######## onewire_txn_ctrl ########
Figure 1. PDN straps and rails (onewire_txn_ctrl).
Drawn at 4 px/µm. Pins as bars on the die edge.
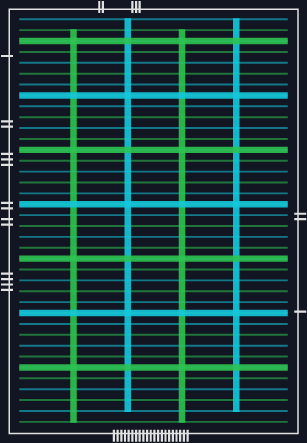
Figure 2. Cell classes on the final placement (onewire_txn_ctrl).
Drawn at 2 px/µm. Fill, decap, tap and diode cells in gray.
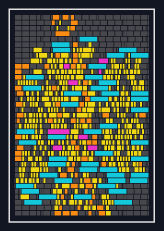
Figure 3. Clock network drawn from the DEF (onewire_txn_ctrl).
Drawn at 6 px/µm.
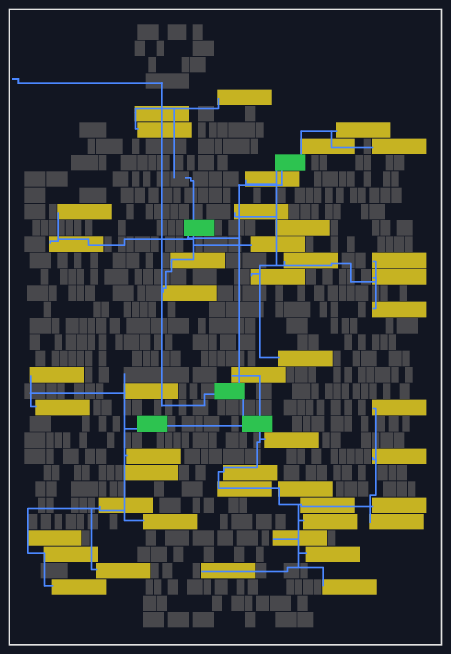
`src/rtl/onewire_txn_ctrl.sv`:
```
// 1-wire transaction sequencer: turns byte-level commands (bus reset, write N, read N)
// into single bit-slot requests for the bit transceiver, moving data LSB first
// between the TX/RX FIFOs and the bus. A watchdog aborts a slot that never completes.
module onewire_txn_ctrl #(
    parameter int unsigned            TIMER_WIDTH    = 19,
    parameter logic [TIMER_WIDTH-1:0] TIMEOUT_CYCLES = 19'd500000
) (
    input  logic       clock,
    input  logic       reset,
    input  logic       cmd_valid,
    output logic       cmd_ready,
    input  logic [1:0] cmd_op,
    input  logic [7:0] cmd_count,
    input  logic       txfifo_empty,
    output logic       txfifo_re,
    input  logic [7:0] txfifo_do,
    input  logic       rxfifo_full,
    output logic       rxfifo_we,
    output logic [7:0] rxfifo_di,
    output logic       bit_req,
    output logic [1:0] bit_op,
    input  logic       bit_ack,
    input  logic       bit_rx,
    output logic       busy,
    output logic       done,
    output logic       presence,
    output logic       error
);

    localparam logic [1:0] OpReset = 2'b00;
    localparam logic [1:0] OpWrite = 2'b01;
    localparam logic [1:0] OpRead  = 2'b10;

    localparam logic [1:0] SlotReset  = 2'b00;
    localparam logic [1:0] SlotWrite0 = 2'b01;
    localparam logic [1:0] SlotWrite1 = 2'b10;
    localparam logic [1:0] SlotRead   = 2'b11;

    // Last watchdog value before the slot is declared stalled.
    localparam logic [TIMER_WIDTH-1:0] TimeoutLast = TIMEOUT_CYCLES - TIMER_WIDTH'(1);

    typedef enum logic [3:0] {
        StIdle,
        StRstIssue,
        StFetch,
        StLoad,
        StBitIssue,
        StBitWait,
        StByteEnd,
        StStore,
        StDone,
        StError
    } state_e;

    state_e                 state_q, state_d;
    logic [1:0]             op_q;
    logic [7:0]             count_q;
    logic [7:0]             shift_q;
    logic [2:0]             bit_idx_q;
    logic [TIMER_WIDTH-1:0] timer_q;
    logic                   presence_q;
    logic                   error_q;
    logic [1:0]             slot_op;

    // Slot type for the command in flight; stable for the whole slot because
    // shift_q only moves on the edge that samples bit_ack.
    assign slot_op = (op_q == OpReset) ? SlotReset :
                     (op_q == OpRead)  ? SlotRead  :
                     (shift_q[0]       ? SlotWrite1 : SlotWrite0);

    // State register.
    always_ff @(posedge clock or posedge reset) begin
        if (reset) begin
            state_q <= StIdle;
        end else begin
            state_q <= state_d;
        end
    end

    // Next-state logic.
    always_comb begin
        state_d = state_q;
        unique case (state_q)
            StIdle: begin
                if (cmd_valid) begin
                    case (cmd_op)
                        OpReset: state_d = StRstIssue;
                        OpWrite: state_d = (cmd_count == 8'd0) ? StDone : StFetch;
                        OpRead:  state_d = (cmd_count == 8'd0) ? StDone : StBitIssue;
                        default: state_d = StError;
                    endcase
                end
            end
            StRstIssue: state_d = StBitWait;
            StFetch:    if (!txfifo_empty) state_d = StLoad;
            StLoad:     state_d = StBitIssue;
            StBitIssue: state_d = StBitWait;
            StBitWait: begin
                if (bit_ack) begin
                    if (op_q == OpReset) begin
                        state_d = bit_rx ? StError : StDone;
                    end else begin
                        state_d = (bit_idx_q == 3'd7) ? StByteEnd : StBitIssue;
                    end
                end else if (timer_q == TimeoutLast) begin
                    state_d = StError;
                end
            end
            StByteEnd: begin
                if (op_q == OpWrite) begin
                    state_d = (count_q <= 8'd1) ? StDone : StFetch;
                end else begin
                    state_d = StStore;
                end
            end
            StStore: begin
                if (!rxfifo_full) state_d = (count_q <= 8'd1) ? StDone : StBitIssue;
            end
            StDone:  state_d = StIdle;
            StError: state_d = StIdle;
            default: state_d = StIdle;
        endcase
    end

    // Datapath: command latch, shift register, bit/byte counters, watchdog, status flags.
    always_ff @(posedge clock or posedge reset) begin
        if (reset) begin
            op_q       <= 2'b00;
            count_q    <= 8'd0;
            shift_q    <= 8'd0;
            bit_idx_q  <= 3'd0;
            timer_q    <= '0;
            presence_q <= 1'b0;
            error_q    <= 1'b0;
        end else begin
            unique case (state_q)
                StIdle: begin
                    if (cmd_valid) begin
                        op_q      <= cmd_op;
                        count_q   <= cmd_count;
                        bit_idx_q <= 3'd0;
                        error_q   <= 1'b0;
                    end
                end
                StRstIssue, StBitIssue: timer_q <= '0;
                StLoad: begin
                    shift_q   <= txfifo_do;
                    bit_idx_q <= 3'd0;
                end
                StBitWait: begin
                    timer_q <= timer_q + TIMER_WIDTH'(1);
                    if (bit_ack) begin
                        if (op_q == OpReset) begin
                            presence_q <= ~bit_rx;
                        end else begin
                            // Read fills from the top so the first bit ends up at bit 0.
                            shift_q   <= {(op_q == OpRead) ? bit_rx : 1'b0, shift_q[7:1]};
                            bit_idx_q <= bit_idx_q + 3'd1;
                        end
                    end
                end
                StByteEnd: begin
                    if (op_q == OpWrite && count_q != 8'd0) count_q <= count_q - 8'd1;
                end
                StStore: begin
                    if (!rxfifo_full && count_q != 8'd0) count_q <= count_q - 8'd1;
                end
                StError: error_q <= 1'b1;
                default: ;
            endcase
        end
    end

    // Output decode; bit_req is pure state decode so reset drops it immediately.
    always_comb begin
        cmd_ready = 1'b0;
        txfifo_re = 1'b0;
        rxfifo_we = 1'b0;
        rxfifo_di = 8'd0;
        bit_req   = 1'b0;
        bit_op    = 2'b00;
        done      = 1'b0;
        unique case (state_q)
            StIdle:     cmd_ready = ~reset;
            StRstIssue: begin
                bit_req = 1'b1;
                bit_op  = SlotReset;
            end
            StFetch:    txfifo_re = ~txfifo_empty;
            StBitIssue, StBitWait: begin
                bit_req = 1'b1;
                bit_op  = slot_op;
            end
            StStore: begin
                if (!rxfifo_full) begin
                    rxfifo_we = 1'b1;
                    rxfifo_di = shift_q;
                end
            end
            StDone:     done = 1'b1;
            default: ;
        endcase
    end

    assign busy     = (state_q != StIdle);
    assign presence = presence_q;
    assign error    = error_q;

endmodule

```
`config.mk`:
```
export PLATFORM = sky130hd
export DESIGN_NAME = onewire_txn_ctrl
export DESIGN_NICKNAME = d
export VERILOG_FILES = /design/src/rtl/onewire_txn_ctrl.sv
export SDC_FILE = /design/constraint.sdc
export NUM_CORES = 1
export LEC_CHECK = 0
export ABC_AREA = 1
export ABC_CLOCK_PERIOD_IN_PS = 2000
export CORE_ASPECT_RATIO = 1.5
export CORE_MARGIN = 2
export CORE_UTILIZATION = 45
export DETAILED_ROUTE_END_ITERATION = 8
export GPL_ROUTABILITY_DRIVEN = 0
export PLACE_DENSITY = 0.74
export SLEW_MARGIN = 30
export SYNTH_ARGS = -nofsm -noshare
export SYNTH_HDL_FRONTEND = slang
export SYNTH_SLANG_ARGS = --single-unit
```
`constraint.sdc`:
```
create_clock -name clock -period 2 [get_ports clock]
set_clock_uncertainty 0.05 [all_clocks]
set_input_delay 0.4 -clock clock [delete_from_list [all_inputs] [get_ports clock]]
set_output_delay 0.4 -clock clock [all_outputs]
set_load 0.01 [all_outputs]
```
==> flow_summary.ini <==
; physical design summary
[worst_setup_path]
cp-start-kind = register
cp.arrival_ps = 1550

[final_layout]
seq-cell-share_pct = 29.55
utilization_pct = 57.63
fill_cells = 645
clock_area_share_pct = 2.891
logic_area_um2 = 1730
n_all_inverters = 63
lay_top_cells = nand2_1, nor2_1, inv_1

[floorplanning]
row_count = 37

[synth]
ys_cells = 462
ys.flops = 46
synthSimpleGateAreaFrac_pct = 35.82
seq_area_frac_synth_pct = 37.11

[clocking]
cts_root_buffer = clkbuf_8
clkTransAtPathRegs_ps = 90
cts.path.max_buffers = 2

[run_status]
status = complete, no violations

[global_route]
grt_pass1_wl_mm = 13.56
grt_max_degree = 47

[route]
first_iter_violations = 170

[hold_path]
hold_path_class = input port to async pin

[timing]
tns_ps = 0

[power]
power-top-group = combinational logic

[place]
dpl_worst_slack_ps = -346.9
About Figure 1:
| net | color |
|---|---|
| VSS | green |
| VDD | cyan |
met5 straps: 7
met4 straps: 4
signal pins: 43
die x size: 71.79 µm
Worst VDD drop: 0.8225 mV
DIE HEIGHT: 105.7 µm
core area: 6759 µm²

About Figure 2:
| class | color | cells |
|---|---|---|
| combinational and other logic | yellow | 407 |
| clock drivers and dummy loads | magenta | 8 |
| other buffers and delay cells | orange | 69 |
| flops | cyan | 46 |

About Figure 3:
[clock drivers] green | count: 5
[clock wires] blue | length: 604 µm
[flip-flops] yellow | count: 46
flops lie: all over the die
routed clock nets: 6
clk pwr: 0.000712 W
Clk pwr share: 14.4%
Latency at later pin: 300 ps

worst max-delay path, cell delays in order, from the launching register on:
cell and delay [ps]:
dfrtp_1 420, inv_2 90, nand2_4 60, buf_4 160, nor2_4 100, inv_1 70, a211oi_1 160, buf_2 180
Yosys cell counts, drive strengths merged:
cell and n:
a211oi 1, a21boi 1, a21oi 8, a31oi 1, buf 9, clkinv 1, dfrtp 46, ha 9
inv 62, nand2 135, nand3 35, nand4 9, nor2 80, nor3 2, o211ai 9, o21a 1
o21ai 41, o21bai 4, o22ai 5, o31ai 1, o32ai 1, xor2 1

######## level_sequencer ########
Figure 4. PDN straps and rails (level_sequencer).
Drawn at 4 px/µm. Pins as bars on the die edge.
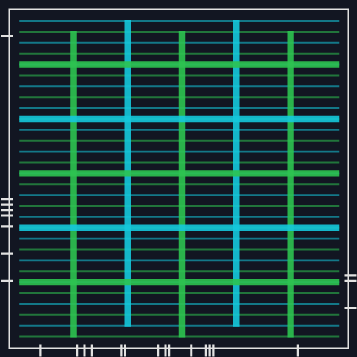
Figure 5. Cell classes on the final placement (level_sequencer).
Drawn at 3 px/µm. Fill, decap, tap and diode cells in gray.
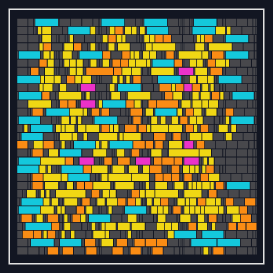
[src/rtl/level_sequencer.sv]
// level_sequencer
//   Game-flow controller placed after the per-level modules. It uses the win
//   and lose flags of the selected level to decide the active level, the
//   remaining lives and the screen mode. It also holds the level modules in
//   reset while a level is (re)loading.
//
// Ports
//   vga_clock_i      system clock
//   reset_i          synchronous, active-high reset
//   start_button_i   synchronised start button; only its rising edge is used
//   level_win_i      win flag of the currently selected level
//   level_lose_i     lose flag of the currently selected level
//   level_select_o   index of the active level (drives the level mux)
//   level_reset_n_o  active-low reset to all level modules
//   screen_mode_o    0 TITLE,1 LOAD,2 PLAY,3 CLEAR,4 DEATH,5 GAME_OVER,6 VICTORY
//   lives_o          remaining lives
//   leds_o           [9:8] level_select, [7:0] thermometer of lives
//
// state      | meaning
// -----------+------------------------------------------------------------
// TITLE      | title screen, levels in reset, waiting for a start edge
// LOAD       | level held in reset for LOAD_CYCLES cycles
// PLAY       | level running; first cycle ignores win/lose
// CLEAR      | level-cleared banner for BANNER_CYCLES, then next level
// DEATH      | life-lost banner for BANNER_CYCLES, then reload same level
// GAME_OVER  | no lives left, waiting for a start edge
// VICTORY    | last level cleared, waiting for a start edge
module level_sequencer #(
   parameter int NUM_LEVELS    = 4,
   parameter int START_LIVES   = 3,
   parameter int LOAD_CYCLES   = 4,
   parameter int BANNER_CYCLES = 50_000_000
) (
   input  logic       vga_clock_i,
   input  logic       reset_i,
   input  logic       start_button_i,
   input  logic       level_win_i,
   input  logic       level_lose_i,
   output logic [1:0] level_select_o,
   output logic       level_reset_n_o,
   output logic [2:0] screen_mode_o,
   output logic [3:0] lives_o,
   output logic [9:0] leds_o
);

   typedef enum logic [2:0] {
      S_TITLE     = 3'd0,
      S_LOAD      = 3'd1,
      S_PLAY      = 3'd2,
      S_CLEAR     = 3'd3,
      S_DEATH     = 3'd4,
      S_GAME_OVER = 3'd5,
      S_VICTORY   = 3'd6
   } state_t;

   localparam int CNT_MAX = (BANNER_CYCLES > LOAD_CYCLES) ? BANNER_CYCLES : LOAD_CYCLES;
   localparam int CNT_W   = $clog2(CNT_MAX + 1);

   localparam logic [CNT_W-1:0] LOAD_LAST   = CNT_W'(LOAD_CYCLES - 1);
   localparam logic [CNT_W-1:0] BANNER_LAST = CNT_W'(BANNER_CYCLES - 1);
   localparam logic [1:0]       LAST_LEVEL  = 2'(NUM_LEVELS - 1);
   localparam logic [3:0]       LIVES_INIT  = 4'(START_LIVES);

   state_t           state_q, state_d;
   logic [1:0]       sel_q, sel_d;
   logic [3:0]       lives_q, lives_d;
   logic [CNT_W-1:0] cnt_q, cnt_d;
   logic             start_q;
   logic             rstn_q, rstn_d;
   logic [9:0]       leds_q, leds_d;
   logic [7:0]       therm_d;
   logic             start_edge;

   assign start_edge = start_button_i & ~start_q;

   always_comb begin
      state_d = state_q;
      sel_d   = sel_q;
      lives_d = lives_q;
      cnt_d   = cnt_q;
      case (state_q)
         S_TITLE: begin
            if (start_edge) begin
               state_d = S_LOAD;
               sel_d   = 2'd0;
               lives_d = LIVES_INIT;
               cnt_d   = '0;
            end
         end
         S_LOAD: begin
            if (cnt_q == LOAD_LAST) begin
               state_d = S_PLAY;
               cnt_d   = '0;
            end else begin
               cnt_d = cnt_q + 1'b1;
            end
         end
         S_PLAY: begin
            // cnt_q == 0 marks the first PLAY cycle while levels leave reset
            if (cnt_q == '0) begin
               cnt_d = CNT_W'(1);
            end else if (level_win_i) begin
               state_d = (sel_q == LAST_LEVEL) ? S_VICTORY : S_CLEAR;
               cnt_d   = '0;
            end else if (level_lose_i) begin
               cnt_d = '0;
               if (lives_q <= 4'd1) begin
                  lives_d = 4'd0;
                  state_d = S_GAME_OVER;
               end else begin
                  lives_d = lives_q - 4'd1;
                  state_d = S_DEATH;
               end
            end
         end
         S_CLEAR, S_DEATH: begin
            if (cnt_q == BANNER_LAST) begin
               state_d = S_LOAD;
               cnt_d   = '0;
               if (state_q == S_CLEAR && sel_q != LAST_LEVEL)
                  sel_d = sel_q + 2'd1;
            end else begin
               cnt_d = cnt_q + 1'b1;
            end
         end
         S_GAME_OVER, S_VICTORY: begin
            if (start_edge) begin
               state_d = S_TITLE;
               cnt_d   = '0;
            end
         end
         default: begin
            state_d = S_TITLE;
            cnt_d   = '0;
         end
      endcase

      rstn_d = !(state_d == S_TITLE || state_d == S_LOAD);

      therm_d = '0;
      for (int i = 0; i < 8; i++)
         therm_d[i] = (lives_d > 4'(i));
      leds_d = {sel_d, therm_d};
   end

   always_ff @(posedge vga_clock_i) begin
      if (reset_i) begin
         state_q <= S_TITLE;
         sel_q   <= 2'd0;
         lives_q <= LIVES_INIT;
         cnt_q   <= '0;
         start_q <= 1'b0;
         rstn_q  <= 1'b0;
         leds_q  <= {2'd0, 8'(~(8'hFF << START_LIVES))};
      end else begin
         state_q <= state_d;
         sel_q   <= sel_d;
         lives_q <= lives_d;
         cnt_q   <= cnt_d;
         start_q <= start_button_i;
         rstn_q  <= rstn_d;
         leds_q  <= leds_d;
      end
   end

   assign level_select_o  = sel_q;
   assign level_reset_n_o = rstn_q;
   assign screen_mode_o   = state_q;
   assign lives_o         = lives_q;
   assign leds_o          = leds_q;

endmodule

[config.mk]
export PLATFORM = sky130hd
export DESIGN_NAME = level_sequencer
export DESIGN_NICKNAME = d
export VERILOG_FILES = /design/src/rtl/level_sequencer.sv
export SDC_FILE = /design/constraint.sdc
export NUM_CORES = 1
export LEC_CHECK = 0
export ABC_CLOCK_PERIOD_IN_PS = 1800
export CAP_MARGIN = 40
export CELL_PAD_IN_SITES_DETAIL_PLACEMENT = 0
export CELL_PAD_IN_SITES_GLOBAL_PLACEMENT = 1
export CORE_MARGIN = 2
export CORE_UTILIZATION = 39
export CTS_CLUSTER_SIZE = 30
export DETAILED_ROUTE_END_ITERATION = 16
export PLACE_DENSITY_LB_ADDON = 0.1
export SLEW_MARGIN = 25
export SYNTH_ARGS = -nofsm -noshare
export SYNTH_HDL_FRONTEND = slang
export SYNTH_SLANG_ARGS = --single-unit
[constraint.sdc]
create_clock -name vga_clock_i -period 1.8 [get_ports vga_clock_i]
set_clock_uncertainty 0.05 [all_clocks]
set_input_delay 0.18 -clock vga_clock_i [delete_from_list [all_inputs] [get_ports vga_clock_i]]
set_output_delay 0.18 -clock vga_clock_i [all_outputs]
set_load 0.01 [all_outputs]
==> flow_summary.ini <==
; physical design summary
[run_status]
status = finished, violations left
violations = setup timing

[synth]
fp_nets = 302
avgSynthCellArea_um2 = 8.626
ys.flops = 45
seq_area_frac_synth_pct = 35.77
syn-cell-area_um2 = 2519
flop_cell = dfxtp_1
topCellsByArea = dfxtp_1, xor2_1, nand4_1

[worst_setup_path]
critPathMaxStageDelay_ps = 350
timing.rr.start = cnt_q[14]
cp.arrival_ps = 2260
critPathCapture = cnt_q[17]
cp_num_cells = 8
slowest_stage = dfxtp_2

[hold_path]
hold_path_depth = 2

[floorplanning]
tap_cells = 77
fp_util_pct = 39.89

[clocking]
cts_resized = 27
cts_num_sinks = 45

[place]
io_buffers = 24
gp_congestion = 0.8582
hpwl_mm = 5.317

[timing]
finalSetupViolations = 44
period_used_pct = 116.7
worst_slack_ps = -300.7

[final_layout]
n_all_inverters = 14
seqCellArea_um2 = 934.6
lay_top_count = buf_4
n_clock_buffer = 6
diodes = 0

[power]
vdd_drop_max_mv = 0.5294
## Picture notes: Figure 4
| net | color |
|---|---|
| VDD | cyan |
| VSS | green |
met5 straps: 5
rows: 29
met4 straps: 5
met1 rails: 30

## Picture notes: Figure 5
| class | color | cells |
|---|---|---|
| other buffers and delay cells | orange | 114 |
| flops | cyan | 45 |
| combinational and other logic | yellow | 235 |
| clock drivers and dummy loads | magenta | 8 |
core area: 6314 µm²
post-route core utilization: 62.15%
row cnt: 29
Seq area share: 23.82%
Design Area, Final: 3924 µm²

==> per-layer routing <==
layer,global-route usage (%),wire [µm]
met5,0,0
met4,7.504,131
met3,3.638,333
met2,33.41,3386
met1,29.92,3601
==> where the power goes <==
part           switching (W)  internal (W)  total, W
Clock               0.000384      0.000317  0.000700
Sequential        0.00000532      0.000997   0.00100
Combinational       0.000118      0.000112  0.000231
==> registers in the layout (all words and copies together), names as in the netlist, named ones only <==
signal           count
start_q              1
lives_o              4
screen_mode_o        3
cnt_q               26
level_reset_n_o      1
leds_o               8

######## input_port_rc ########
Figure 6. PDN straps and rails (input_port_rc).
Drawn at 1.5 px/µm. Pins as bars on the die edge.
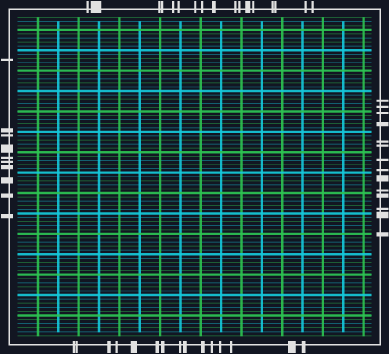
Figure 7. Cell classes on the final placement (input_port_rc).
Drawn at 1 px/µm. Fill, decap, tap and diode cells in gray.
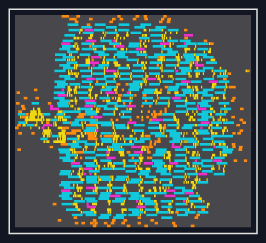
Figure 8. Clock network drawn from the DEF (input_port_rc).
Drawn at 2 px/µm.
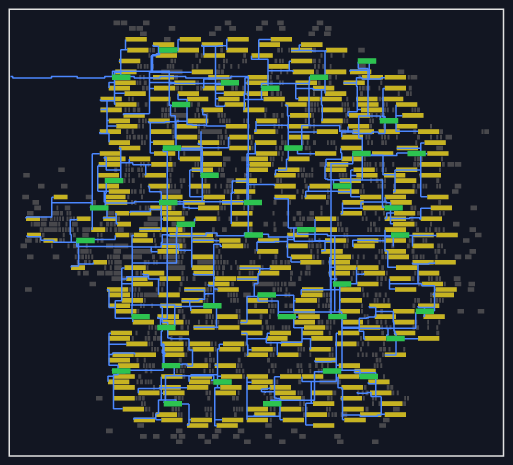
<file path="src/rtl/input_port_rc.sv">
// Router input stage: a DEPTH-entry flit FIFO with XY route computation done at write time.
// The head flit and its one-hot port label go to the switch allocator; flits routed to the absent S port are dropped.
module input_port_rc #(
  parameter int DEPTH    = 8,
  parameter int WIDTH    = 3,
  parameter int DATASIZE = 40,
  parameter int CUR_X    = 0,
  parameter int CUR_Y    = 0
) (
  input  logic                clk,
  input  logic                rst_n,
  input  logic [DATASIZE-1:0] in_data,
  input  logic                in_valid,
  output logic                full,
  output logic                route_err,
  output logic [3:0]          label,
  output logic [DATASIZE-1:0] data_out,
  input  logic                ready,
  output logic [WIDTH:0]      count
);

  typedef enum logic [2:0] {
    RT_L,
    RT_N,
    RT_E,
    RT_W,
    RT_S
  } route_t;

  localparam logic [1:0]   CX        = CUR_X[1:0];
  localparam logic [1:0]   CY        = CUR_Y[1:0];
  localparam logic [WIDTH:0] DEPTH_CNT = (WIDTH + 1)'(DEPTH);

  logic [DATASIZE-1:0] data_mem  [DEPTH];
  logic [3:0]          label_mem [DEPTH];
  logic [WIDTH-1:0]    wr_ptr;
  logic [WIDTH-1:0]    rd_ptr;

  logic [1:0] dx;
  logic [1:0] dy;
  route_t     route;
  logic [3:0] in_label;
  logic       push;
  logic       drop;
  logic       pop;
  logic       empty;

  assign dx = in_data[35:34];
  assign dy = in_data[33:32];

  always_comb begin
    route = RT_L;
    if (dx > CX)
      route = RT_E;
    else if (dx < CX)
      route = RT_W;
    else if (dy > CY)
      route = RT_N;
    else if (dy < CY)
      route = RT_S;
  end

  always_comb begin
    in_label = 4'b0000;
    case (route)
      RT_L:    in_label = 4'b0001;
      RT_N:    in_label = 4'b0010;
      RT_E:    in_label = 4'b0100;
      RT_W:    in_label = 4'b1000;
      default: in_label = 4'b0000;
    endcase
  end

  // full is judged on the registered count, so a same-cycle pop never frees room for a push
  assign empty = (count == '0);
  assign full  = (count == DEPTH_CNT);
  assign push  = in_valid && !full && (route != RT_S);
  assign drop  = in_valid && !full && (route == RT_S);
  assign pop   = ready && !empty;

  always_ff @(posedge clk) begin
    if (!rst_n) begin
      wr_ptr    <= '0;
      rd_ptr    <= '0;
      count     <= '0;
      route_err <= 1'b0;
    end else begin
      route_err <= drop;
      if (push)
        wr_ptr <= wr_ptr + 1'b1;
      if (pop)
        rd_ptr <= rd_ptr + 1'b1;
      if (push && !pop)
        count <= count + 1'b1;
      else if (pop && !push)
        count <= count - 1'b1;
    end
  end

  always_ff @(posedge clk) begin
    if (push) begin
      data_mem[wr_ptr]  <= in_data;
      label_mem[wr_ptr] <= in_label;
    end
  end

  assign label    = empty ? 4'b0000 : label_mem[rd_ptr];
  assign data_out = empty ? '0 : data_mem[rd_ptr];

endmodule
</file>
<file path="config.mk">
export PLATFORM = sky130hd
export DESIGN_NAME = input_port_rc
export DESIGN_NICKNAME = d
export VERILOG_FILES = /design/src/rtl/input_port_rc.sv
export SDC_FILE = /design/constraint.sdc
export NUM_CORES = 1
export LEC_CHECK = 0
export ABC_AREA = 1
export ABC_CLOCK_PERIOD_IN_PS = 4520
export CORE_ASPECT_RATIO = 0.9
export CORE_MARGIN = 5
export CORE_UTILIZATION = 30
export CTS_CLUSTER_SIZE = 40
export DETAILED_ROUTE_END_ITERATION = 10
export GPL_TIMING_DRIVEN = 0
export PLACE_DENSITY = 0.5
export SETUP_SLACK_MARGIN = 0.3
export SYNTH_ARGS = -nofsm -noshare
export SYNTH_HDL_FRONTEND = slang
export SYNTH_SLANG_ARGS = --single-unit
</file>
<file path="constraint.sdc">
create_clock -name clk -period 4.52 [get_ports clk]
set_input_delay 0.452 -clock clk [delete_from_list [all_inputs] [get_ports clk]]
set_output_delay 0.452 -clock clk [all_outputs]
set_load 0.005 [all_outputs]
</file>
==> flow_summary.ini <==
; physical design summary
[final_layout]
seqCellArea_um2 = 10830
largest_reg_flops = 320
nonClkBufAreaFrac_pct = 8.548
seq-cell-share_pct = 58.49
fill_cells = 4882
diodes = 1
synthToLayoutAreaGrowth_pct = 22.80
drive_gt1_share_pct = 7.712
n_all_inverters = 106

[clocking]
cts_num_sinks = 365
clk_latency_ps = 550
cts_root_buffer = clkbuf_16

[worst_setup_path]
cp.arrival_ps = 3030
end_kind = output port
critPathMaxStageDelay_ps = 550
critPathTopFamily = buffers and inverters
cp-start-kind = register

[place]
dpl_worst_slack_ps = 1540
gp_congestion = 0.7483

[global_route]
grt.overflow.total = 0

[synth]
topCellsByArea = edfxtp_1, nand2_1, nor2_1
xor_area_share_pct = 0.2904
adder_share_pct = 0.5477

[timing]
worst_pin_slew_ps = 925.5

[run_status]
status = complete, no violations

[route]
drtAntennaViolNets = 0
first_iter_violations = 573
first_pass_iters = 5
m1WireLength_mm = 18.58

[hold_path]
hold_path_depth = 2

[power]
cell_internal_pwr_w = 0.007052
switching_power_w = 0.003179

[floorplanning]
io_pins = 94

[run]
maxCapViolations = 0
Notes on Figure 6 above:
| net | color |
|---|---|
| VSS | green |
| VDD | cyan |
met5 straps: 15
rows: 78
signal pins: 94
met4 straps: 17
met1 rails: 79
DIE HEIGHT: 222.7 µm
core area: 50070 µm²
Worst VDD drop: 0.2355 mV
die x size: 246.3 µm

Notes on Figure 7 above:
| class | color | cells |
|---|---|---|
| combinational and other logic | yellow | 933 |
| clock drivers and dummy loads | magenta | 69 |
| flops | cyan | 365 |
| other buffers and delay cells | orange | 176 |

Notes on Figure 8 above:
[flip-flops] yellow | count: 365
[clock wires] blue | length: 4690 µm
[clock drivers] green | count: 40
routed clock nets: 41
clk pwr: 0.00326 W
Worst Clk Skew: 12.12 ps

[Yosys cell counts]
master    count
edfxtp_1    352
nand3_1      98
xnor2_1       1
xor2_1        4
a21oi_1       8
o21ai_1      40
inv_2         1
clkinv_1      1
dfxtp_1      13
ha_1          5
nor2_1      238
nand2_1     325
o21ai_0      96
buf_6         6
nor3_1        1
or2_2         1
buf_1         6
fa_1          1
buf_4        11
conb_1        1
clkbuf_1     27
buf_2        22
inv_1       104

######## vga_timing_gen ########
`src/rtl/vga_timing_pkg.sv`:
```
// Shared VGA raster constants: default 640x480@60 timing, derived totals and sync edges.
// Pure definitions, no logic; imported by the timing generator and its delay line.
package vga_timing_pkg;

    localparam int H_ACTIVE_DEF = 640;
    localparam int H_FP_DEF     = 16;
    localparam int H_SYNC_DEF   = 96;
    localparam int H_BP_DEF     = 48;
    localparam int V_ACTIVE_DEF = 480;
    localparam int V_FP_DEF     = 10;
    localparam int V_SYNC_DEF   = 2;
    localparam int V_BP_DEF     = 33;

    localparam int H_TOTAL_DEF      = H_ACTIVE_DEF + H_FP_DEF + H_SYNC_DEF + H_BP_DEF;
    localparam int V_TOTAL_DEF      = V_ACTIVE_DEF + V_FP_DEF + V_SYNC_DEF + V_BP_DEF;
    localparam int H_SYNC_START_DEF = H_ACTIVE_DEF + H_FP_DEF;
    localparam int H_SYNC_END_DEF   = H_SYNC_START_DEF + H_SYNC_DEF - 1;
    localparam int V_SYNC_START_DEF = V_ACTIVE_DEF + V_FP_DEF;
    localparam int V_SYNC_END_DEF   = V_SYNC_START_DEF + V_SYNC_DEF - 1;

    typedef logic [9:0] coord_t;

    // Idle value of the {hs, vs, blank} bundle: syncs deasserted, not visible.
    localparam logic [2:0] SYNC_IDLE = 3'b110;

    function automatic coord_t to_coord(input int v);
        return coord_t'(v);
    endfunction

endpackage

```
`src/rtl/vga_timing_gen_sync_delay_line.sv`:
```
// Purpose: DEPTH-stage shift register with a configurable reset value (DEPTH >= 1).
// Latency: DEPTH cycles. Backpressure: none, shifts every cycle.
module sync_delay_line #(
    parameter int               WIDTH   = 3,
    parameter int               DEPTH   = 2,
    parameter logic [WIDTH-1:0] RST_VAL = '0
) (
    input  logic             clk,
    input  logic             reset,
    input  logic [WIDTH-1:0] in_dat,
    output logic [WIDTH-1:0] out_dat
);

    logic [WIDTH-1:0] stage_q [DEPTH];
    logic [WIDTH-1:0] stage_d [DEPTH];

    always_comb begin
        stage_d[0] = in_dat;
        for (int i = 1; i < DEPTH; i++) begin
            stage_d[i] = stage_q[i-1];
        end
    end

    always_ff @(posedge clk) begin
        for (int i = 0; i < DEPTH; i++) begin
            stage_q[i] <= reset ? RST_VAL : stage_d[i];
        end
    end

    assign out_dat = stage_q[DEPTH-1];

endmodule

```
`src/rtl/vga_timing_gen.sv`:
```
// Purpose: VGA raster counters with registered coordinates, blank, syncs, frame strobe/count.
// Latency: hs/vs/blank coincident with DrawX/DrawY; *_d follow after PIPE_DELAY cycles.
// Backpressure: none, free-running every pixel clock.
module vga_timing_gen
    import vga_timing_pkg::*;
#(
    parameter int H_ACTIVE   = H_ACTIVE_DEF,
    parameter int H_FP       = H_FP_DEF,
    parameter int H_SYNC     = H_SYNC_DEF,
    parameter int H_BP       = H_BP_DEF,
    parameter int V_ACTIVE   = V_ACTIVE_DEF,
    parameter int V_FP       = V_FP_DEF,
    parameter int V_SYNC     = V_SYNC_DEF,
    parameter int V_BP       = V_BP_DEF,
    parameter int PIPE_DELAY = 2
) (
    input  logic       vga_clk,
    input  logic       reset,
    output logic [9:0] DrawX,
    output logic [9:0] DrawY,
    output logic       blank,
    output logic       hs,
    output logic       vs,
    output logic       frame_start,
    output logic [7:0] frame_count,
    output logic       hs_d,
    output logic       vs_d,
    output logic       blank_d
);

    localparam int     H_TOTAL  = H_ACTIVE + H_FP + H_SYNC + H_BP;
    localparam int     V_TOTAL  = V_ACTIVE + V_FP + V_SYNC + V_BP;
    localparam coord_t H_LAST   = to_coord(H_TOTAL - 1);
    localparam coord_t V_LAST   = to_coord(V_TOTAL - 1);
    localparam coord_t H_ACT    = to_coord(H_ACTIVE);
    localparam coord_t V_ACT    = to_coord(V_ACTIVE);
    localparam coord_t HS_START = to_coord(H_ACTIVE + H_FP);
    localparam coord_t HS_END   = to_coord(H_ACTIVE + H_FP + H_SYNC - 1);
    localparam coord_t VS_START = to_coord(V_ACTIVE + V_FP);
    localparam coord_t VS_END   = to_coord(V_ACTIVE + V_FP + V_SYNC - 1);

    coord_t     h_q, h_d, v_q, v_d;
    logic       vis_q, vis_d;
    logic       hsync_q, hsync_d;
    logic       vsync_q, vsync_d;
    logic       fstart_q, fstart_d;
    logic [7:0] fcount_q, fcount_d;
    logic [2:0] sync_dat, sync_dly_dat;

    // Every flag is derived from the next position so it lands on the same edge as the counters.
    always_comb begin
        h_d = (h_q == H_LAST) ? '0 : h_q + 10'd1;
        v_d = v_q;
        if (h_q == H_LAST) begin
            v_d = (v_q == V_LAST) ? '0 : v_q + 10'd1;
        end
        vis_d    = (h_d < H_ACT) && (v_d < V_ACT);
        hsync_d  = !((h_d >= HS_START) && (h_d <= HS_END));
        vsync_d  = !((v_d >= VS_START) && (v_d <= VS_END));
        fstart_d = (h_d == '0) && (v_d == '0);
        fcount_d = fstart_d ? fcount_q + 8'd1 : fcount_q;
    end

    // Reset parks on the last position so the first free edge lands on (0,0) as frame 0.
    always_ff @(posedge vga_clk) begin
        if (reset) begin
            h_q      <= H_LAST;
            v_q      <= V_LAST;
            vis_q    <= 1'b0;
            hsync_q  <= 1'b1;
            vsync_q  <= 1'b1;
            fstart_q <= 1'b0;
            fcount_q <= 8'hFF;
        end else begin
            h_q      <= h_d;
            v_q      <= v_d;
            vis_q    <= vis_d;
            hsync_q  <= hsync_d;
            vsync_q  <= vsync_d;
            fstart_q <= fstart_d;
            fcount_q <= fcount_d;
        end
    end

    assign DrawX       = h_q;
    assign DrawY       = v_q;
    assign blank       = vis_q;
    assign hs          = hsync_q;
    assign vs          = vsync_q;
    assign frame_start = fstart_q;
    assign frame_count = fcount_q;

    assign sync_dat = {hsync_q, vsync_q, vis_q};

    generate
        if (PIPE_DELAY == 0) begin : g_no_dly
            assign sync_dly_dat = sync_dat;
        end else begin : g_dly
            sync_delay_line #(
                .WIDTH  (3),
                .DEPTH  (PIPE_DELAY),
                .RST_VAL(SYNC_IDLE)
            ) u_sync_dly (
                .clk    (vga_clk),
                .reset  (reset),
                .in_dat (sync_dat),
                .out_dat(sync_dly_dat)
            );
        end
    endgenerate

    assign {hs_d, vs_d, blank_d} = sync_dly_dat;

endmodule

```
`config.mk`:
```
export PLATFORM = sky130hd
export DESIGN_NAME = vga_timing_gen
export DESIGN_NICKNAME = d
export VERILOG_FILES = /design/src/rtl/vga_timing_pkg.sv /design/src/rtl/vga_timing_gen_sync_delay_line.sv /design/src/rtl/vga_timing_gen.sv
export SDC_FILE = /design/constraint.sdc
export NUM_CORES = 1
export LEC_CHECK = 0
export CAP_MARGIN = 25
export CORE_AREA = 8 8 71 73
export CTS_CLUSTER_SIZE = 24
export DETAILED_ROUTE_END_ITERATION = 6
export DIE_AREA = 0 0 79 81
export PLACE_DENSITY = 0.84
export REMOVE_ABC_BUFFERS = 1
export SLEW_MARGIN = 20
export SYNTH_ARGS = -nofsm -noshare
export SYNTH_HDL_FRONTEND = slang
export SYNTH_HIERARCHICAL = 1
export SYNTH_SLANG_ARGS = --single-unit
```
`constraint.sdc`:
```
create_clock -name vga_clk -period 4.1 [get_ports vga_clk]
set_input_delay 0.82 -clock vga_clk [delete_from_list [all_inputs] [get_ports vga_clk]]
set_output_delay 0.82 -clock vga_clk [all_outputs]
set_load 0.01 [all_outputs]
```
Figure 9. PDN straps and rails (vga_timing_gen).
Drawn at 4 px/µm. Pins as bars on the die edge.
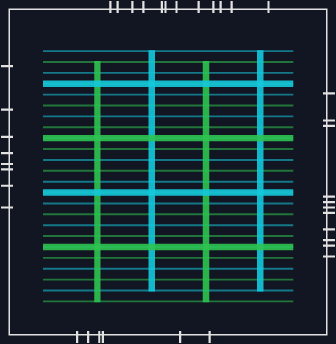
| net | color |
|---|---|
| VDD | cyan |
| VSS | green |
met1 rails: 24
rows: 23
signal pins: 37
met4 straps: 4
met5 straps: 4
Worst VDD drop: 0.3897 mV
DIE HEIGHT: 81 µm

Figure 10. Cell classes on the final placement (vga_timing_gen).
Drawn at 3 px/µm. Fill, decap, tap and diode cells in gray.
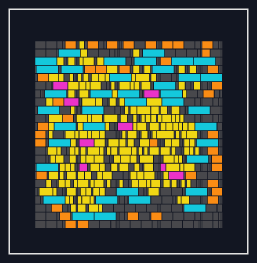
| class | color | cells |
|---|---|---|
| combinational and other logic | yellow | 195 |
| clock drivers and dummy loads | magenta | 8 |
| flops | cyan | 38 |
| other buffers and delay cells | orange | 38 |
core area: 3914 µm²
Design Area, Final: 2536 µm²
post-route core utilization: 64.80%
row cnt: 23

==> flow_summary.ini <==
; physical design summary
[route]
first_pass_iters = 4
wl_met3_um = 393
routed_via_density = 5.933

[power]
p_comb_w = 0.000731
p_per_area_nw_per_um2 = 612.2
power-top-group = combinational logic

[run]
warning_count = 28

[final_layout]
logic_gates = 189
nonClkBufAreaFrac_pct = 14.80
seq_cells = 38

[worst_setup_path]
end_kind = register
critPathCapture = frame_count[4]
path_cells = ha_1, nand4_1, or3_1, o31a_1, a2111oi_0, and4bb_2, and4_1, o21ai_1

[timing]
fin_worst_skew_ps = 3.091
worst_slack_ps = 923.0

[clocking]
clkTransAtPathRegs_ps = 80
tritoncts = built

[synth]
ys_cells = 247
yosysWarningCount = 6
synthArstFlopShare_pct = 0

[run_status]
status = complete, no violations

[floorplanning]
io_pins = 37

[place]
hpwl_mm = 3.738

[global_route]
grt.overflow.total = 0
## routing by layer
metal  vias to the layer above  GRT usage [%]
li1                        967              -
met3                         7          4.967
met2                        64          27.53
met5                         -              0
met1                       914          21.11
met4                         0          4.630
## stage by stage
step	total power [W]	instance area, µm²
2_1_floorplan	0.001022	2003
3_3_place_gp	0.001268	2441
3_5_place_dp	0.001276	2441
4_1_cts	0.001550	2536
5_1_grt	0.001672	2536
6_report	0.001553	2536

######## cp0_exc ########
Figure 11. PDN straps and rails (cp0_exc).
Drawn at 4 px/µm. Pins as bars on the die edge.
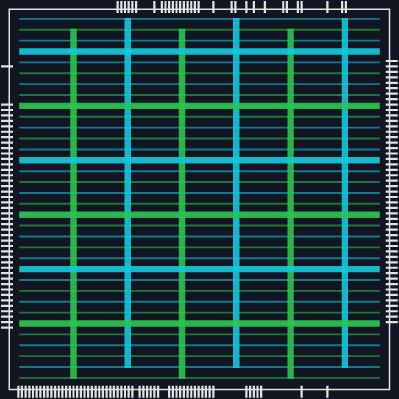
Figure 12. Cell classes on the final placement (cp0_exc).
Drawn at 3 px/µm. Fill, decap, tap and diode cells in gray.
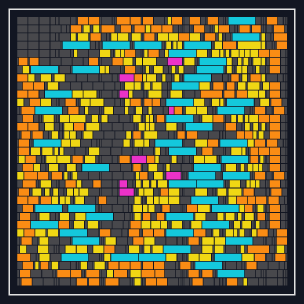
`src/rtl/cp0_exc.sv`:
```
// cp0_exc -- coprocessor-0 exception/interrupt responder.
//
// Sits beside the M stage. Holds SR (12), Cause (13), EPC (14) and the
// constant PRId (15), serves mfc0 reads and mtc0 writes, and raises IntReq
// when a hardware interrupt or an M-stage exception must be taken at the
// M/W boundary.
//
// Ports:
//   clk     in   1  rising-edge clock
//   reset   in   1  asynchronous, active-high reset
//   A1      in   5  mfc0 read register number
//   A2      in   5  mtc0 write register number
//   DIn     in  32  mtc0 write data
//   We      in   1  mtc0 write enable
//   EXLClr  in   1  eret in M: clears SR.EXL
//   PCM     in  32  PC of the instruction in M
//   causeM  in  32  cause word of the M instruction (BD=[31], ExcCode=[6:2])
//   HWInt   in   6  level-sensitive hardware interrupt lines
//   IntReq  out  1  take the exception this cycle (combinational)
//   EPC     out 32  current EPC, the eret target
//   DOut    out 32  combinational read data for A1
module cp0_exc #(
  parameter logic [31:0] PRID = 32'h0000_8888
) (
  input  logic        clk,
  input  logic        reset,
  input  logic [4:0]  A1,
  input  logic [4:0]  A2,
  input  logic [31:0] DIn,
  input  logic        We,
  input  logic        EXLClr,
  input  logic [31:0] PCM,
  input  logic [31:0] causeM,
  input  logic [5:0]  HWInt,
  output logic        IntReq,
  output logic [31:0] EPC,
  output logic [31:0] DOut
);

  localparam logic [4:0] RegSr    = 5'd12;
  localparam logic [4:0] RegCause = 5'd13;
  localparam logic [4:0] RegEpc   = 5'd14;
  localparam logic [4:0] RegPrid  = 5'd15;

  logic [5:0]  srIm;
  logic        srExl;
  logic        srIe;
  logic        causeBd;
  logic [5:0]  causeIp;
  logic [4:0]  causeExc;
  logic [31:0] epcReg;

  logic        irq;
  logic        exc;
  logic [31:0] excPc;
  logic [31:0] srWord;
  logic [31:0] causeWord;
  logic        unusedCauseBits;

  // Cause bits outside BD and ExcCode carry no information.
  assign unusedCauseBits = ^{causeM[30:7], causeM[1:0]};

  // Interrupts outrank the synchronous exception; EXL masks both.
  assign irq    = (|(HWInt & srIm)) & srIe & ~srExl;
  assign exc    = (causeM[6:2] != 5'd0) & ~srExl;
  assign IntReq = irq | exc;

  // A faulting delay-slot instruction restarts at its branch; wraps mod 2^32.
  assign excPc = causeM[31] ? (PCM - 32'd4) : PCM;

  assign srWord    = {16'd0, srIm, 8'd0, srExl, srIe};
  assign causeWord = {causeBd, 15'd0, causeIp, 3'd0, causeExc, 2'd0};
  assign EPC       = epcReg;

  always_comb begin
    DOut = 32'd0;
    case (A1)
      RegSr:    DOut = srWord;
      RegCause: DOut = causeWord;
      RegEpc:   DOut = epcReg;
      RegPrid:  DOut = PRID;
      default:  DOut = 32'd0;
    endcase
  end

  always_ff @(posedge clk or posedge reset) begin
    if (reset) begin
      srIm     <= 6'd0;
      srExl    <= 1'b0;
      srIe     <= 1'b0;
      causeBd  <= 1'b0;
      causeIp  <= 6'd0;
      causeExc <= 5'd0;
      epcReg   <= 32'd0;
    end else begin
      causeIp <= HWInt;
      if (IntReq) begin
        // Taking the exception wins over any mtc0 or eret in the same cycle.
        srExl    <= 1'b1;
        causeBd  <= causeM[31];
        causeExc <= irq ? 5'd0 : causeM[6:2];
        epcReg   <= {excPc[31:2], 2'b00};
      end else begin
        if (We && (A2 == RegSr)) begin
          srIm  <= DIn[15:10];
          srExl <= DIn[1];
          srIe  <= DIn[0];
        end
        if (We && (A2 == RegEpc)) begin
          epcReg <= {DIn[31:2], 2'b00};
        end
        // Placed after the SR write so eret's clear of EXL has the last word.
        if (EXLClr) begin
          srExl <= 1'b0;
        end
      end
    end
  end

endmodule
```
`config.mk`:
```
export PLATFORM = sky130hd
export DESIGN_NAME = cp0_exc
export DESIGN_NICKNAME = d
export VERILOG_FILES = /design/src/rtl/cp0_exc.sv
export SDC_FILE = /design/constraint.sdc
export NUM_CORES = 1
export LEC_CHECK = 0
export CAP_MARGIN = 20
export CORE_MARGIN = 2
export CORE_UTILIZATION = 39
export DETAILED_ROUTE_END_ITERATION = 12
export GPL_TIMING_DRIVEN = 1
export PLACE_DENSITY_LB_ADDON = 0.25
export SLEW_MARGIN = 10
export SYNTH_ARGS = -nofsm -noshare
export SYNTH_HDL_FRONTEND = slang
export SYNTH_SLANG_ARGS = --single-unit
export TNS_END_PERCENT = 30
```
`constraint.sdc`:
```
create_clock -name clk -period 2.3 [get_ports clk]
set_input_delay 0.23 -clock clk [delete_from_list [all_inputs] [get_ports clk]]
set_output_delay 0.23 -clock clk [all_outputs]
set_load 0.02 [all_outputs]
```
==> flow_summary.ini <==
; physical design summary
[run_status]
status = complete, no violations

[place]
placed_cells = 596
dpl_worst_slack_ps = -3.686
post_dp_cell_area_um2 = 5017

[synth]
ys.flops = 50
yosysChipArea_um2 = 3208
synth_cells = 328
synth.most_common_cell = mux2i_1
common_cells = mux2i_1, dfrtp_1, nor2_1, xnor2_1

[final_layout]
finish.instance_area_um2 = 5141
diodes = 0
nonClkBufAreaFrac_pct = 34.53
seqCellArea_um2 = 1251
seq_cells = 50
synthToLayoutAreaGrowth_pct = 60.26
fill_cells = 724

[worst_setup_path]
r2r-end = srIm[0]
timing.rr.start = srIm[2]
cp_num_buf_inv = 3
worstPathRequired_ps = 2070
critical_path_peak_fanout = 15
slowest_stage = clkdlybuf4s50_1

[timing]
fin_worst_skew_ps = 3.250
period_used_pct = 96.98
worst_pin_slew_ps = 650.0
maxSlewHeadroom_pct = 56.67
hold_violations = 0
finalCriticalPeriod_ps = 2231

[clocking]
cts_buffers = 5
cts_num_sinks = 50
cts-htree-levels = 2
tritoncts = built

[power]
power-top-group = combinational logic
swShare_pct = 39.09
switching_power_w = 0.001636
cell_internal_pwr_w = 0.002548
leakagePower_nw = 2.488

[run]
warning_count = 54

[route]
first_iter_violations = 90

[hold_path]
hold_path_class = input port to async pin

[floorplanning]
io_pins = 181

[global_route]
grt_pass1_vias = 3305
antenna_found_initial = 0
Notes on Figure 11 above:
| net | color |
|---|---|
| VSS | green |
| VDD | cyan |
signal pins: 181
met1 rails: 34
rows: 33
met5 straps: 6
met4 straps: 6

Notes on Figure 12 above:
| class | color | cells |
|---|---|---|
| clock drivers and dummy loads | magenta | 8 |
| combinational and other logic | yellow | 262 |
| flops | cyan | 50 |
| other buffers and delay cells | orange | 179 |

==> kinds of logic (layout without fill, tap and decap cells) <==
logic type | after synthesis | in the layout | synth area share, %
AND-OR/OR-AND | 36 | 36 | 7.059
XOR/XNOR | 29 | 29 | 7.917
adder cells (fa/ha/maj) | 1 | 1 | 0.3900
multiplexers | 63 | 63 | 19.97
buffers and inverters | 26 | 196 | 3.588
other | 1 | 2 | 0.1169
AND/OR/NAND/NOR | 122 | 122 | 21.96
flip-flops | 50 | 50 | 39.00

######## regresp_tlp_tx ########
Figure 13. PDN straps and rails (regresp_tlp_tx).
Drawn at 1 px/µm. Pins as bars on the die edge.
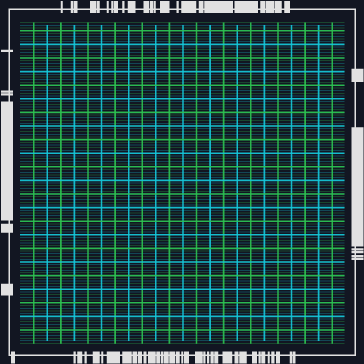
## src/rtl/regresp_tlp_tx.sv

```systemverilog
// rtl/regresp_tlp_tx.sv - queued memory-write TLP transmitter for a TRN tx port
//
// Purpose: buffers host write requests in a small FIFO and turns each one into
// a PCIe MWr32/MWr64 TLP on a 64-bit TRN transmit interface, arbitrating for
// the shared endpoint port (req_ep/my_trn/drv_ep) and leaving a fixed idle
// gap after every packet.
//
// Ports:
//   clk, rst                 clock, synchronous active-high reset
//   req_valid/req_ready      request handshake into the queue
//   req_addr, req_len_qw,    host byte address, payload quadwords (0 or too
//   req_data                 large means MAX_QW), payload DWs little-end first
//   cfg_completer_id         requester ID source (sampled one cycle late)
//   trn_td ... trn_tbuf_av   TRN transmit interface
//   my_trn, req_ep, drv_ep   endpoint arbiter grant/request/drive
//   q_level                  current queue occupancy
module regresp_tlp_tx #(
  parameter int         DEPTH  = 4,
  parameter int         MAX_QW = 4,
  parameter int         GAP    = 8,
  parameter logic [7:0] TAG    = 8'h00
) (
  input  logic                    clk,
  input  logic                    rst,
  input  logic                    req_valid,
  output logic                    req_ready,
  input  logic [63:0]             req_addr,
  input  logic [4:0]              req_len_qw,
  input  logic [64*MAX_QW-1:0]    req_data,
  input  logic [15:0]             cfg_completer_id,
  output logic [63:0]             trn_td,
  output logic [7:0]              trn_trem_n,
  output logic                    trn_tsof_n,
  output logic                    trn_teof_n,
  output logic                    trn_tsrc_rdy_n,
  input  logic                    trn_tdst_rdy_n,
  input  logic [3:0]              trn_tbuf_av,
  input  logic                    my_trn,
  output logic                    req_ep,
  output logic                    drv_ep,
  output logic [$clog2(DEPTH):0]  q_level
);

  localparam int PW = $clog2(DEPTH);
  localparam int LW = PW + 1;
  localparam int DB = 64 * MAX_QW;
  localparam int GW = $clog2(GAP + 1);
  localparam logic [6:0] FMT_MWR32 = 7'b1000000;
  localparam logic [6:0] FMT_MWR64 = 7'b1100000;

  typedef struct packed {
    logic [63:0]   addr;
    logic [4:0]    len;
    logic [DB-1:0] data;
  } entry_t;

  typedef enum logic [2:0] {S_IDLE, S_ARB, S_HDR, S_ADDR64, S_DATA, S_GAPW} state_t;

  entry_t          mem_q [DEPTH];
  entry_t          mem_d [DEPTH];
  logic [PW-1:0]   wr_ptr_q, wr_ptr_d, rd_ptr_q, rd_ptr_d;
  logic [LW-1:0]   level_q, level_d;
  logic            rdy_q, rdy_d;
  state_t          state_q, state_d;
  logic [GW-1:0]   gap_q, gap_d;
  logic [4:0]      beat_q, beat_d;
  logic [15:0]     rid_q, rid_d;
  logic [63:0]     td_q, td_d;
  logic [7:0]      trem_n_q, trem_n_d;
  logic            tsof_n_q, tsof_n_d, teof_n_q, teof_n_d, tsrc_rdy_n_q, tsrc_rdy_n_d;
  logic            req_ep_q, req_ep_d, drv_ep_q, drv_ep_d;

  entry_t          head;
  logic            push, pop, accept, is64;
  logic [4:0]      eff_len, last_idx, sel_beat;
  logic [63:0]     nb_td;
  logic [7:0]      nb_trem_n;
  logic            nb_eof;
  int              k;
  logic            unused_tbuf;

  assign unused_tbuf = ^{trn_tbuf_av[3:2], trn_tbuf_av[0]};

  function automatic logic [31:0] swap(input logic [31:0] w);
    return {w[7:0], w[15:8], w[23:16], w[31:24]};
  endfunction

  // Out-of-range indices read as zero so the pad DW of an MWr32 tail is harmless.
  function automatic logic [31:0] dw_at(input logic [DB-1:0] d, input int idx);
    logic [31:0] r;
    r = '0;
    for (int i = 0; i < 2 * MAX_QW; i++) begin
      if (i == idx) r = d[32*i +: 32];
    end
    return r;
  endfunction

  assign head     = mem_q[rd_ptr_q];
  assign is64     = |head.addr[63:32];
  assign last_idx = head.len + 5'd1;
  assign accept   = !tsrc_rdy_n_q && !trn_tdst_rdy_n;
  assign push     = req_valid && rdy_q;
  assign eff_len  = (req_len_qw == 5'd0 || req_len_qw > 5'(MAX_QW)) ? 5'(MAX_QW) : req_len_qw;

  // Beat numbering is shared by both formats: 0 header, 1 address (MWr32 also
  // carries DW0 here), then len data beats. MWr32 data is shifted by one DW.
  always_comb begin
    sel_beat  = (state_q == S_ARB) ? 5'd0 : beat_q + 5'd1;
    k         = int'(sel_beat) - 2;
    nb_eof    = (sel_beat == last_idx);
    nb_td     = '0;
    if (sel_beat == 5'd0) begin
      nb_td = {1'b0, is64 ? FMT_MWR64 : FMT_MWR32, 1'b0, 3'b000, 4'b0000, 1'b0, 1'b0,
               2'b00, 2'b00, 4'b0000, head.len, 1'b0, rid_q, TAG, 4'hF, 4'hF};
    end else if (sel_beat == 5'd1) begin
      nb_td = is64 ? head.addr : {head.addr[31:0], swap(dw_at(head.data, 0))};
    end else if (is64) begin
      nb_td = {swap(dw_at(head.data, 2*k)), swap(dw_at(head.data, 2*k + 1))};
    end else begin
      nb_td = {swap(dw_at(head.data, 2*k + 1)), nb_eof ? 32'h0 : swap(dw_at(head.data, 2*k + 2))};
    end
    nb_trem_n = (nb_eof && !is64) ? 8'h0F : 8'h00;
  end

  always_comb begin
    state_d      = state_q;
    gap_d        = gap_q;
    beat_d       = beat_q;
    rid_d        = cfg_completer_id;
    td_d         = td_q;
    trem_n_d     = trem_n_q;
    tsof_n_d     = tsof_n_q;
    teof_n_d     = teof_n_q;
    tsrc_rdy_n_d = tsrc_rdy_n_q;
    req_ep_d     = req_ep_q;
    drv_ep_d     = drv_ep_q;
    pop          = 1'b0;
    mem_d        = mem_q;
    wr_ptr_d     = wr_ptr_q;
    rd_ptr_d     = rd_ptr_q;

    case (state_q)
      S_IDLE: begin
        if (level_q != '0) begin
          req_ep_d = 1'b1;
          state_d  = S_ARB;
        end
      end
      S_ARB: begin
        if (my_trn && trn_tbuf_av[1] && !trn_tdst_rdy_n) begin
          req_ep_d     = 1'b0;
          drv_ep_d     = 1'b1;
          td_d         = nb_td;
          trem_n_d     = nb_trem_n;
          tsof_n_d     = 1'b0;
          teof_n_d     = !nb_eof;
          tsrc_rdy_n_d = 1'b0;
          beat_d       = 5'd0;
          state_d      = S_HDR;
        end
      end
      S_HDR, S_ADDR64, S_DATA: begin
        if (accept) begin
          if (beat_q == last_idx) begin
            td_d         = '0;
            trem_n_d     = 8'hFF;
            tsof_n_d     = 1'b1;
            teof_n_d     = 1'b1;
            tsrc_rdy_n_d = 1'b1;
            drv_ep_d     = 1'b0;
            pop          = 1'b1;
            gap_d        = GW'(GAP);
            state_d      = S_GAPW;
          end else begin
            td_d     = nb_td;
            trem_n_d = nb_trem_n;
            tsof_n_d = 1'b1;
            teof_n_d = !nb_eof;
            beat_d   = beat_q + 5'd1;
            state_d  = (state_q == S_HDR && is64) ? S_ADDR64 : S_DATA;
          end
        end
      end
      S_GAPW: begin
        if (gap_q == '0) state_d = S_IDLE;
        else             gap_d   = gap_q - GW'(1);
      end
      default: state_d = S_GAPW;
    endcase

    if (push) begin
      mem_d[wr_ptr_q] = {req_addr, eff_len, req_data};
      wr_ptr_d        = wr_ptr_q + PW'(1);
    end
    if (pop) rd_ptr_d = rd_ptr_q + PW'(1);

    level_d = level_q;
    if (push && !pop)      level_d = level_q + LW'(1);
    else if (!push && pop) level_d = level_q - LW'(1);
    rdy_d = (level_d < LW'(DEPTH));
  end

  always_ff @(posedge clk) begin
    if (rst) begin
      state_q      <= S_GAPW;
      gap_q        <= GW'(GAP);
      beat_q       <= '0;
      rid_q        <= '0;
      td_q         <= '0;
      trem_n_q     <= 8'hFF;
      tsof_n_q     <= 1'b1;
      teof_n_q     <= 1'b1;
      tsrc_rdy_n_q <= 1'b1;
      req_ep_q     <= 1'b0;
      drv_ep_q     <= 1'b0;
      wr_ptr_q     <= '0;
      rd_ptr_q     <= '0;
      level_q      <= '0;
      rdy_q        <= 1'b0;
    end else begin
      state_q      <= state_d;
      gap_q        <= gap_d;
      beat_q       <= beat_d;
      rid_q        <= rid_d;
      td_q         <= td_d;
      trem_n_q     <= trem_n_d;
      tsof_n_q     <= tsof_n_d;
      teof_n_q     <= teof_n_d;
      tsrc_rdy_n_q <= tsrc_rdy_n_d;
      req_ep_q     <= req_ep_d;
      drv_ep_q     <= drv_ep_d;
      wr_ptr_q     <= wr_ptr_d;
      rd_ptr_q     <= rd_ptr_d;
      level_q      <= level_d;
      rdy_q        <= rdy_d;
    end
  end

  // Queue storage needs no reset; the pointers define what is valid.
  always_ff @(posedge clk) begin
    mem_q <= mem_d;
  end

  assign req_ready      = rdy_q;
  assign q_level        = level_q;
  assign trn_td         = td_q;
  assign trn_trem_n     = trem_n_q;
  assign trn_tsof_n     = tsof_n_q;
  assign trn_teof_n     = teof_n_q;
  assign trn_tsrc_rdy_n = tsrc_rdy_n_q;
  assign req_ep         = req_ep_q;
  assign drv_ep         = drv_ep_q;

endmodule
```

## config.mk

```make
export PLATFORM = sky130hd
export DESIGN_NAME = regresp_tlp_tx
export DESIGN_NICKNAME = d
export VERILOG_FILES = /design/src/rtl/regresp_tlp_tx.sv
export SDC_FILE = /design/constraint.sdc
export NUM_CORES = 1
export LEC_CHECK = 0
export CAP_MARGIN = 20
export CORE_MARGIN = 10
export CORE_UTILIZATION = 53
export CTS_CLUSTER_DIAMETER = 60
export CTS_CLUSTER_SIZE = 12
export DETAILED_ROUTE_END_ITERATION = 10
export PLACE_DENSITY = 0.76
export SYNTH_ARGS = -nofsm -noshare
export SYNTH_HDL_FRONTEND = slang
export SYNTH_SLANG_ARGS = --single-unit
export TNS_END_PERCENT = 100
```

## constraint.sdc

```tcl
create_clock -name clk -period 11.94 [get_ports clk]
set_clock_uncertainty 0.05 [all_clocks]
set_input_delay 3.582 -clock clk [delete_from_list [all_inputs] [get_ports clk]]
set_output_delay 3.582 -clock clk [all_outputs]
set_load 0.1 [all_outputs]
```

==> flow_summary.ini <==
; physical design summary
[run_status]
status = complete, no violations

[final_layout]
largest_reg_flops = 1300
fill_cells = 7124
logic_gates = 1340
seqCellArea_um2 = 41190
seq-cell-share_pct = 62.78
utilization_pct = 63.03
logic_area_um2 = 13800
seq_cells = 1407
clock_area_share_pct = 6.057

[timing]
finalCriticalPeriod_ps = 6293
finalSetupViolations = 0
fmax_mhz = 158.9

[global_route]
met2_usage_pct = 41.92
grt.overflow.total = 0

[floorplanning]
die_y_um = 344.5
dieArea_um2 = 118700

[synth]
ys.flops = 1407
edf_count = 1300
ys_cells = 2954
xor_area_share_pct = 0.4709

[power]
cell_internal_pwr_w = 0.008420

[worst_setup_path]
critPathMaxStageDelay_ps = 490
worstPathRequired_ps = 12570
end_kind = register

[run]
warning_count = 59

[clocking]
clk_latency_ps = 740
Notes on Figure 13 above:
| net | color |
|---|---|
| VDD | cyan |
| VSS | green |
met4 straps: 23
met1 rails: 119

## stage by stage
stage	power (W)	instance area (µm²)
6_report	0.01182	65600
5_1_grt	0.01213	65560
4_1_cts	0.01182	65510
3_5_place_dp	0.007898	61530
3_3_place_gp	0.007872	61530
2_1_floorplan	0.007163	55830
## final timing paths
check | to | cells past startpoint | startpoint | slack (ps)
min | drv_ep | 2 | drv_ep | 410
max reg2reg | trn_td[3] | 10 | rd_ptr_q[0] | 6310
min reg2reg | drv_ep | 2 | drv_ep | 410
max | trn_td[22] | 11 | trn_tdst_rdy_n | 5650

######## branch_ctrl ########
Figure 14. PDN straps and rails (branch_ctrl).
Drawn at 2 px/µm. Pins as bars on the die edge.
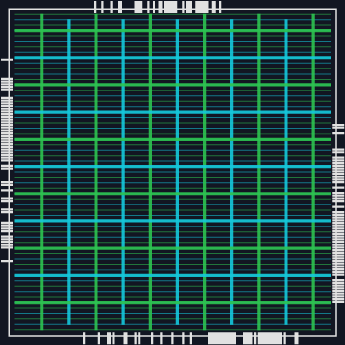
<file path="config.mk">
export PLATFORM = sky130hd
export DESIGN_NAME = branch_ctrl
export DESIGN_NICKNAME = d
export VERILOG_FILES = /design/src/rtl/branch_ctrl_pkg.sv /design/src/rtl/branch_ctrl_cmp.sv /design/src/rtl/branch_ctrl.sv
export SDC_FILE = /design/constraint.sdc
export NUM_CORES = 1
export LEC_CHECK = 0
export ABC_AREA = 1
export CAP_MARGIN = 10
export CORE_MARGIN = 2
export CORE_UTILIZATION = 26
export DETAILED_ROUTE_END_ITERATION = 7
export PLACE_DENSITY_LB_ADDON = 0.3
export SETUP_SLACK_MARGIN = 0.4
export SLEW_MARGIN = 5
export SYNTH_ARGS = -nofsm -noshare
export SYNTH_HDL_FRONTEND = slang
export SYNTH_SLANG_ARGS = --single-unit
</file>
<file path="constraint.sdc">
create_clock -name clk -period 2.4 [get_ports clk]
set_clock_uncertainty 0.2 [all_clocks]
set_input_delay 0.24 -clock clk [delete_from_list [all_inputs] [get_ports clk]]
set_output_delay 0.24 -clock clk [all_outputs]
set_load 0.02 [all_outputs]
</file>
<file path="src/rtl/branch_ctrl_pkg.sv">
// Shared CPU branch definitions: branch-type codes, resolver FSM states and the operand-need rule.
// Types only; it holds no timing and no flow control.
package branch_ctrl_pkg;

  typedef enum logic [2:0] {
    BR_BEQ  = 3'd0,
    BR_BNE  = 3'd1,
    BR_BLEZ = 3'd2,
    BR_BGTZ = 3'd3,
    BR_BLTZ = 3'd4,
    BR_BGEZ = 3'd5
  } br_type_e;

  typedef enum logic [1:0] {
    ST_IDLE = 2'd0,
    ST_WAIT = 2'd1,
    ST_DONE = 2'd2
  } br_state_e;

  // Only the two-register compares depend on rt; every other type tests rs against zero.
  function automatic logic br_needs_b(input logic [2:0] t);
    return (t == BR_BEQ) || (t == BR_BNE);
  endfunction

endpackage

</file>
<file path="src/rtl/branch_ctrl_cmp.sv">
// Signed 32-bit magnitude comparator (combinational, zero latency).
// Purely combinational, so it applies no backpressure.
module branch_ctrl_cmp (
  input  logic [31:0] a,
  input  logic [31:0] b,
  output logic        larger,
  output logic        equal,
  output logic        smaller
);

  assign equal   = (a == b);
  assign larger  = ($signed(a) > $signed(b));
  assign smaller = ($signed(a) < $signed(b));

endmodule

</file>
<file path="src/rtl/branch_ctrl.sv">
// D-stage branch resolver: redirect is registered one cycle after operands are ready.
// Holds F/D through stall_d while a needed forwarded operand is missing; flush cancels the branch.
module branch_ctrl
  import branch_ctrl_pkg::*;
#(
  parameter int CNT_W    = 16,
  parameter int WAIT_MAX = 255
) (
  input  logic             clk,
  input  logic             reset_n,
  input  logic             br_valid,
  input  logic [2:0]       br_type,
  input  logic             a_ready,
  input  logic             b_ready,
  input  logic [31:0]      rs_val,
  input  logic [31:0]      rt_val,
  input  logic [31:0]      pc_d,
  input  logic [15:0]      imm16,
  input  logic             flush,
  output logic             stall_d,
  output logic             redirect_valid,
  output logic [31:0]      redirect_pc,
  output logic [CNT_W-1:0] resolved_cnt,
  output logic [CNT_W-1:0] taken_cnt,
  output logic             timeout
);

  localparam int SC_W = $clog2(WAIT_MAX + 2);
  localparam logic [SC_W-1:0] SC_LIM = SC_W'(WAIT_MAX);
  localparam logic [SC_W-1:0] SC_MAX = SC_W'(WAIT_MAX + 1);

  br_state_e       state;
  logic [SC_W-1:0] stall_cnt;
  logic            need_b, ops_ready, live, resolve, taken;
  logic            larger, equal, smaller;
  logic [31:0]     cmp_b, target;

  assign need_b    = br_needs_b(br_type);
  assign ops_ready = a_ready && (b_ready || !need_b);
  // The delay-slot cycle (DONE) never stalls and never resolves.
  assign live      = br_valid && (state != ST_DONE);
  assign stall_d   = reset_n && live && !ops_ready;
  assign resolve   = live && ops_ready && !flush;
  assign cmp_b     = need_b ? rt_val : 32'd0;
  assign target    = pc_d + 32'd4 + {{14{imm16[15]}}, imm16, 2'b00};

  branch_ctrl_cmp u_cmp (
    .a       (rs_val),
    .b       (cmp_b),
    .larger  (larger),
    .equal   (equal),
    .smaller (smaller)
  );

  always_comb begin
    taken = 1'b0;
    case (br_type)
      BR_BEQ:  taken = equal;
      BR_BNE:  taken = !equal;
      BR_BLEZ: taken = smaller || equal;
      BR_BGTZ: taken = larger;
      BR_BLTZ: taken = smaller;
      BR_BGEZ: taken = larger || equal;
      default: taken = 1'b0;
    endcase
  end

  always_ff @(posedge clk or negedge reset_n) begin
    if (!reset_n) begin
      state          <= ST_IDLE;
      stall_cnt      <= '0;
      redirect_valid <= 1'b0;
      redirect_pc    <= 32'd0;
      resolved_cnt   <= '0;
      taken_cnt      <= '0;
      timeout        <= 1'b0;
    end else begin
      redirect_valid <= 1'b0;
      if (flush) begin
        state     <= ST_IDLE;
        stall_cnt <= '0;
      end else begin
        case (state)
          ST_IDLE: begin
            if (br_valid && ops_ready) begin
              state <= ST_DONE;
            end else if (br_valid) begin
              state     <= ST_WAIT;
              stall_cnt <= '0;
            end
          end
          ST_WAIT: begin
            if (!br_valid) begin
              state <= ST_IDLE;
            end else if (ops_ready) begin
              state <= ST_DONE;
            end else begin
              // Saturate one past the limit so a very long stall cannot wrap back under it.
              if (stall_cnt != SC_MAX) stall_cnt <= stall_cnt + 1'b1;
              if (stall_cnt >= SC_LIM) timeout <= 1'b1;
            end
          end
          default: state <= ST_IDLE;
        endcase
        if (resolve) begin
          redirect_valid <= taken;
          redirect_pc    <= target;
          resolved_cnt   <= resolved_cnt + 1'b1;
          if (taken) taken_cnt <= taken_cnt + 1'b1;
        end
      end
    end
  end

endmodule

</file>
==> flow_summary.ini <==
; physical design summary
[worst_setup_path]
worstPathRequired_ps = 2430
r2r-end = taken_cnt[13]
cp-start-kind = input port

[final_layout]
finish.instance_area_um2 = 13160
lay_top_count = nand2_1
largest_reg_flops = 32
largestClassByArea = multi-input combinational cells
fin_cells = 1581
n_all_inverters = 97
seq-cell-share_pct = 14.65
utilization_pct = 52.70
comb_area_share_pct = 49.21
buffers = 372
logic_area_um2 = 6474

[timing]
hold_violations = 0
finalSetupViolations = 16
drv_slew = 0
worst_pin_slew_ps = 530.2
worst_slack_ps = -107.8
worst_hold_slack_ps = 63.66

[synth]
adder_share_pct = 18.29
edf_count = 0
seq_area_frac_synth_pct = 29.47
synthArstFlopShare_pct = 100.0
topCellsByArea = dfrtp_1, ha_1, nand2_1

[clocking]
clk_latency_ps = 340
cts_root_buffer = clkbuf_16

[hold_path]
hold_path_class = input port to register
hold_path_depth = 4

[route]
first_iter_violations = 299
wl_met3_mm = 1.340
drtAntennaViolNets = 0
m1WireLength_mm = 10.26

[floorplanning]
core-area_um2 = 24960

[place]
placed_cells = 1491
post_dp_cell_area_um2 = 10380

[run_status]
status = finished, violations left
violations = setup timing

[power]
pg_seq_w = 0.00177
Notes on Figure 14 above:
| net | color |
|---|---|
| VSS | green |
| VDD | cyan |
met4 straps: 11
signal pins: 188
met5 straps: 11
DIE HEIGHT: 162.6 µm
die x size: 162.6 µm

==> critical path, stage by stage <==
cell and delay [ps]:
buf_8 110, inv_8 50, nand3_4 100, nand2_8 120
buf_12 130, buf_12 130, nand2_4 50, ha_4 250
nand2_2 50, nor2_2 130, nand2_2 100, nor2_4 140
nand2_2 100, mux2i_1 150, inv_1 70, nand2_2 60
inv_2 40, nand3_4 100, buf_6 150, buf_12 130
nand2_1 50, nand2_1 50, nand2_1 50

######## mbank_port_arbiter ########
===== config.mk =====
export PLATFORM = sky130hd
export DESIGN_NAME = mbank_port_arbiter
export DESIGN_NICKNAME = d
export VERILOG_FILES = /design/src/rtl/mbank_arb_pkg.sv /design/src/rtl/mbank_rr_pick.sv /design/src/rtl/mbank_port_arbiter.sv
export SDC_FILE = /design/constraint.sdc
export NUM_CORES = 1
export LEC_CHECK = 0
export ABC_AREA = 1
export CAP_MARGIN = 20
export CORE_ASPECT_RATIO = 0.9
export CORE_MARGIN = 4
export CORE_UTILIZATION = 38
export CTS_CLUSTER_SIZE = 16
export DETAILED_ROUTE_END_ITERATION = 8
export PLACE_DENSITY_LB_ADDON = 0.1
export SYNTH_ARGS = -nofsm -noshare
export SYNTH_HDL_FRONTEND = slang
export SYNTH_SLANG_ARGS = --single-unit

===== constraint.sdc =====
create_clock -name clk -period 1.35 [get_ports clk]
set_input_delay 0.27 -clock clk [delete_from_list [all_inputs] [get_ports clk]]
set_output_delay 0.27 -clock clk [all_outputs]
set_load 0.02 [all_outputs]

===== src/rtl/mbank_arb_pkg.sv =====
// Shared types and default sizes for the two-port mbank arbiter.
// The optional WAIT timeout is enabled with MBANK_ARB_TIMEOUT_EN.
package mbank_arb_pkg;

    localparam int ADDR_W_DEF      = 5;
    localparam int DATA_W_DEF      = 8;
    localparam int TIMEOUT_CYC_DEF = 16;

    typedef enum logic [1:0] {
        IDLE  = 2'd0,
        ISSUE = 2'd1,
        WAIT  = 2'd2,
        RESP  = 2'd3
    } state_t;

    typedef enum logic {
        PORT_A = 1'b0,
        PORT_B = 1'b1
    } port_sel_t;

endpackage


===== src/rtl/mbank_rr_pick.sv =====
// Two-way round-robin picker: on a tie the port that was not granted last wins.
// Purely combinational; the last-grant pointer is held by the caller.
module mbank_rr_pick (
    input  logic [1:0] req_i,
    input  logic       last_grant_i,
    output logic       grant_o,
    output logic       valid_o
);

    always_comb begin
        valid_o = |req_i;
        grant_o = 1'b0;
        if (req_i == 2'b11) begin
            grant_o = ~last_grant_i;
        end else if (req_i[1]) begin
            grant_o = 1'b1;
        end
    end

endmodule


===== src/rtl/mbank_port_arbiter.sv =====
// Round-robin front end sharing one mbank controller between ports A and B.
// Define MBANK_ARB_TIMEOUT_EN to bound the WAIT state by TIMEOUT_CYC cycles.
module mbank_port_arbiter
    import mbank_arb_pkg::*;
#(
    parameter int ADDR_W = ADDR_W_DEF,
    parameter int DATA_W = DATA_W_DEF
`ifdef MBANK_ARB_TIMEOUT_EN
    ,
    parameter int TIMEOUT_CYC = TIMEOUT_CYC_DEF
`endif
) (
    input  logic              clk,
    input  logic              rst_n,
    input  logic              pa_req,
    input  logic              pa_we,
    input  logic [ADDR_W-1:0] pa_addr,
    input  logic [DATA_W-1:0] pa_wdata,
    output logic              pa_ack,
    output logic [DATA_W-1:0] pa_rdata,
    input  logic              pb_req,
    input  logic              pb_we,
    input  logic [ADDR_W-1:0] pb_addr,
    input  logic [DATA_W-1:0] pb_wdata,
    output logic              pb_ack,
    output logic [DATA_W-1:0] pb_rdata,
    output logic              err,
    output logic              mc_req,
    output logic              mc_we,
    output logic [ADDR_W-1:0] mc_addr,
    output logic [DATA_W-1:0] mc_din,
    input  logic [DATA_W-1:0] mc_dout,
    input  logic              mc_ready,
    input  logic              mc_busy
);

    state_t            state_q, state_d;
    port_sel_t         win_q, win_d;
    port_sel_t         last_q, last_d;
    logic              we_q, we_d;
    logic [ADDR_W-1:0] addr_q, addr_d;
    logic [DATA_W-1:0] wdata_q, wdata_d;
    logic [DATA_W-1:0] rdata_q, rdata_d;
    logic              pick_grant, pick_valid, done;

    mbank_rr_pick u_pick (
        .req_i        ({pb_req, pa_req}),
        .last_grant_i (last_q),
        .grant_o      (pick_grant),
        .valid_o      (pick_valid)
    );

    // Writes finish once the controller drops busy; reads wait for the ready pulse.
    assign done = we_q ? ~mc_busy : mc_ready;

`ifdef MBANK_ARB_TIMEOUT_EN
    localparam int TMO_W = $clog2(TIMEOUT_CYC + 1);
    logic [TMO_W-1:0] tmo_q, tmo_d;
    logic             err_q, err_d;
    logic             tmo_hit;

    assign tmo_hit = (tmo_q == TMO_W'(TIMEOUT_CYC - 1));

    always_comb begin
        tmo_d = tmo_q;
        if (state_q == ISSUE) begin
            tmo_d = '0;
        end else if (state_q == WAIT) begin
            tmo_d = tmo_q + 1'b1;
        end
    end

    always_ff @(posedge clk or negedge rst_n) begin
        if (!rst_n) begin
            tmo_q <= '0;
            err_q <= 1'b0;
        end else begin
            tmo_q <= tmo_d;
            err_q <= err_d;
        end
    end
`endif

    always_ff @(posedge clk or negedge rst_n) begin
        if (!rst_n) begin
            state_q <= IDLE;
            win_q   <= PORT_A;
            last_q  <= PORT_B;
            we_q    <= 1'b0;
            addr_q  <= '0;
            wdata_q <= '0;
            rdata_q <= '0;
        end else begin
            state_q <= state_d;
            win_q   <= win_d;
            last_q  <= last_d;
            we_q    <= we_d;
            addr_q  <= addr_d;
            wdata_q <= wdata_d;
            rdata_q <= rdata_d;
        end
    end

    always_comb begin
        state_d = state_q;
        win_d   = win_q;
        last_d  = last_q;
        we_d    = we_q;
        addr_d  = addr_q;
        wdata_d = wdata_q;
        rdata_d = rdata_q;
`ifdef MBANK_ARB_TIMEOUT_EN
        err_d   = err_q;
`endif
        case (state_q)
            IDLE: begin
                if (pick_valid && !mc_busy) begin
                    win_d   = port_sel_t'(pick_grant);
                    we_d    = pick_grant ? pb_we    : pa_we;
                    addr_d  = pick_grant ? pb_addr  : pa_addr;
                    wdata_d = pick_grant ? pb_wdata : pa_wdata;
                    rdata_d = '0;
`ifdef MBANK_ARB_TIMEOUT_EN
                    err_d   = 1'b0;
`endif
                    state_d = ISSUE;
                end
            end
            ISSUE: state_d = WAIT;
            WAIT: begin
                if (done) begin
                    rdata_d = we_q ? '0 : mc_dout;
                    state_d = RESP;
                end
`ifdef MBANK_ARB_TIMEOUT_EN
                else if (tmo_hit) begin
                    rdata_d = '0;
                    err_d   = 1'b1;
                    state_d = RESP;
                end
`endif
            end
            RESP: begin
                last_d  = win_q;
                state_d = IDLE;
            end
            default: state_d = IDLE;
        endcase
    end

    always_comb begin
        mc_req   = (state_q == ISSUE);
        mc_we    = 1'b0;
        mc_addr  = '0;
        mc_din   = '0;
        if (state_q == ISSUE || state_q == WAIT) begin
            mc_we   = we_q;
            mc_addr = addr_q;
            mc_din  = wdata_q;
        end
        pa_ack   = (state_q == RESP) && (win_q == PORT_A);
        pb_ack   = (state_q == RESP) && (win_q == PORT_B);
        pa_rdata = pa_ack ? rdata_q : '0;
        pb_rdata = pb_ack ? rdata_q : '0;
`ifdef MBANK_ARB_TIMEOUT_EN
        err      = err_q & (state_q == RESP);
`else
        err      = 1'b0;
`endif
    end

endmodule


Figure 15. Clock network drawn from the DEF (mbank_port_arbiter).
Drawn at 8 px/µm.
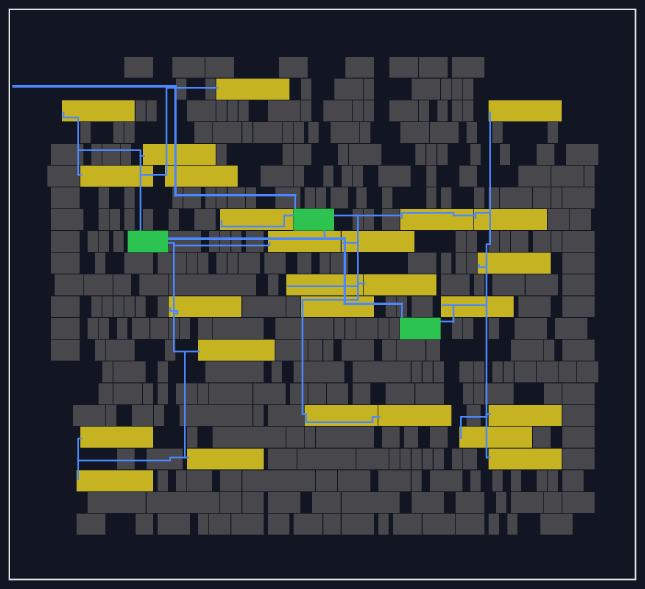
[clock drivers] green | count: 3
[flip-flops] yellow | count: 26
[clock wires] blue | length: 373 µm
routed clock nets: 4

==> flow_summary.ini <==
; physical design summary
[run_status]
status = finished, violations left
violations = setup timing

[clocking]
cts_buffers = 3
cts-htree-levels = 1

[run]
warning_count = 33

[global_route]
grt_pass1_vias = 1832

[synth]
synthSimpleGateAreaFrac_pct = 42.07
yosysUniqueCellTypes = 21
top_area_share_pct = 37.23
synth_cells = 252
avgSynthCellArea_um2 = 6.668
synthArstFlopShare_pct = 100.0
adder_share_pct = 4.468
top_area_cell = dfrtp_1

[timing]
finalSetupViolations = 43
worst_slack_ps = -336.3

[floorplanning]
fp_util_pct = 40.16
die_y_um = 71.09
dieArea_um2 = 5551
core-area_um2 = 4184
row_count = 22

[final_layout]
nets = 401
largest_registers = rdata_q: 8 flops, wdata_q: 8 flops, addr_q: 5 flops

[route]
drtAntennaViolNets = 0
Figure 16. Signal wires by layer (mbank_port_arbiter).
Drawn at 4 px/µm. Only two layers are drawn.
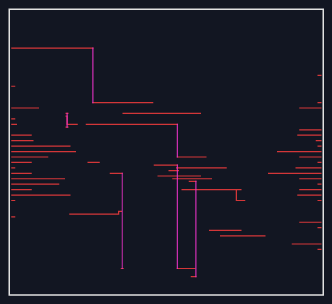
| layer | color | wire length |
|---|---|---|
| metal 3 | red | 397 µm |
| metal 4 | magenta | 98.6 µm |
gr usage total: 18.79%
vias post-DR: 1866
final wirelength: 5.291 mm
Routed WL per cell: 12.84 µm

-- worst max-delay path, delay by kind of cell (launching register included) --
family	cells	cell delay, ps
fa+ha+maj	1	290
buf+inv	4	360
flops	1	430
simple gates	1	60
-- final cells by class --
class                      instances  area (µm²)
sequential                        26       655.6
tap                               60       75.07
clock buffer                       3       41.29
timing repair buffer             100        1033
fill                             317        1110
clock inverter                     1       30.03
inverter                          41       166.4
multi-input combinational        181        1072
-- power breakdown --
group | internal [W] | switching (W)
Clock | 0.000397 | 0.000264
Sequential | 0.00116 | 0.000300
Combinational | 0.00199 | 0.00238

######## decoder_pipelined ########
==> src/rtl/decoder_pipelined.sv <==
// decoder_pipelined: splits fetch bundles into decoded lanes, buffers them in a 2-entry skid FIFO, returns fetcher feedback.
// Ports: clk_i/rst_ni (sync active-low), flush_i, warp_start_i; ic_* fetch bundle in, dec_ready_o back-pressure;
// dec_* FIFO head to dispatch with disp_ready_i; fb_* registered feedback one cycle after each acceptance; warp_stopped_o.
// Opcode byte: [7:4] class (0 IU, 1 FPU, 2 LSU, 3 cond branch), [3:0] subtype; IU subtype[3]=1 immediate,
// FPU subtypes 8..12 unary, LSU subtype[0]=1 store; 0x40 STOP, 0x41 JMP, 0x42 SYNC; other classes have no register operands.
module decoder_pipelined #(
  parameter int FetchWidth = 2,
  parameter int PcWidth = 32,
  parameter int NumWarps = 8,
  parameter int WarpWidth = 32,
  parameter int OperandsPerInst = 2,
  localparam int EncInstWidth = 16 + 8 * OperandsPerInst,
  localparam int WidW = $clog2(NumWarps),
  localparam int SwidW = $clog2(WarpWidth)
) (
  input  logic                                    clk_i,
  input  logic                                    rst_ni,
  input  logic                                    flush_i,
  input  logic [NumWarps-1:0]                     warp_start_i,
  output logic                                    dec_ready_o,
  input  logic [FetchWidth-1:0]                   ic_valid_i,
  input  logic [FetchWidth-1:0]                   ic_fetch_mask_i,
  input  logic [PcWidth-1:0]                      ic_pc_i,
  input  logic [WarpWidth-1:0]                    ic_act_mask_i,
  input  logic [WidW-1:0]                         ic_warp_id_i,
  input  logic [SwidW-1:0]                        ic_subwarp_id_i,
  input  logic [FetchWidth*EncInstWidth-1:0]      ic_inst_i,
  input  logic                                    disp_ready_i,
  output logic [FetchWidth-1:0]                   dec_valid_o,
  output logic [PcWidth-1:0]                      dec_pc_o,
  output logic [WarpWidth-1:0]                    dec_act_mask_o,
  output logic [WidW-1:0]                         dec_warp_id_o,
  output logic [SwidW-1:0]                        dec_subwarp_id_o,
  output logic [FetchWidth*8-1:0]                 dec_inst_o,
  output logic [FetchWidth*8-1:0]                 dec_dst_o,
  output logic [FetchWidth*OperandsPerInst-1:0]   dec_operands_is_reg_o,
  output logic [FetchWidth*OperandsPerInst*8-1:0] dec_operands_o,
  output logic                                    fb_valid_o,
  output logic                                    fb_stop_o,
  output logic                                    fb_branch_o,
  output logic                                    fb_sync_o,
  output logic [FetchWidth-1:0]                   fb_unused_ibe_o,
  output logic [WidW-1:0]                         fb_warp_id_o,
  output logic [SwidW-1:0]                        fb_subwarp_id_o,
  output logic [PcWidth-1:0]                      fb_next_pc_o,
  output logic [NumWarps-1:0]                     warp_stopped_o
);
  localparam int EntW = FetchWidth * (17 + 9 * OperandsPerInst) + PcWidth + WarpWidth + WidW + SwidW;
  localparam logic [7:0] OpStop = 8'h40, OpJmp = 8'h41, OpSync = 8'h42;
  localparam logic [3:0] ClsIu = 4'h0, ClsFpu = 4'h1, ClsLsu = 4'h2, ClsBr = 4'h3;

  function automatic logic op_is_reg(input logic [7:0] op, input int k);
    logic fpu, un;
    fpu = op[7:4] == ClsFpu;
    un = fpu && op[3:0] >= 4'd8 && op[3:0] <= 4'd12;
    return k >= 2 ? fpu && !un :
           op[7:4] == ClsIu ? !op[3] || k == 1 :
           fpu ? !un || k == 0 :
           op[7:4] == ClsLsu ? k == 1 || op[0] :
           op[7:4] == ClsBr && k == 1;
  endfunction

  logic [FetchWidth-1:0]                   w_valid;
  logic                                    w_stop, w_branch, w_sync, w_jmp, w_done;
  logic [PcWidth-1:0]                      w_cnt, w_jmp_pc;
  logic [FetchWidth*8-1:0]                 w_inst, w_dst;
  logic [FetchWidth*OperandsPerInst-1:0]   w_isreg;
  logic [FetchWidth*OperandsPerInst*8-1:0] w_ops;

  // Lanes decode in order; a branch or control op ends the bundle and later lanes are dropped.
  always_comb begin
    logic [7:0] op;
    op = '0;
    w_valid = '0;
    w_stop = 1'b0;
    w_branch = 1'b0;
    w_sync = 1'b0;
    w_jmp = 1'b0;
    w_done = 1'b0;
    w_cnt = '0;
    w_jmp_pc = '0;
    w_inst = '0;
    w_dst = '0;
    w_isreg = '0;
    w_ops = '0;
    for (int f = 0; f < FetchWidth; f++) begin
      op = ic_inst_i[f*EncInstWidth+EncInstWidth-8 +: 8];
      w_inst[f*8 +: 8] = op;
      w_dst[f*8 +: 8] = ic_inst_i[f*EncInstWidth+EncInstWidth-16 +: 8];
      for (int k = 0; k < OperandsPerInst; k++) begin
        w_ops[(f*OperandsPerInst+k)*8 +: 8] = ic_inst_i[f*EncInstWidth+k*8 +: 8];
        w_isreg[f*OperandsPerInst+k] = op_is_reg(op, k);
      end
      if (ic_valid_i[f] && !w_done) begin
        w_cnt = w_cnt + PcWidth'(1);
        w_valid[f] = !(op == OpStop || op == OpJmp || op == OpSync);
        w_stop = w_stop || op == OpStop;
        w_sync = w_sync || op == OpSync;
        w_branch = w_branch || op[7:4] == ClsBr;
        if (op == OpJmp) begin
          w_jmp = 1'b1;
          w_jmp_pc = ic_pc_i + PcWidth'(f + 1) + PcWidth'($signed(ic_inst_i[f*EncInstWidth +: 16]));
        end
        w_done = !w_valid[f] || op[7:4] == ClsBr;
      end
    end
  end

  logic [EntW-1:0]     r_mem [2];
  logic [1:0]          r_cnt;
  logic                r_rd, r_ready;
  logic [NumWarps-1:0] r_stopped;
  logic                r_fb_valid, r_fb_stop, r_fb_branch, r_fb_sync;
  logic [FetchWidth-1:0] r_fb_unused;
  logic [WidW-1:0]     r_fb_wid;
  logic [SwidW-1:0]    r_fb_swid;
  logic [PcWidth-1:0]  r_fb_npc;
  logic [FetchWidth-1:0] w_hvalid;
  logic                w_wstop, w_accept, w_push, w_pop, w_wr, w_take;
  logic [1:0]          w_cnt_nxt;

  assign w_wstop = r_stopped[ic_warp_id_i];
  assign w_accept = |ic_valid_i && r_ready;
  assign w_take = w_accept && !w_wstop;
  assign w_push = w_take && |w_valid && !flush_i;
  assign w_pop = r_cnt != 2'd0 && disp_ready_i && !flush_i;
  assign w_cnt_nxt = r_cnt + 2'(w_push) - 2'(w_pop);
  assign w_wr = r_rd ^ r_cnt[0];

  always_ff @(posedge clk_i)
    if (w_push) r_mem[w_wr] <= {w_valid, ic_pc_i, ic_act_mask_i, ic_warp_id_i, ic_subwarp_id_i, w_inst, w_dst, w_isreg, w_ops};

  // Ready is registered from the post-update occupancy, so a push can never land on a full FIFO.
  always_ff @(posedge clk_i) begin
    if (!rst_ni) begin
      r_cnt <= '0;
      r_rd <= 1'b0;
      r_ready <= 1'b0;
    end else if (flush_i) begin
      r_cnt <= '0;
      r_rd <= 1'b0;
      r_ready <= 1'b1;
    end else begin
      r_cnt <= w_cnt_nxt;
      r_rd <= r_rd ^ w_pop;
      r_ready <= w_cnt_nxt <= 2'd1;
    end
  end

  always_ff @(posedge clk_i) begin
    if (!rst_ni) begin
      r_stopped <= '0;
      r_fb_valid <= 1'b0;
      r_fb_stop <= 1'b0;
      r_fb_branch <= 1'b0;
      r_fb_sync <= 1'b0;
      r_fb_unused <= '0;
      r_fb_wid <= '0;
      r_fb_swid <= '0;
      r_fb_npc <= '0;
    end else begin
      r_stopped <= (r_stopped | (w_take && w_stop ? NumWarps'(1) << ic_warp_id_i : '0)) & ~warp_start_i;
      r_fb_valid <= w_accept;
      r_fb_stop <= w_take && w_stop;
      r_fb_branch <= w_take && w_branch;
      r_fb_sync <= w_take && w_sync;
      r_fb_unused <= !w_accept ? '0 : w_wstop ? ic_fetch_mask_i : ic_fetch_mask_i & ~w_valid;
      r_fb_wid <= ic_warp_id_i;
      r_fb_swid <= ic_subwarp_id_i;
      r_fb_npc <= w_wstop ? ic_pc_i : w_jmp ? w_jmp_pc : ic_pc_i + w_cnt;
    end
  end

  assign {w_hvalid, dec_pc_o, dec_act_mask_o, dec_warp_id_o, dec_subwarp_id_o,
          dec_inst_o, dec_dst_o, dec_operands_is_reg_o, dec_operands_o} = r_mem[r_rd];
  assign dec_valid_o = r_cnt != 2'd0 ? w_hvalid : '0;
  assign dec_ready_o = r_ready;
  assign warp_stopped_o = r_stopped;
  assign fb_valid_o = r_fb_valid;
  assign fb_stop_o = r_fb_stop;
  assign fb_branch_o = r_fb_branch;
  assign fb_sync_o = r_fb_sync;
  assign fb_unused_ibe_o = r_fb_unused;
  assign fb_warp_id_o = r_fb_wid;
  assign fb_subwarp_id_o = r_fb_swid;
  assign fb_next_pc_o = r_fb_npc;
endmodule
==> config.mk <==
export PLATFORM = sky130hd
export DESIGN_NAME = decoder_pipelined
export DESIGN_NICKNAME = d
export VERILOG_FILES = /design/src/rtl/decoder_pipelined.sv
export SDC_FILE = /design/constraint.sdc
export NUM_CORES = 1
export LEC_CHECK = 0
export CORE_MARGIN = 4
export CORE_UTILIZATION = 40
export DETAILED_ROUTE_END_ITERATION = 10
export GPL_TIMING_DRIVEN = 0
export MAX_ROUTING_LAYER = met4
export PLACE_DENSITY = 0.67
export SLEW_MARGIN = 10
export SYNTH_ARGS = -nofsm -noshare
export SYNTH_HDL_FRONTEND = slang
export SYNTH_SLANG_ARGS = --single-unit
==> constraint.sdc <==
create_clock -name clk_i -period 10.9 [get_ports clk_i]
set_clock_uncertainty 0.1 [all_clocks]
set_input_delay 2.18 -clock clk_i [delete_from_list [all_inputs] [get_ports clk_i]]
set_output_delay 2.18 -clock clk_i [all_outputs]
set_load 0.02 [all_outputs]
Figure 17. PDN straps and rails (decoder_pipelined).
Drawn at 1.5 px/µm. Pins as bars on the die edge.
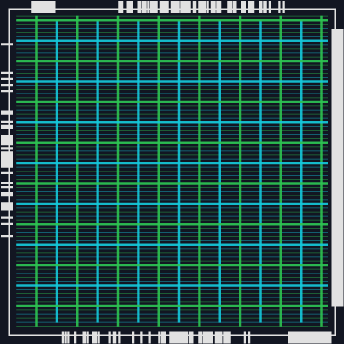
| net | color |
|---|---|
| VSS | green |
| VDD | cyan |
met4 straps: 15
met5 straps: 15
signal pins: 349
met1 rails: 77
rows: 76

Figure 18. Cell classes on the final placement (decoder_pipelined).
Drawn at 1 px/µm. Fill, decap, tap and diode cells in gray.
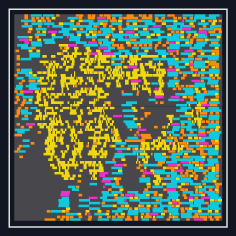
| class | color | cells |
|---|---|---|
| other buffers and delay cells | orange | 414 |
| flops | cyan | 342 |
| clock drivers and dummy loads | magenta | 69 |
| combinational and other logic | yellow | 984 |

==> flow_summary.ini <==
; physical design summary
[global_route]
busiest_layer = met2
track_usage_pct = 22.73
grt_pass1_wl_mm = 78.99
met3_usage_pct = 4.739

[place]
gp_congestion = 0.9405

[final_layout]
utilization_pct = 53.86
logic_gates = 945
fin_cells = 2397
diodes = 3
nets = 2032
seq-cell-share_pct = 41.85

[worst_setup_path]
crit_path_start = ic_inst_i[28]
path_cells = clkdlybuf4s50_1, nor4_1, nand4_1, and3_1, ha_1, ha_1, inv_1, fa_1, nor3_1, and3_1, clkbuf_1, nand2_1, or3_1, xnor2_1, a221oi_1, a21oi_1
slowest_stage = clkdlybuf4s50_1
r2r-end = r_mem[1][31]
ff2ff_path_depth = 8

[clocking]
cts-htree-levels = 2
clkTransAtPathRegs_ps = 60
cts_buffers = 38
cts.path.max_buffers = 3
cts_root_buffer = clkbuf_16

[timing]
finalSetupViolations = 0
worst_pin_slew_ps = 1057
worst_hold_slack_ps = 433.2
finalCriticalPeriod_ps = 6583

[route]
wl_mm = 53.73
drtAntennaViolNets = 0

[power]
p_per_area_nw_per_um2 = 141.7

[synth]
top_area_cell = edfxtp_1
avgSynthCellArea_um2 = 12.58
ys.flops = 342
yosysUniqueCellTypes = 86
fp_nets = 1632

[run_status]
status = complete, no violations

[hold_path]
hold_path_depth = 2

[floorplanning]
dieArea_um2 = 46790
io_pins = 349
## layer usage
layer,vias to the layer above,routed length (µm)
met5,-,0
met4,0,1263
met3,69,3658
met2,448,25510
met1,6361,23300
li1,6099,-
## power groups by stage
stage               sequential (W)  combinational, W  clock, W
global placement           0.00150          0.000518         0
global route               0.00146          0.000580   0.00138
floorplan                  0.00150          0.000288         0
CTS                        0.00146          0.000534   0.00133
finish                     0.00146          0.000535   0.00129
detailed placement         0.00149          0.000530         0
## worst min-delay path, stage by stage, from the launching register on
cell,delay (ps)
dfxtp_1,320
a21oi_1,110
nor3_1,50

######## sub_nbits_seq ########
Figure 19. PDN straps and rails (sub_nbits_seq).
Drawn at 6 px/µm. Pins as bars on the die edge.
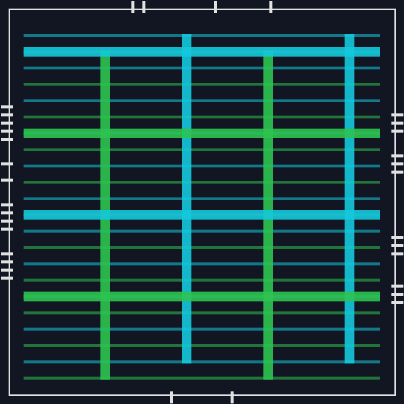
Figure 20. Cell classes on the final placement (sub_nbits_seq).
Drawn at 4 px/µm. Fill, decap, tap and diode cells in gray.
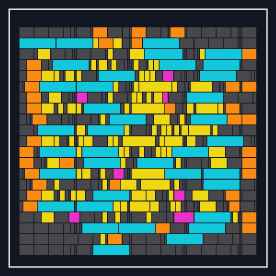
--- config.mk ---
export PLATFORM = sky130hd
export DESIGN_NAME = sub_nbits_seq
export DESIGN_NICKNAME = d
export VERILOG_FILES = /design/src/rtl/arith_pkg.sv /design/src/rtl/cla_nbits.sv /design/src/rtl/sub_nbits_seq.sv
export SDC_FILE = /design/constraint.sdc
export NUM_CORES = 1
export LEC_CHECK = 0
export CAP_MARGIN = 20
export CORE_MARGIN = 2
export CORE_UTILIZATION = 45
export DETAILED_ROUTE_END_ITERATION = 10
export PLACE_DENSITY = 0.74
export SKIP_CTS_REPAIR_TIMING = 1
export SYNTH_ARGS = -nofsm -noshare
export SYNTH_HDL_FRONTEND = slang
export SYNTH_HIERARCHICAL = 1
export SYNTH_SLANG_ARGS = --single-unit
--- constraint.sdc ---
create_clock -name clk -period 2.2 [get_ports clk]
set_input_delay 0.44 -clock clk [delete_from_list [all_inputs] [get_ports clk]]
set_output_delay 0.44 -clock clk [all_outputs]
set_load 0.02 [all_outputs]
--- src/rtl/arith_pkg.sv ---
// arith_pkg: state encoding and sizing helper shared by the iterative arithmetic blocks
package arith_pkg;

    typedef enum logic [1:0] {IDLE, RUN, DONE} state_t;

    // Counter width that never collapses to zero bits, even for a single chunk
    function automatic int clog2(input int v);
        return (v <= 2) ? 1 : $clog2(v);
    endfunction

endpackage

--- src/rtl/cla_nbits.sv ---
// cla_nbits: combinational n-bit carry-lookahead adder
//   a, b : n-bit addends
//   cin  : carry-in
//   s    : n-bit sum
//   cout : carry-out
module cla_nbits #(
    parameter int n = 4
) (
    input  logic [n-1:0] a,
    input  logic [n-1:0] b,
    input  logic         cin,
    output logic [n-1:0] s,
    output logic         cout
);

    logic [n-1:0] g, p;
    logic [n:0]   c;

    // Each carry is flattened from g/p/cin alone rather than from the previous carry
    always_comb begin
        g    = a & b;
        p    = a ^ b;
        c    = '0;
        c[0] = cin;
        for (int i = 0; i < n; i++) begin
            c[i+1] = cin;
            for (int j = 0; j <= i; j++) c[i+1] = g[j] | (p[j] & c[i+1]);
        end
        s    = p ^ c[n-1:0];
        cout = c[n];
    end

endmodule

--- src/rtl/sub_nbits_seq.sv ---
// sub_nbits_seq: multi-cycle subtractor d = x - y - bin, W bits per cycle LSB-first
//   clk, rst : clock, asynchronous active-high reset
//   start    : request, taken when ready=1
//   x, y, bin: minuend, subtrahend, borrow-in (latched on accepted start)
//   ready    : start will be accepted (IDLE/DONE)
//   busy     : operation in progress
//   done     : one-cycle result-valid pulse
//   d        : difference, held until the next operation completes
//   bout     : borrow-out (x < y + bin), held with d
//   zero     : d == 0, held with d
module sub_nbits_seq
    import arith_pkg::*;
#(
    parameter int N = 8,
    parameter int W = 4
) (
    input  logic         clk,
    input  logic         rst,
    input  logic         start,
    input  logic [N-1:0] x,
    input  logic [N-1:0] y,
    input  logic         bin,
    output logic         ready,
    output logic         busy,
    output logic         done,
    output logic [N-1:0] d,
    output logic         bout,
    output logic         zero
);

    localparam int NCH = N / W;
    localparam int CW  = clog2(NCH);

    if (N % W != 0) begin : g_bad_width
        $error("sub_nbits_seq: N must be a multiple of W");
    end

    state_t        state;
    logic [CW-1:0] cnt;
    logic          borrow;
    logic [N-1:0]  xr, yr, acc, res;
    logic [W-1:0]  s;
    logic          c;

    // Subtract as x + ~y + ~borrow; carry-out low means a borrow into the next chunk
    cla_nbits #(.n(W)) u_cla (
        .a   (xr[W-1:0]),
        .b   (~yr[W-1:0]),
        .cin (~borrow),
        .s   (s),
        .cout(c)
    );

    // Operands shift down so the active chunk is always at the bottom; the
    // working register fills from the top, landing chunk k at slice k after NCH steps
    assign res = (acc >> W) | (N'(s) << (N - W));

    always_ff @(posedge clk or posedge rst) begin
        if (rst) begin
            state  <= IDLE;
            cnt    <= '0;
            borrow <= 1'b0;
            xr     <= '0;
            yr     <= '0;
            acc    <= '0;
            d      <= '0;
            bout   <= 1'b0;
            zero   <= 1'b0;
            done   <= 1'b0;
            busy   <= 1'b0;
            ready  <= 1'b1;
        end else begin
            done <= 1'b0;
            case (state)
                IDLE, DONE: begin
                    if (start) begin
                        xr     <= x;
                        yr     <= y;
                        borrow <= bin;
                        cnt    <= '0;
                        state  <= RUN;
                        busy   <= 1'b1;
                        ready  <= 1'b0;
                    end else begin
                        state <= IDLE;
                    end
                end
                RUN: begin
                    xr     <= xr >> W;
                    yr     <= yr >> W;
                    acc    <= res;
                    borrow <= ~c;
                    if (cnt == CW'(NCH - 1)) begin
                        state <= DONE;
                        d     <= res;
                        bout  <= ~c;
                        zero  <= res == '0;
                        done  <= 1'b1;
                        busy  <= 1'b0;
                        ready <= 1'b1;
                    end else begin
                        cnt <= cnt + 1'b1;
                    end
                end
                default: state <= IDLE;
            endcase
        end
    end

endmodule

==> flow_summary.ini <==
; physical design summary
[run_status]
status = finished, violations left
violations = setup timing

[power]
leakagePower_nw = 0.9938
vdd_drop_max_mv = 0.5785

[timing]
worst_hold_slack_ps = 464.4
worst_slack_ps = -96.66
fin_worst_skew_ps = 6.728
maxSlewHeadroom_pct = 47.73
finalSetupViolations = 2
tns_ps = -141.2

[final_layout]
nonClkBufAreaFrac_pct = 17.03
comb_area_share_pct = 28.95
fin_cells = 230
nets = 208
lay_top_cells = dfrtp_1, nand2_1, clkdlybuf4s50_1

[synth]
synthSimpleGateAreaFrac_pct = 15.10
ys.flops = 37
ys_cells = 147
yosysChipArea_um2 = 1624
syn-cell-area_um2 = 1624

[route]
wl_mm = 2.837
drc = 0
wl_met3_um = 169

[hold_path]
hold_path_class = register to register

[worst_setup_path]
cp-start-kind = register
critPathKind = register to register

[floorplanning]
die_w_um = 64.08
io_pins = 33

[place]
post_dp_cell_area_um2 = 1968

[clocking]
clk_latency_ps = 340

[global_route]
grt.overflow.total = 0
## Picture notes: Figure 19
| net | color |
|---|---|
| VDD | cyan |
| VSS | green |
met4 straps: 4
rows: 21
signal pins: 33

## Picture notes: Figure 20
| class | color | cells |
|---|---|---|
| clock drivers and dummy loads | magenta | 7 |
| other buffers and delay cells | orange | 36 |
| combinational and other logic | yellow | 104 |
| flops | cyan | 37 |

-- Yosys cell counts --
| library cell | number |
|---|---|
| a31oi_1 | 8 |
| buf_6 | 3 |
| a22o_1 | 8 |
| nor2b_4 | 1 |
| mux2_4 | 3 |
| nor2_1 | 11 |
| nand2b_1 | 2 |
| o21ai_0 | 4 |
| inv_1 | 19 |
| nand3b_4 | 1 |
| buf_2 | 3 |
| fa_1 | 4 |
| nor2_4 | 1 |
| and2b_4 | 1 |
| nor4_1 | 2 |
| dfstp_2 | 1 |
| a221o_1 | 1 |
| nand2_1 | 33 |
| dfrtp_1 | 36 |
| mux2_2 | 5 |

######## dlt_sig_adc_decimator ########
### src/rtl/dlt_sig_adc_decimator.sv
// dlt_sig_adc_decimator
// Recovers 16-bit signed PCM from a 1-bit delta-sigma / PDM bitstream using a
// second-order CIC decimator (ratio R = 2**LOG2_DECIM) followed by an
// arithmetic-shift scaler with saturation to the 16-bit signed range.
//
// Pipeline, with t the cycle in which the R-th bit of a period is accepted:
//   t   : integrators absorb the bit, dec_stb is registered
//   t+1 : comb 1 (C1 <- I2 - I2_d)
//   t+2 : comb 2 (Y  <- C1 - C1_d), sample_valid registered
//   t+3 : sample_out (scaled/saturated Y) and sample_valid presented
module dlt_sig_adc_decimator #(
  parameter int LOG2_DECIM = 10
) (
  input  logic        clk,
  input  logic        rst,
  input  logic        bit_in,
  input  logic        bit_valid,
  output logic [15:0] sample_out,
  output logic        sample_valid
);

  // Internal width: a second-order CIC grows by 2*log2(R) bits over the
  // 1-bit (+/-1) input, plus a sign bit and one bit of headroom so that
  // the peak |Y| = R**2 stays representable.
  localparam int W     = 2 * LOG2_DECIM + 2;
  // Y spans +/-R**2 = +/-2**(2*LOG2_DECIM); this shift maps it onto +/-2**15.
  localparam int SHIFT = 2 * LOG2_DECIM - 15;

  localparam logic [LOG2_DECIM-1:0] DCNT_LAST = '1;
  localparam logic signed [W-1:0]   SAT_HI    = W'(32767);
  localparam logic signed [W-1:0]   SAT_LO    = W'(-32768);

  // Integrator section (runs at the bit rate, gated by bit_valid)
  logic [W-1:0]          i1_q, i1_d;
  logic [W-1:0]          i2_q, i2_d;
  logic [W-1:0]          step;
  logic [LOG2_DECIM-1:0] dcnt_q, dcnt_d;
  logic                  dec_stb_q, dec_stb_d;

  // Comb section (runs once per decimation period)
  logic [W-1:0]          i2_dly_q, i2_dly_d;
  logic [W-1:0]          c1_q, c1_d;
  logic [W-1:0]          c1_dly_q, c1_dly_d;
  logic                  comb2_stb_q, comb2_stb_d;
  logic signed [W-1:0]   y_q, y_d;

  // Output / warm-up control
  logic [1:0]            warm_q, warm_d;
  logic                  sample_valid_q, sample_valid_d;
  logic signed [W-1:0]   scaled;
  logic [15:0]           sample_sat;

  // Map the bit to +1/-1 in W-bit two's complement: 0...01 or 1...11.
  assign step = {{(W-1){~bit_in}}, 1'b1};

  // Integrators and decimation counter advance only on accepted bits; I2
  // deliberately adds the pre-update I1. dec_stb fires after the R-th bit.
  always_comb begin
    i1_d      = i1_q;
    i2_d      = i2_q;
    dcnt_d    = dcnt_q;
    dec_stb_d = 1'b0;
    if (bit_valid) begin
      i1_d      = i1_q + step;
      i2_d      = i2_q + i1_q;
      dcnt_d    = dcnt_q + LOG2_DECIM'(1);
      dec_stb_d = (dcnt_q == DCNT_LAST);
    end
  end

  // First comb differences successive I2 snapshots on the decimation strobe.
  always_comb begin
    i2_dly_d    = i2_dly_q;
    c1_d        = c1_q;
    comb2_stb_d = dec_stb_q;
    if (dec_stb_q) begin
      c1_d     = i2_q - i2_dly_q;
      i2_dly_d = i2_q;
    end
  end

  // Second comb one cycle later; the warm-up counter hides the first two
  // outputs, which still carry the combs' zero-initialised history.
  always_comb begin
    c1_dly_d       = c1_dly_q;
    y_d            = y_q;
    warm_d         = warm_q;
    sample_valid_d = 1'b0;
    if (comb2_stb_q) begin
      y_d      = $signed(c1_q - c1_dly_q);
      c1_dly_d = c1_q;
      if (warm_q == 2'd2) begin
        sample_valid_d = 1'b1;
      end else begin
        warm_d = warm_q + 2'd1;
      end
    end
  end

  // Scale Y down to 16 bits and clamp; Y is a register, so sample_out
  // changes only when a new comb result lands and holds in between.
  always_comb begin
    scaled = y_q >>> SHIFT;
    if (scaled > SAT_HI) begin
      sample_sat = 16'h7FFF;
    end else if (scaled < SAT_LO) begin
      sample_sat = 16'h8000;
    end else begin
      sample_sat = scaled[15:0];
    end
  end

  assign sample_out   = sample_sat;
  assign sample_valid = sample_valid_q;

  // State registers; reset clears everything, dropping any in-flight sample.
  always_ff @(posedge clk) begin
    if (rst) begin
      i1_q           <= '0;
      i2_q           <= '0;
      dcnt_q         <= '0;
      dec_stb_q      <= 1'b0;
      i2_dly_q       <= '0;
      c1_q           <= '0;
      c1_dly_q       <= '0;
      comb2_stb_q    <= 1'b0;
      y_q            <= '0;
      warm_q         <= 2'd0;
      sample_valid_q <= 1'b0;
    end else begin
      i1_q           <= i1_d;
      i2_q           <= i2_d;
      dcnt_q         <= dcnt_d;
      dec_stb_q      <= dec_stb_d;
      i2_dly_q       <= i2_dly_d;
      c1_q           <= c1_d;
      c1_dly_q       <= c1_dly_d;
      comb2_stb_q    <= comb2_stb_d;
      y_q            <= y_d;
      warm_q         <= warm_d;
      sample_valid_q <= sample_valid_d;
    end
  end

endmodule
### config.mk
export PLATFORM = sky130hd
export DESIGN_NAME = dlt_sig_adc_decimator
export DESIGN_NICKNAME = d
export VERILOG_FILES = /design/src/rtl/dlt_sig_adc_decimator.sv
export SDC_FILE = /design/constraint.sdc
export NUM_CORES = 1
export LEC_CHECK = 0
export ABC_CLOCK_PERIOD_IN_PS = 3760
export CAP_MARGIN = 20
export CORE_MARGIN = 5
export CORE_UTILIZATION = 45
export CTS_BUF_LIST = sky130_fd_sc_hd__clkbuf_16
export CTS_CLUSTER_SIZE = 16
export DETAILED_ROUTE_END_ITERATION = 16
export PLACE_DENSITY = 0.62
export SYNTH_ARGS = -nofsm -noshare
export SYNTH_HDL_FRONTEND = slang
export SYNTH_SLANG_ARGS = --single-unit
### constraint.sdc
create_clock -name clk -period 3.76 [get_ports clk]
set_input_delay 0.564 -clock clk [delete_from_list [all_inputs] [get_ports clk]]
set_output_delay 0.564 -clock clk [all_outputs]
set_load 0.05 [all_outputs]
==> flow_summary.ini <==
; physical design summary
[final_layout]
fill_cells = 2006
seq_cells = 142
logic_gates = 880

[route]
m1WireLength_mm = 9.839
wl_met3_um = 441

[floorplanning]
fp_util_pct = 45.28
dieArea_um2 = 24020
core-area_um2 = 20890

[global_route]
track_usage_pct = 16.84
met3_usage_pct = 2.448

[worst_setup_path]
critPathTopFamily = AND-OR/OR-AND gates

[synth]
top_area_share_pct = 30.05
synthArstFlopShare_pct = 0
topCellsByArea = dfxtp_1, ha_1, mux2i_1
fp_nets = 1235

[clocking]
ctsHoldBuffers = 0

[timing]
tns_ps = 0

[run_status]
status = complete, no violations
==> tightest hold or removal path, delay by kind of cell (launching register included) <==
family | cells | cell delay [ps]
flops | 1 | 320
simple gates | 2 | 100
==> stage by stage <==
stage	utilization [%]	worst slack, ps	area, µm²	hold slack [ps]
global route	49.91	520.0	10430	480.0
global placement	47.13	362.7	9844	431.9
detailed placement	47.13	301.0	9844	435.8
finish	49.91	755.7	10430	441.9
CTS	49.91	730.0	10430	444.4
floorplan	-	967.6	9459	420.5
==> report_power, final <==
part / internal (W) / switching [W]
sequential: 0.00158 / 0.0000855
combinational: 0.000552 / 0.000705
clock: 0.00103 / 0.000628
Figure 21. PDN straps and rails (dlt_sig_adc_decimator).
Drawn at 2 px/µm. Pins as bars on the die edge.
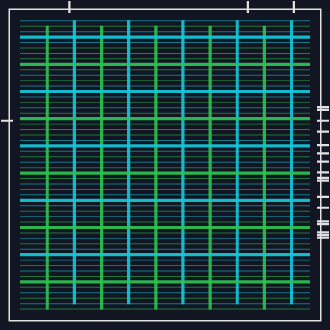
| net | color |
|---|---|
| VSS | green |
| VDD | cyan |
signal pins: 21
rows: 53
met5 straps: 10
Worst VDD drop: 0.2941 mV
die x size: 155.0 µm

Figure 22. Cell classes on the final placement (dlt_sig_adc_decimator).
Drawn at 2 px/µm. Fill, decap, tap and diode cells in gray.
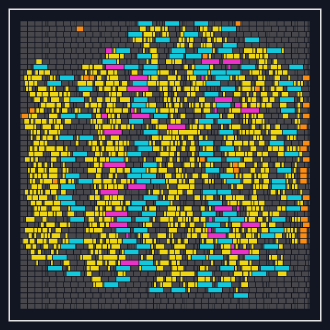
| class | color | cells |
|---|---|---|
| other buffers and delay cells | orange | 29 |
| clock drivers and dummy loads | magenta | 32 |
| flops | cyan | 142 |
| combinational and other logic | yellow | 950 |
Seq area share: 27.29%
post-route core utilization: 49.91%
row cnt: 53
Design Area, Final: 10430 µm²


######## demux2_buf ########
Figure 23. PDN straps and rails (demux2_buf).
Drawn at 4 px/µm. Pins as bars on the die edge.
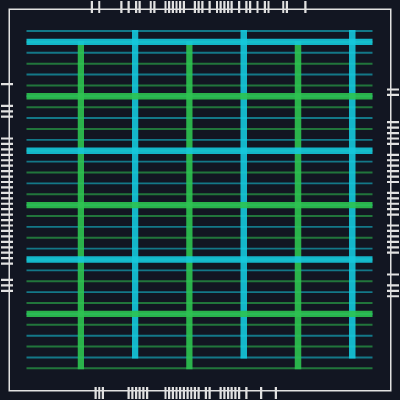
File: src/rtl/demux2_buf.sv
// demux2_buf -- registered 1-to-2 demultiplexer with per-sink output registers.
//
// Purpose:
//   Accepts one WL-bit word stream on a valid/ready handshake and steers each
//   word to sink 0 or sink 1 according to DMUX_SEL. Each sink has its own
//   single-entry output register, so a stalled sink only blocks words that
//   target it. Words delivered to each sink are counted modulo 256 for debug.
//
// Ports:
//   CLK        in   1    clock, rising edge
//   RST        in   1    asynchronous active-high reset
//   Din        in   WL   input data word
//   DMUX_SEL   in   1    destination select (0 -> sink 0, 1 -> sink 1)
//   Din_valid  in   1    Din / DMUX_SEL valid
//   Din_ready  out  1    word accepted this cycle when Din_valid is high
//   Dout0      out  WL   sink-0 data register
//   Dout0_vld  out  1    Dout0 holds an undelivered word
//   Dout0_rdy  in   1    sink 0 takes Dout0 this cycle
//   Dout1      out  WL   sink-1 data register
//   Dout1_vld  out  1    Dout1 holds an undelivered word
//   Dout1_rdy  in   1    sink 1 takes Dout1 this cycle
//   Cnt0       out  8    words delivered to sink 0 (mod 256)
//   Cnt1       out  8    words delivered to sink 1 (mod 256)

module demux2_buf #(
  parameter int WL = 32
) (
  input  logic          CLK,
  input  logic          RST,
  input  logic [WL-1:0] Din,
  input  logic          DMUX_SEL,
  input  logic          Din_valid,
  output logic          Din_ready,
  output logic [WL-1:0] Dout0,
  output logic          Dout0_vld,
  input  logic          Dout0_rdy,
  output logic [WL-1:0] Dout1,
  output logic          Dout1_vld,
  input  logic          Dout1_rdy,
  output logic [7:0]    Cnt0,
  output logic [7:0]    Cnt1
);

  logic [WL-1:0] dout0_r, dout1_r;
  logic          vld0_r, vld1_r;
  logic [7:0]    cnt0_r, cnt1_r;

  logic          ready_s;
  logic          acc_s;
  logic          load0_s, load1_s;
  logic          xfer0_s, xfer1_s;
  logic [WL-1:0] dout0_nxt_s, dout1_nxt_s;
  logic          vld0_nxt_s, vld1_nxt_s;
  logic [7:0]    cnt0_nxt_s, cnt1_nxt_s;

  // Handshake decode: a channel can take a new word when empty or when it is
  // draining this same cycle, which allows one word per cycle per channel.
  always_comb begin
    xfer0_s = vld0_r & Dout0_rdy;
    xfer1_s = vld1_r & Dout1_rdy;
    if (DMUX_SEL == 1'b1) begin
      ready_s = ~vld1_r | Dout1_rdy;
    end else begin
      ready_s = ~vld0_r | Dout0_rdy;
    end
    acc_s   = Din_valid & ready_s;
    load0_s = acc_s & ~DMUX_SEL;
    load1_s = acc_s & DMUX_SEL;
  end

  // Next-state for channel 0: a load wins over a drain so that a simultaneous
  // deliver+load keeps the valid flag set with the fresh word.
  always_comb begin
    dout0_nxt_s = dout0_r;
    vld0_nxt_s  = vld0_r;
    cnt0_nxt_s  = cnt0_r;
    if (load0_s) begin
      dout0_nxt_s = Din;
      vld0_nxt_s  = 1'b1;
    end else if (xfer0_s) begin
      vld0_nxt_s  = 1'b0;
    end else begin
      vld0_nxt_s  = vld0_r;
    end
    if (xfer0_s) begin
      cnt0_nxt_s = cnt0_r + 8'd1;
    end else begin
      cnt0_nxt_s = cnt0_r;
    end
  end

  // Next-state for channel 1, mirror of channel 0.
  always_comb begin
    dout1_nxt_s = dout1_r;
    vld1_nxt_s  = vld1_r;
    cnt1_nxt_s  = cnt1_r;
    if (load1_s) begin
      dout1_nxt_s = Din;
      vld1_nxt_s  = 1'b1;
    end else if (xfer1_s) begin
      vld1_nxt_s  = 1'b0;
    end else begin
      vld1_nxt_s  = vld1_r;
    end
    if (xfer1_s) begin
      cnt1_nxt_s = cnt1_r + 8'd1;
    end else begin
      cnt1_nxt_s = cnt1_r;
    end
  end

  // State registers; reset drops any word in flight.
  always_ff @(posedge CLK or posedge RST) begin
    if (RST) begin
      dout0_r <= {WL{1'b0}};
      dout1_r <= {WL{1'b0}};
      vld0_r  <= 1'b0;
      vld1_r  <= 1'b0;
      cnt0_r  <= 8'd0;
      cnt1_r  <= 8'd0;
    end else begin
      dout0_r <= dout0_nxt_s;
      dout1_r <= dout1_nxt_s;
      vld0_r  <= vld0_nxt_s;
      vld1_r  <= vld1_nxt_s;
      cnt0_r  <= cnt0_nxt_s;
      cnt1_r  <= cnt1_nxt_s;
    end
  end

  assign Din_ready = ready_s;
  assign Dout0     = dout0_r;
  assign Dout0_vld = vld0_r;
  assign Dout1     = dout1_r;
  assign Dout1_vld = vld1_r;
  assign Cnt0      = cnt0_r;
  assign Cnt1      = cnt1_r;

endmodule

File: config.mk
export PLATFORM = sky130hd
export DESIGN_NAME = demux2_buf
export DESIGN_NICKNAME = d
export VERILOG_FILES = /design/src/rtl/demux2_buf.sv
export SDC_FILE = /design/constraint.sdc
export NUM_CORES = 1
export LEC_CHECK = 0
export CAP_MARGIN = 20
export CORE_MARGIN = 4
export CORE_UTILIZATION = 44
export DETAILED_ROUTE_END_ITERATION = 6
export GPL_TIMING_DRIVEN = 1
export PLACE_DENSITY = 0.79
export SYNTH_ARGS = -nofsm -noshare
export SYNTH_HDL_FRONTEND = slang
export SYNTH_SLANG_ARGS = --single-unit
File: constraint.sdc
create_clock -name CLK -period 3 [get_ports CLK]
set_input_delay 0.6 -clock CLK [delete_from_list [all_inputs] [get_ports CLK]]
set_output_delay 0.6 -clock CLK [all_outputs]
set_load 0.05 [all_outputs]
==> flow_summary.ini <==
; physical design summary
[run_status]
status = complete, no violations

[route]
drc = 0
wl_met2_mm = 3.464

[clocking]
cts_resized = 0
ctsHoldBuffers = 0
cts_buffers = 9
cts_root_buffer = clkbuf_8
cts-htree-levels = 3
cts_num_sinks = 82

[hold_path]
hold_path_class = input port to async pin

[global_route]
met3_usage_pct = 5.288
grt_pass1_wl_mm = 11.40

[worst_setup_path]
timing.rr.start = Dout1_vld
end_kind = output port
regToRegSetupSlack_ps = 1540

[synth]
fp_nets = 243
yosysWarningCount = 0
top_area_share_pct = 61.58
ys_sh_mux_pct = 26.02

[power]
leakagePower_nw = 2.114
swShare_pct = 39.06
power_clock_w = 0.000933

[place]
post_dp_cell_area_um2 = 4603
placed_cells = 420
hpwl_mm = 5.196

[final_layout]
synthToLayoutAreaGrowth_pct = 45.17

[timing]
finalSetupViolations = 0
worst_hold_slack_ps = 476.5
worst_slack_ps = 725.9
About Figure 23:
| net | color |
|---|---|
| VDD | cyan |
| VSS | green |
met1 rails: 32
met4 straps: 6
met5 straps: 6
rows: 31
signal pins: 121
die x size: 95.02 µm
core area: 7292 µm²
Worst VDD drop: 0.5433 mV
DIE HEIGHT: 95.02 µm

## worst register-to-register path, delay by kind of cell, from the launching register on
| kind | cells | cell delay [ps] |
|---|---|---|
| simple gates | 2 | 240 |
| flops | 1 | 440 |
| mux | 1 | 380 |
| buf+inv | 1 | 290 |
## layout make-up
cell class	instances	area share, %
clock inverter	5	2.121
timing repair buffer	126	25.71
sequential	82	42.42
clock buffer	11	2.716
tap	99	2.561
inverter	1	0.1035
multi-input combinational	112	24.37

######## lc3_mem_access_unit ########
$ cat config.mk
export PLATFORM = sky130hd
export DESIGN_NAME = lc3_mem_access_unit
export DESIGN_NICKNAME = d
export VERILOG_FILES = /design/src/rtl/lc3_mem_pkg.sv /design/src/rtl/lc3_mem_access_unit.sv
export SDC_FILE = /design/constraint.sdc
export NUM_CORES = 1
export LEC_CHECK = 0
export ABC_CLOCK_PERIOD_IN_PS = 1730
export CAP_MARGIN = 25
export CORE_MARGIN = 5
export CORE_UTILIZATION = 40
export CTS_BUF_LIST = sky130_fd_sc_hd__clkbuf_8
export CTS_CLUSTER_DIAMETER = 120
export DETAILED_ROUTE_END_ITERATION = 12
export GPL_TIMING_DRIVEN = 1
export HOLD_SLACK_MARGIN = 0.06
export PLACE_DENSITY = 0.72
export SYNTH_ARGS = -nofsm -noshare
export SYNTH_HDL_FRONTEND = slang
export SYNTH_SLANG_ARGS = --single-unit
$ cat constraint.sdc
create_clock -name i_clk -period 1.73 [get_ports i_clk]
set_input_delay 0.346 -clock i_clk [delete_from_list [all_inputs] [get_ports i_clk]]
set_output_delay 0.346 -clock i_clk [all_outputs]
set_load 0.03 [all_outputs]
$ cat src/rtl/lc3_mem_pkg.sv
// Shared types and constants for the LC-3 memory-access stage.
package lc3_mem_pkg;

    localparam int LC3_WORD_W = 16;

    localparam logic RW_READ  = 1'b0;
    localparam logic RW_WRITE = 1'b1;

    typedef enum logic [1:0] {
        IDLE = 2'd0,
        REQ  = 2'd1,
        DONE = 2'd2
    } state_t;

endpackage

$ cat src/rtl/lc3_mem_access_unit.sv
// LC-3 memory-access stage: MAR/MDR registers plus the req/ready handshake
// to external memory, returning the one-cycle R flag to the control FSM.
module lc3_mem_access_unit
    import lc3_mem_pkg::*;
#(
    parameter int ADDR_W         = LC3_WORD_W,
    parameter int DATA_W         = LC3_WORD_W,
    parameter int TIMEOUT_CYCLES = 255
) (
    input  logic              i_clk,
    input  logic              i_rst,
    input  logic [DATA_W-1:0] i_bus,
    input  logic              i_LD_MAR,
    input  logic              i_LD_MDR,
    input  logic              i_MIO_EN,
    input  logic              i_R_W,
    output logic [ADDR_W-1:0] o_MAR,
    output logic [DATA_W-1:0] o_MDR,
    output logic              o_R,
    output logic              o_err,
    output logic              o_mem_req,
    output logic              o_mem_we,
    output logic [ADDR_W-1:0] o_mem_addr,
    output logic [DATA_W-1:0] o_mem_wdata,
    input  logic [DATA_W-1:0] i_mem_rdata,
    input  logic              i_mem_ready
);

    localparam int CNT_W = (TIMEOUT_CYCLES > 1) ? $clog2(TIMEOUT_CYCLES + 1) : 1;
    localparam logic [CNT_W-1:0] CNT_LIMIT = CNT_W'(TIMEOUT_CYCLES);

    state_t              state_q, state_d;
    logic [ADDR_W-1:0]   mar_q, mar_d;
    logic [DATA_W-1:0]   mdr_q, mdr_d;
    logic                req_q, req_d;
    logic                we_q, we_d;
    logic [ADDR_W-1:0]   addr_q, addr_d;
    logic [DATA_W-1:0]   wdata_q, wdata_d;
    logic                err_q, err_d;
    logic [CNT_W-1:0]    cnt_q, cnt_d;
    logic [CNT_W-1:0]    cnt_inc;

    assign cnt_inc = cnt_q + 1'b1;

    always_ff @(posedge i_clk) begin
        if (i_rst) begin
            state_q <= IDLE;
            mar_q   <= '0;
            mdr_q   <= '0;
            req_q   <= 1'b0;
            we_q    <= 1'b0;
            addr_q  <= '0;
            wdata_q <= '0;
            err_q   <= 1'b0;
            cnt_q   <= '0;
        end else begin
            state_q <= state_d;
            mar_q   <= mar_d;
            mdr_q   <= mdr_d;
            req_q   <= req_d;
            we_q    <= we_d;
            addr_q  <= addr_d;
            wdata_q <= wdata_d;
            err_q   <= err_d;
            cnt_q   <= cnt_d;
        end
    end

    always_comb begin
        state_d = state_q;
        mar_d   = mar_q;
        mdr_d   = mdr_q;
        req_d   = req_q;
        we_d    = we_q;
        addr_d  = addr_q;
        wdata_d = wdata_q;
        err_d   = err_q;
        cnt_d   = cnt_q;

        if (i_LD_MAR) begin
            mar_d = i_bus[ADDR_W-1:0];
        end
        if (i_LD_MDR && !i_MIO_EN) begin
            mdr_d = i_bus;
        end

        unique case (state_q)
            IDLE: begin
                if (i_MIO_EN) begin
                    state_d = REQ;
                    req_d   = 1'b1;
                    we_d    = i_R_W;
                    addr_d  = mar_q;
                    wdata_d = mdr_q;
                    cnt_d   = '0;
                end
            end
            REQ: begin
                if (i_mem_ready) begin
                    state_d = DONE;
                    req_d   = 1'b0;
                    we_d    = 1'b0;
                    // Read data beats a simultaneous bus load of the MDR.
                    if (we_q == RW_READ && i_LD_MDR) begin
                        mdr_d = i_mem_rdata;
                    end
                end else if (TIMEOUT_CYCLES != 0) begin
                    cnt_d = cnt_inc;
                    if (cnt_inc == CNT_LIMIT) begin
                        state_d = DONE;
                        req_d   = 1'b0;
                        we_d    = 1'b0;
                        err_d   = 1'b1;
                    end
                end
            end
            DONE: begin
                state_d = IDLE;
            end
            default: begin
                state_d = IDLE;
            end
        endcase
    end

    assign o_MAR       = mar_q;
    assign o_MDR       = mdr_q;
    assign o_R         = (state_q == DONE);
    assign o_err       = err_q;
    assign o_mem_req   = req_q;
    assign o_mem_we    = we_q;
    assign o_mem_addr  = addr_q;
    assign o_mem_wdata = wdata_q;

endmodule

Figure 24. PDN straps and rails (lc3_mem_access_unit).
Drawn at 4 px/µm. Pins as bars on the die edge.
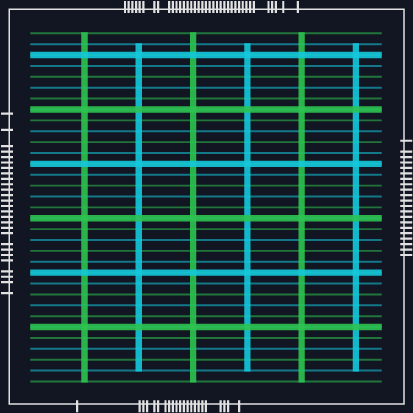
| net | color |
|---|---|
| VSS | green |
| VDD | cyan |
met5 straps: 6
met4 straps: 6
signal pins: 107
rows: 32
met1 rails: 33
core area: 7647 µm²
die x size: 98.31 µm
Worst VDD drop: 0.5324 mV

Figure 25. Cell classes on the final placement (lc3_mem_access_unit).
Drawn at 3 px/µm. Fill, decap, tap and diode cells in gray.
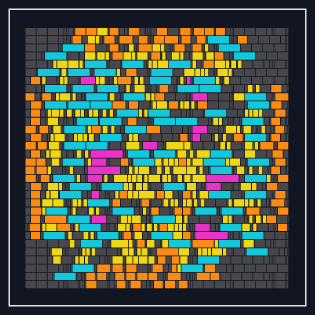
| class | color | cells |
|---|---|---|
| clock drivers and dummy loads | magenta | 16 |
| combinational and other logic | yellow | 256 |
| flops | cyan | 77 |
| other buffers and delay cells | orange | 127 |

## area by class of cell
type	instances	area (µm²)	area share [%]
sequential	77	1543	33.40
tap	102	127.6	2.763
multi-input combinational	252	1448	31.34
clock buffer	9	123.9	2.681
timing repair buffer	127	1224	26.49
inverter	4	15.01	0.3250
clock inverter	7	138.9	3.006
## sequential cells by signal (all words and copies together), names as in the netlist
signal / cells
o_mem_req: 1
o_mem_addr: 16
o_MAR: 16
cnt_q: 8
state_q: 2
o_MDR: 16
o_err: 1
o_mem_we: 1
o_mem_wdata: 16
==> flow_summary.ini <==
; physical design summary
[timing]
drv_slew = 0
finalCriticalPeriod_ps = 1686
worst_hold_slack_ps = 258.3
finalSetupViolations = 0

[worst_setup_path]
cp-start-kind = register
critPathKind = register to output port
cp.arrival_ps = 1340
critPathMaxStageDelay_ps = 680

[global_route]
met3_usage_pct = 3.143

[synth]
syn-cell-area_um2 = 3119
synthSimpleGateAreaFrac_pct = 19.94
synth_cells = 360
topCellsByArea = dfxtp_1, mux2i_1, nand2_1
ys_cells = 360
yosysUniqueCellTypes = 38

[final_layout]
drive_gt1_share_pct = 9.664

[route]
m1WireLength_mm = 3.691
wl_met3_um = 447
routed_via_density = 5.035

[clocking]
cts_setup_buffers = 0

[power]
power-top-group = registers
cell_internal_pwr_w = 0.003239

[run_status]
status = complete, no violations


==> notes/layouts.md <==
Pictures saved along the way, in no particular order.

Signal wires by layer.
(a)
Drawn at 6 px/µm. Only two layers are drawn.
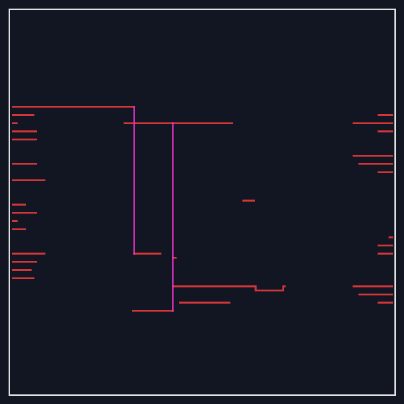
(b)
Drawn at 4 px/µm. Only two layers are drawn.
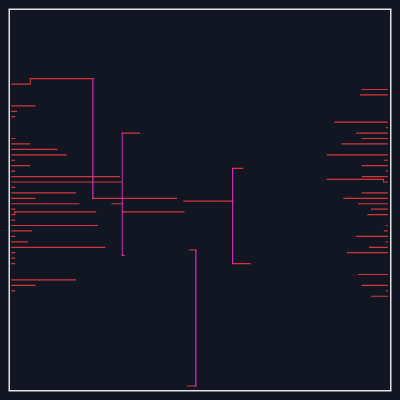
(c)
Drawn at 1.5 px/µm. Only two layers are drawn.
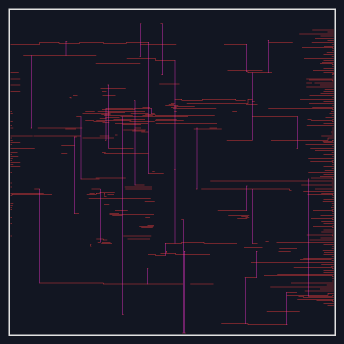
(d)
Drawn at 4 px/µm. Only two layers are drawn.
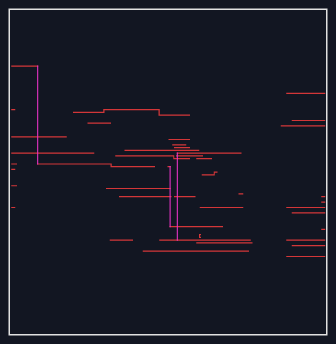
(e)
Drawn at 4 px/µm. Only two layers are drawn.
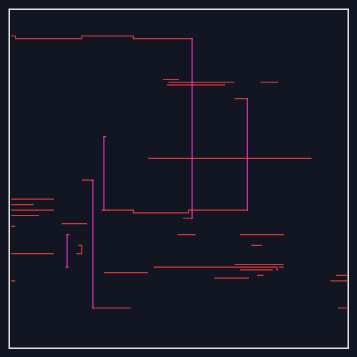
(f)
Drawn at 4 px/µm. Only two layers are drawn.
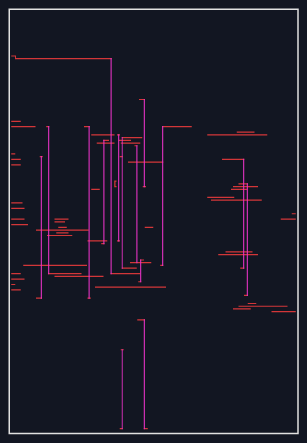
level_sequencer is (e).
demux2_buf is (b).
decoder_pipelined is (c).
sub_nbits_seq is (a).
onewire_txn_ctrl is (f).
vga_timing_gen is (d).
Of these, smallest die: (a)

Key to (d):
| layer | color | wire length |
|---|---|---|
| metal 3 | red | 394 µm |
| metal 4 | magenta | 61.2 µm |


==> screenshots <==
Cell classes on the final placement.
image #1
Drawn at 1 px/µm. Fill, decap, tap and diode cells in gray.
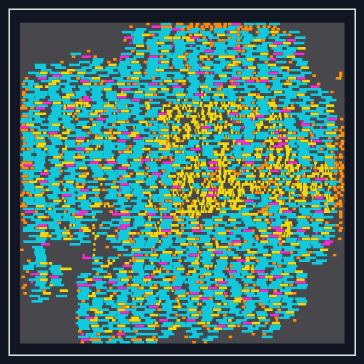
image #2
Drawn at 4 px/µm. Fill, decap, tap and diode cells in gray.
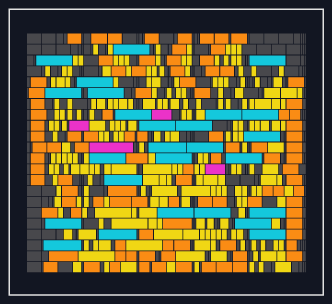
image #3
Drawn at 3 px/µm. Fill, decap, tap and diode cells in gray.
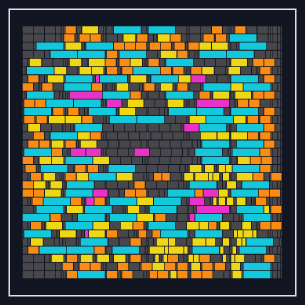
image #4
Drawn at 1.5 px/µm. Fill, decap, tap and diode cells in gray.
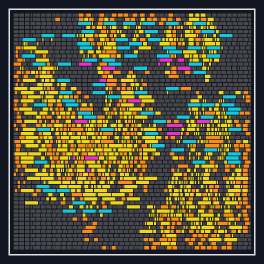
regresp_tlp_tx: image #1
mbank_port_arbiter: image #2
branch_ctrl: image #4
demux2_buf: image #3
- smallest die: image #2
- lowest utilization: image #4

No activity file was given, so power comes from the tool's default toggle rates.
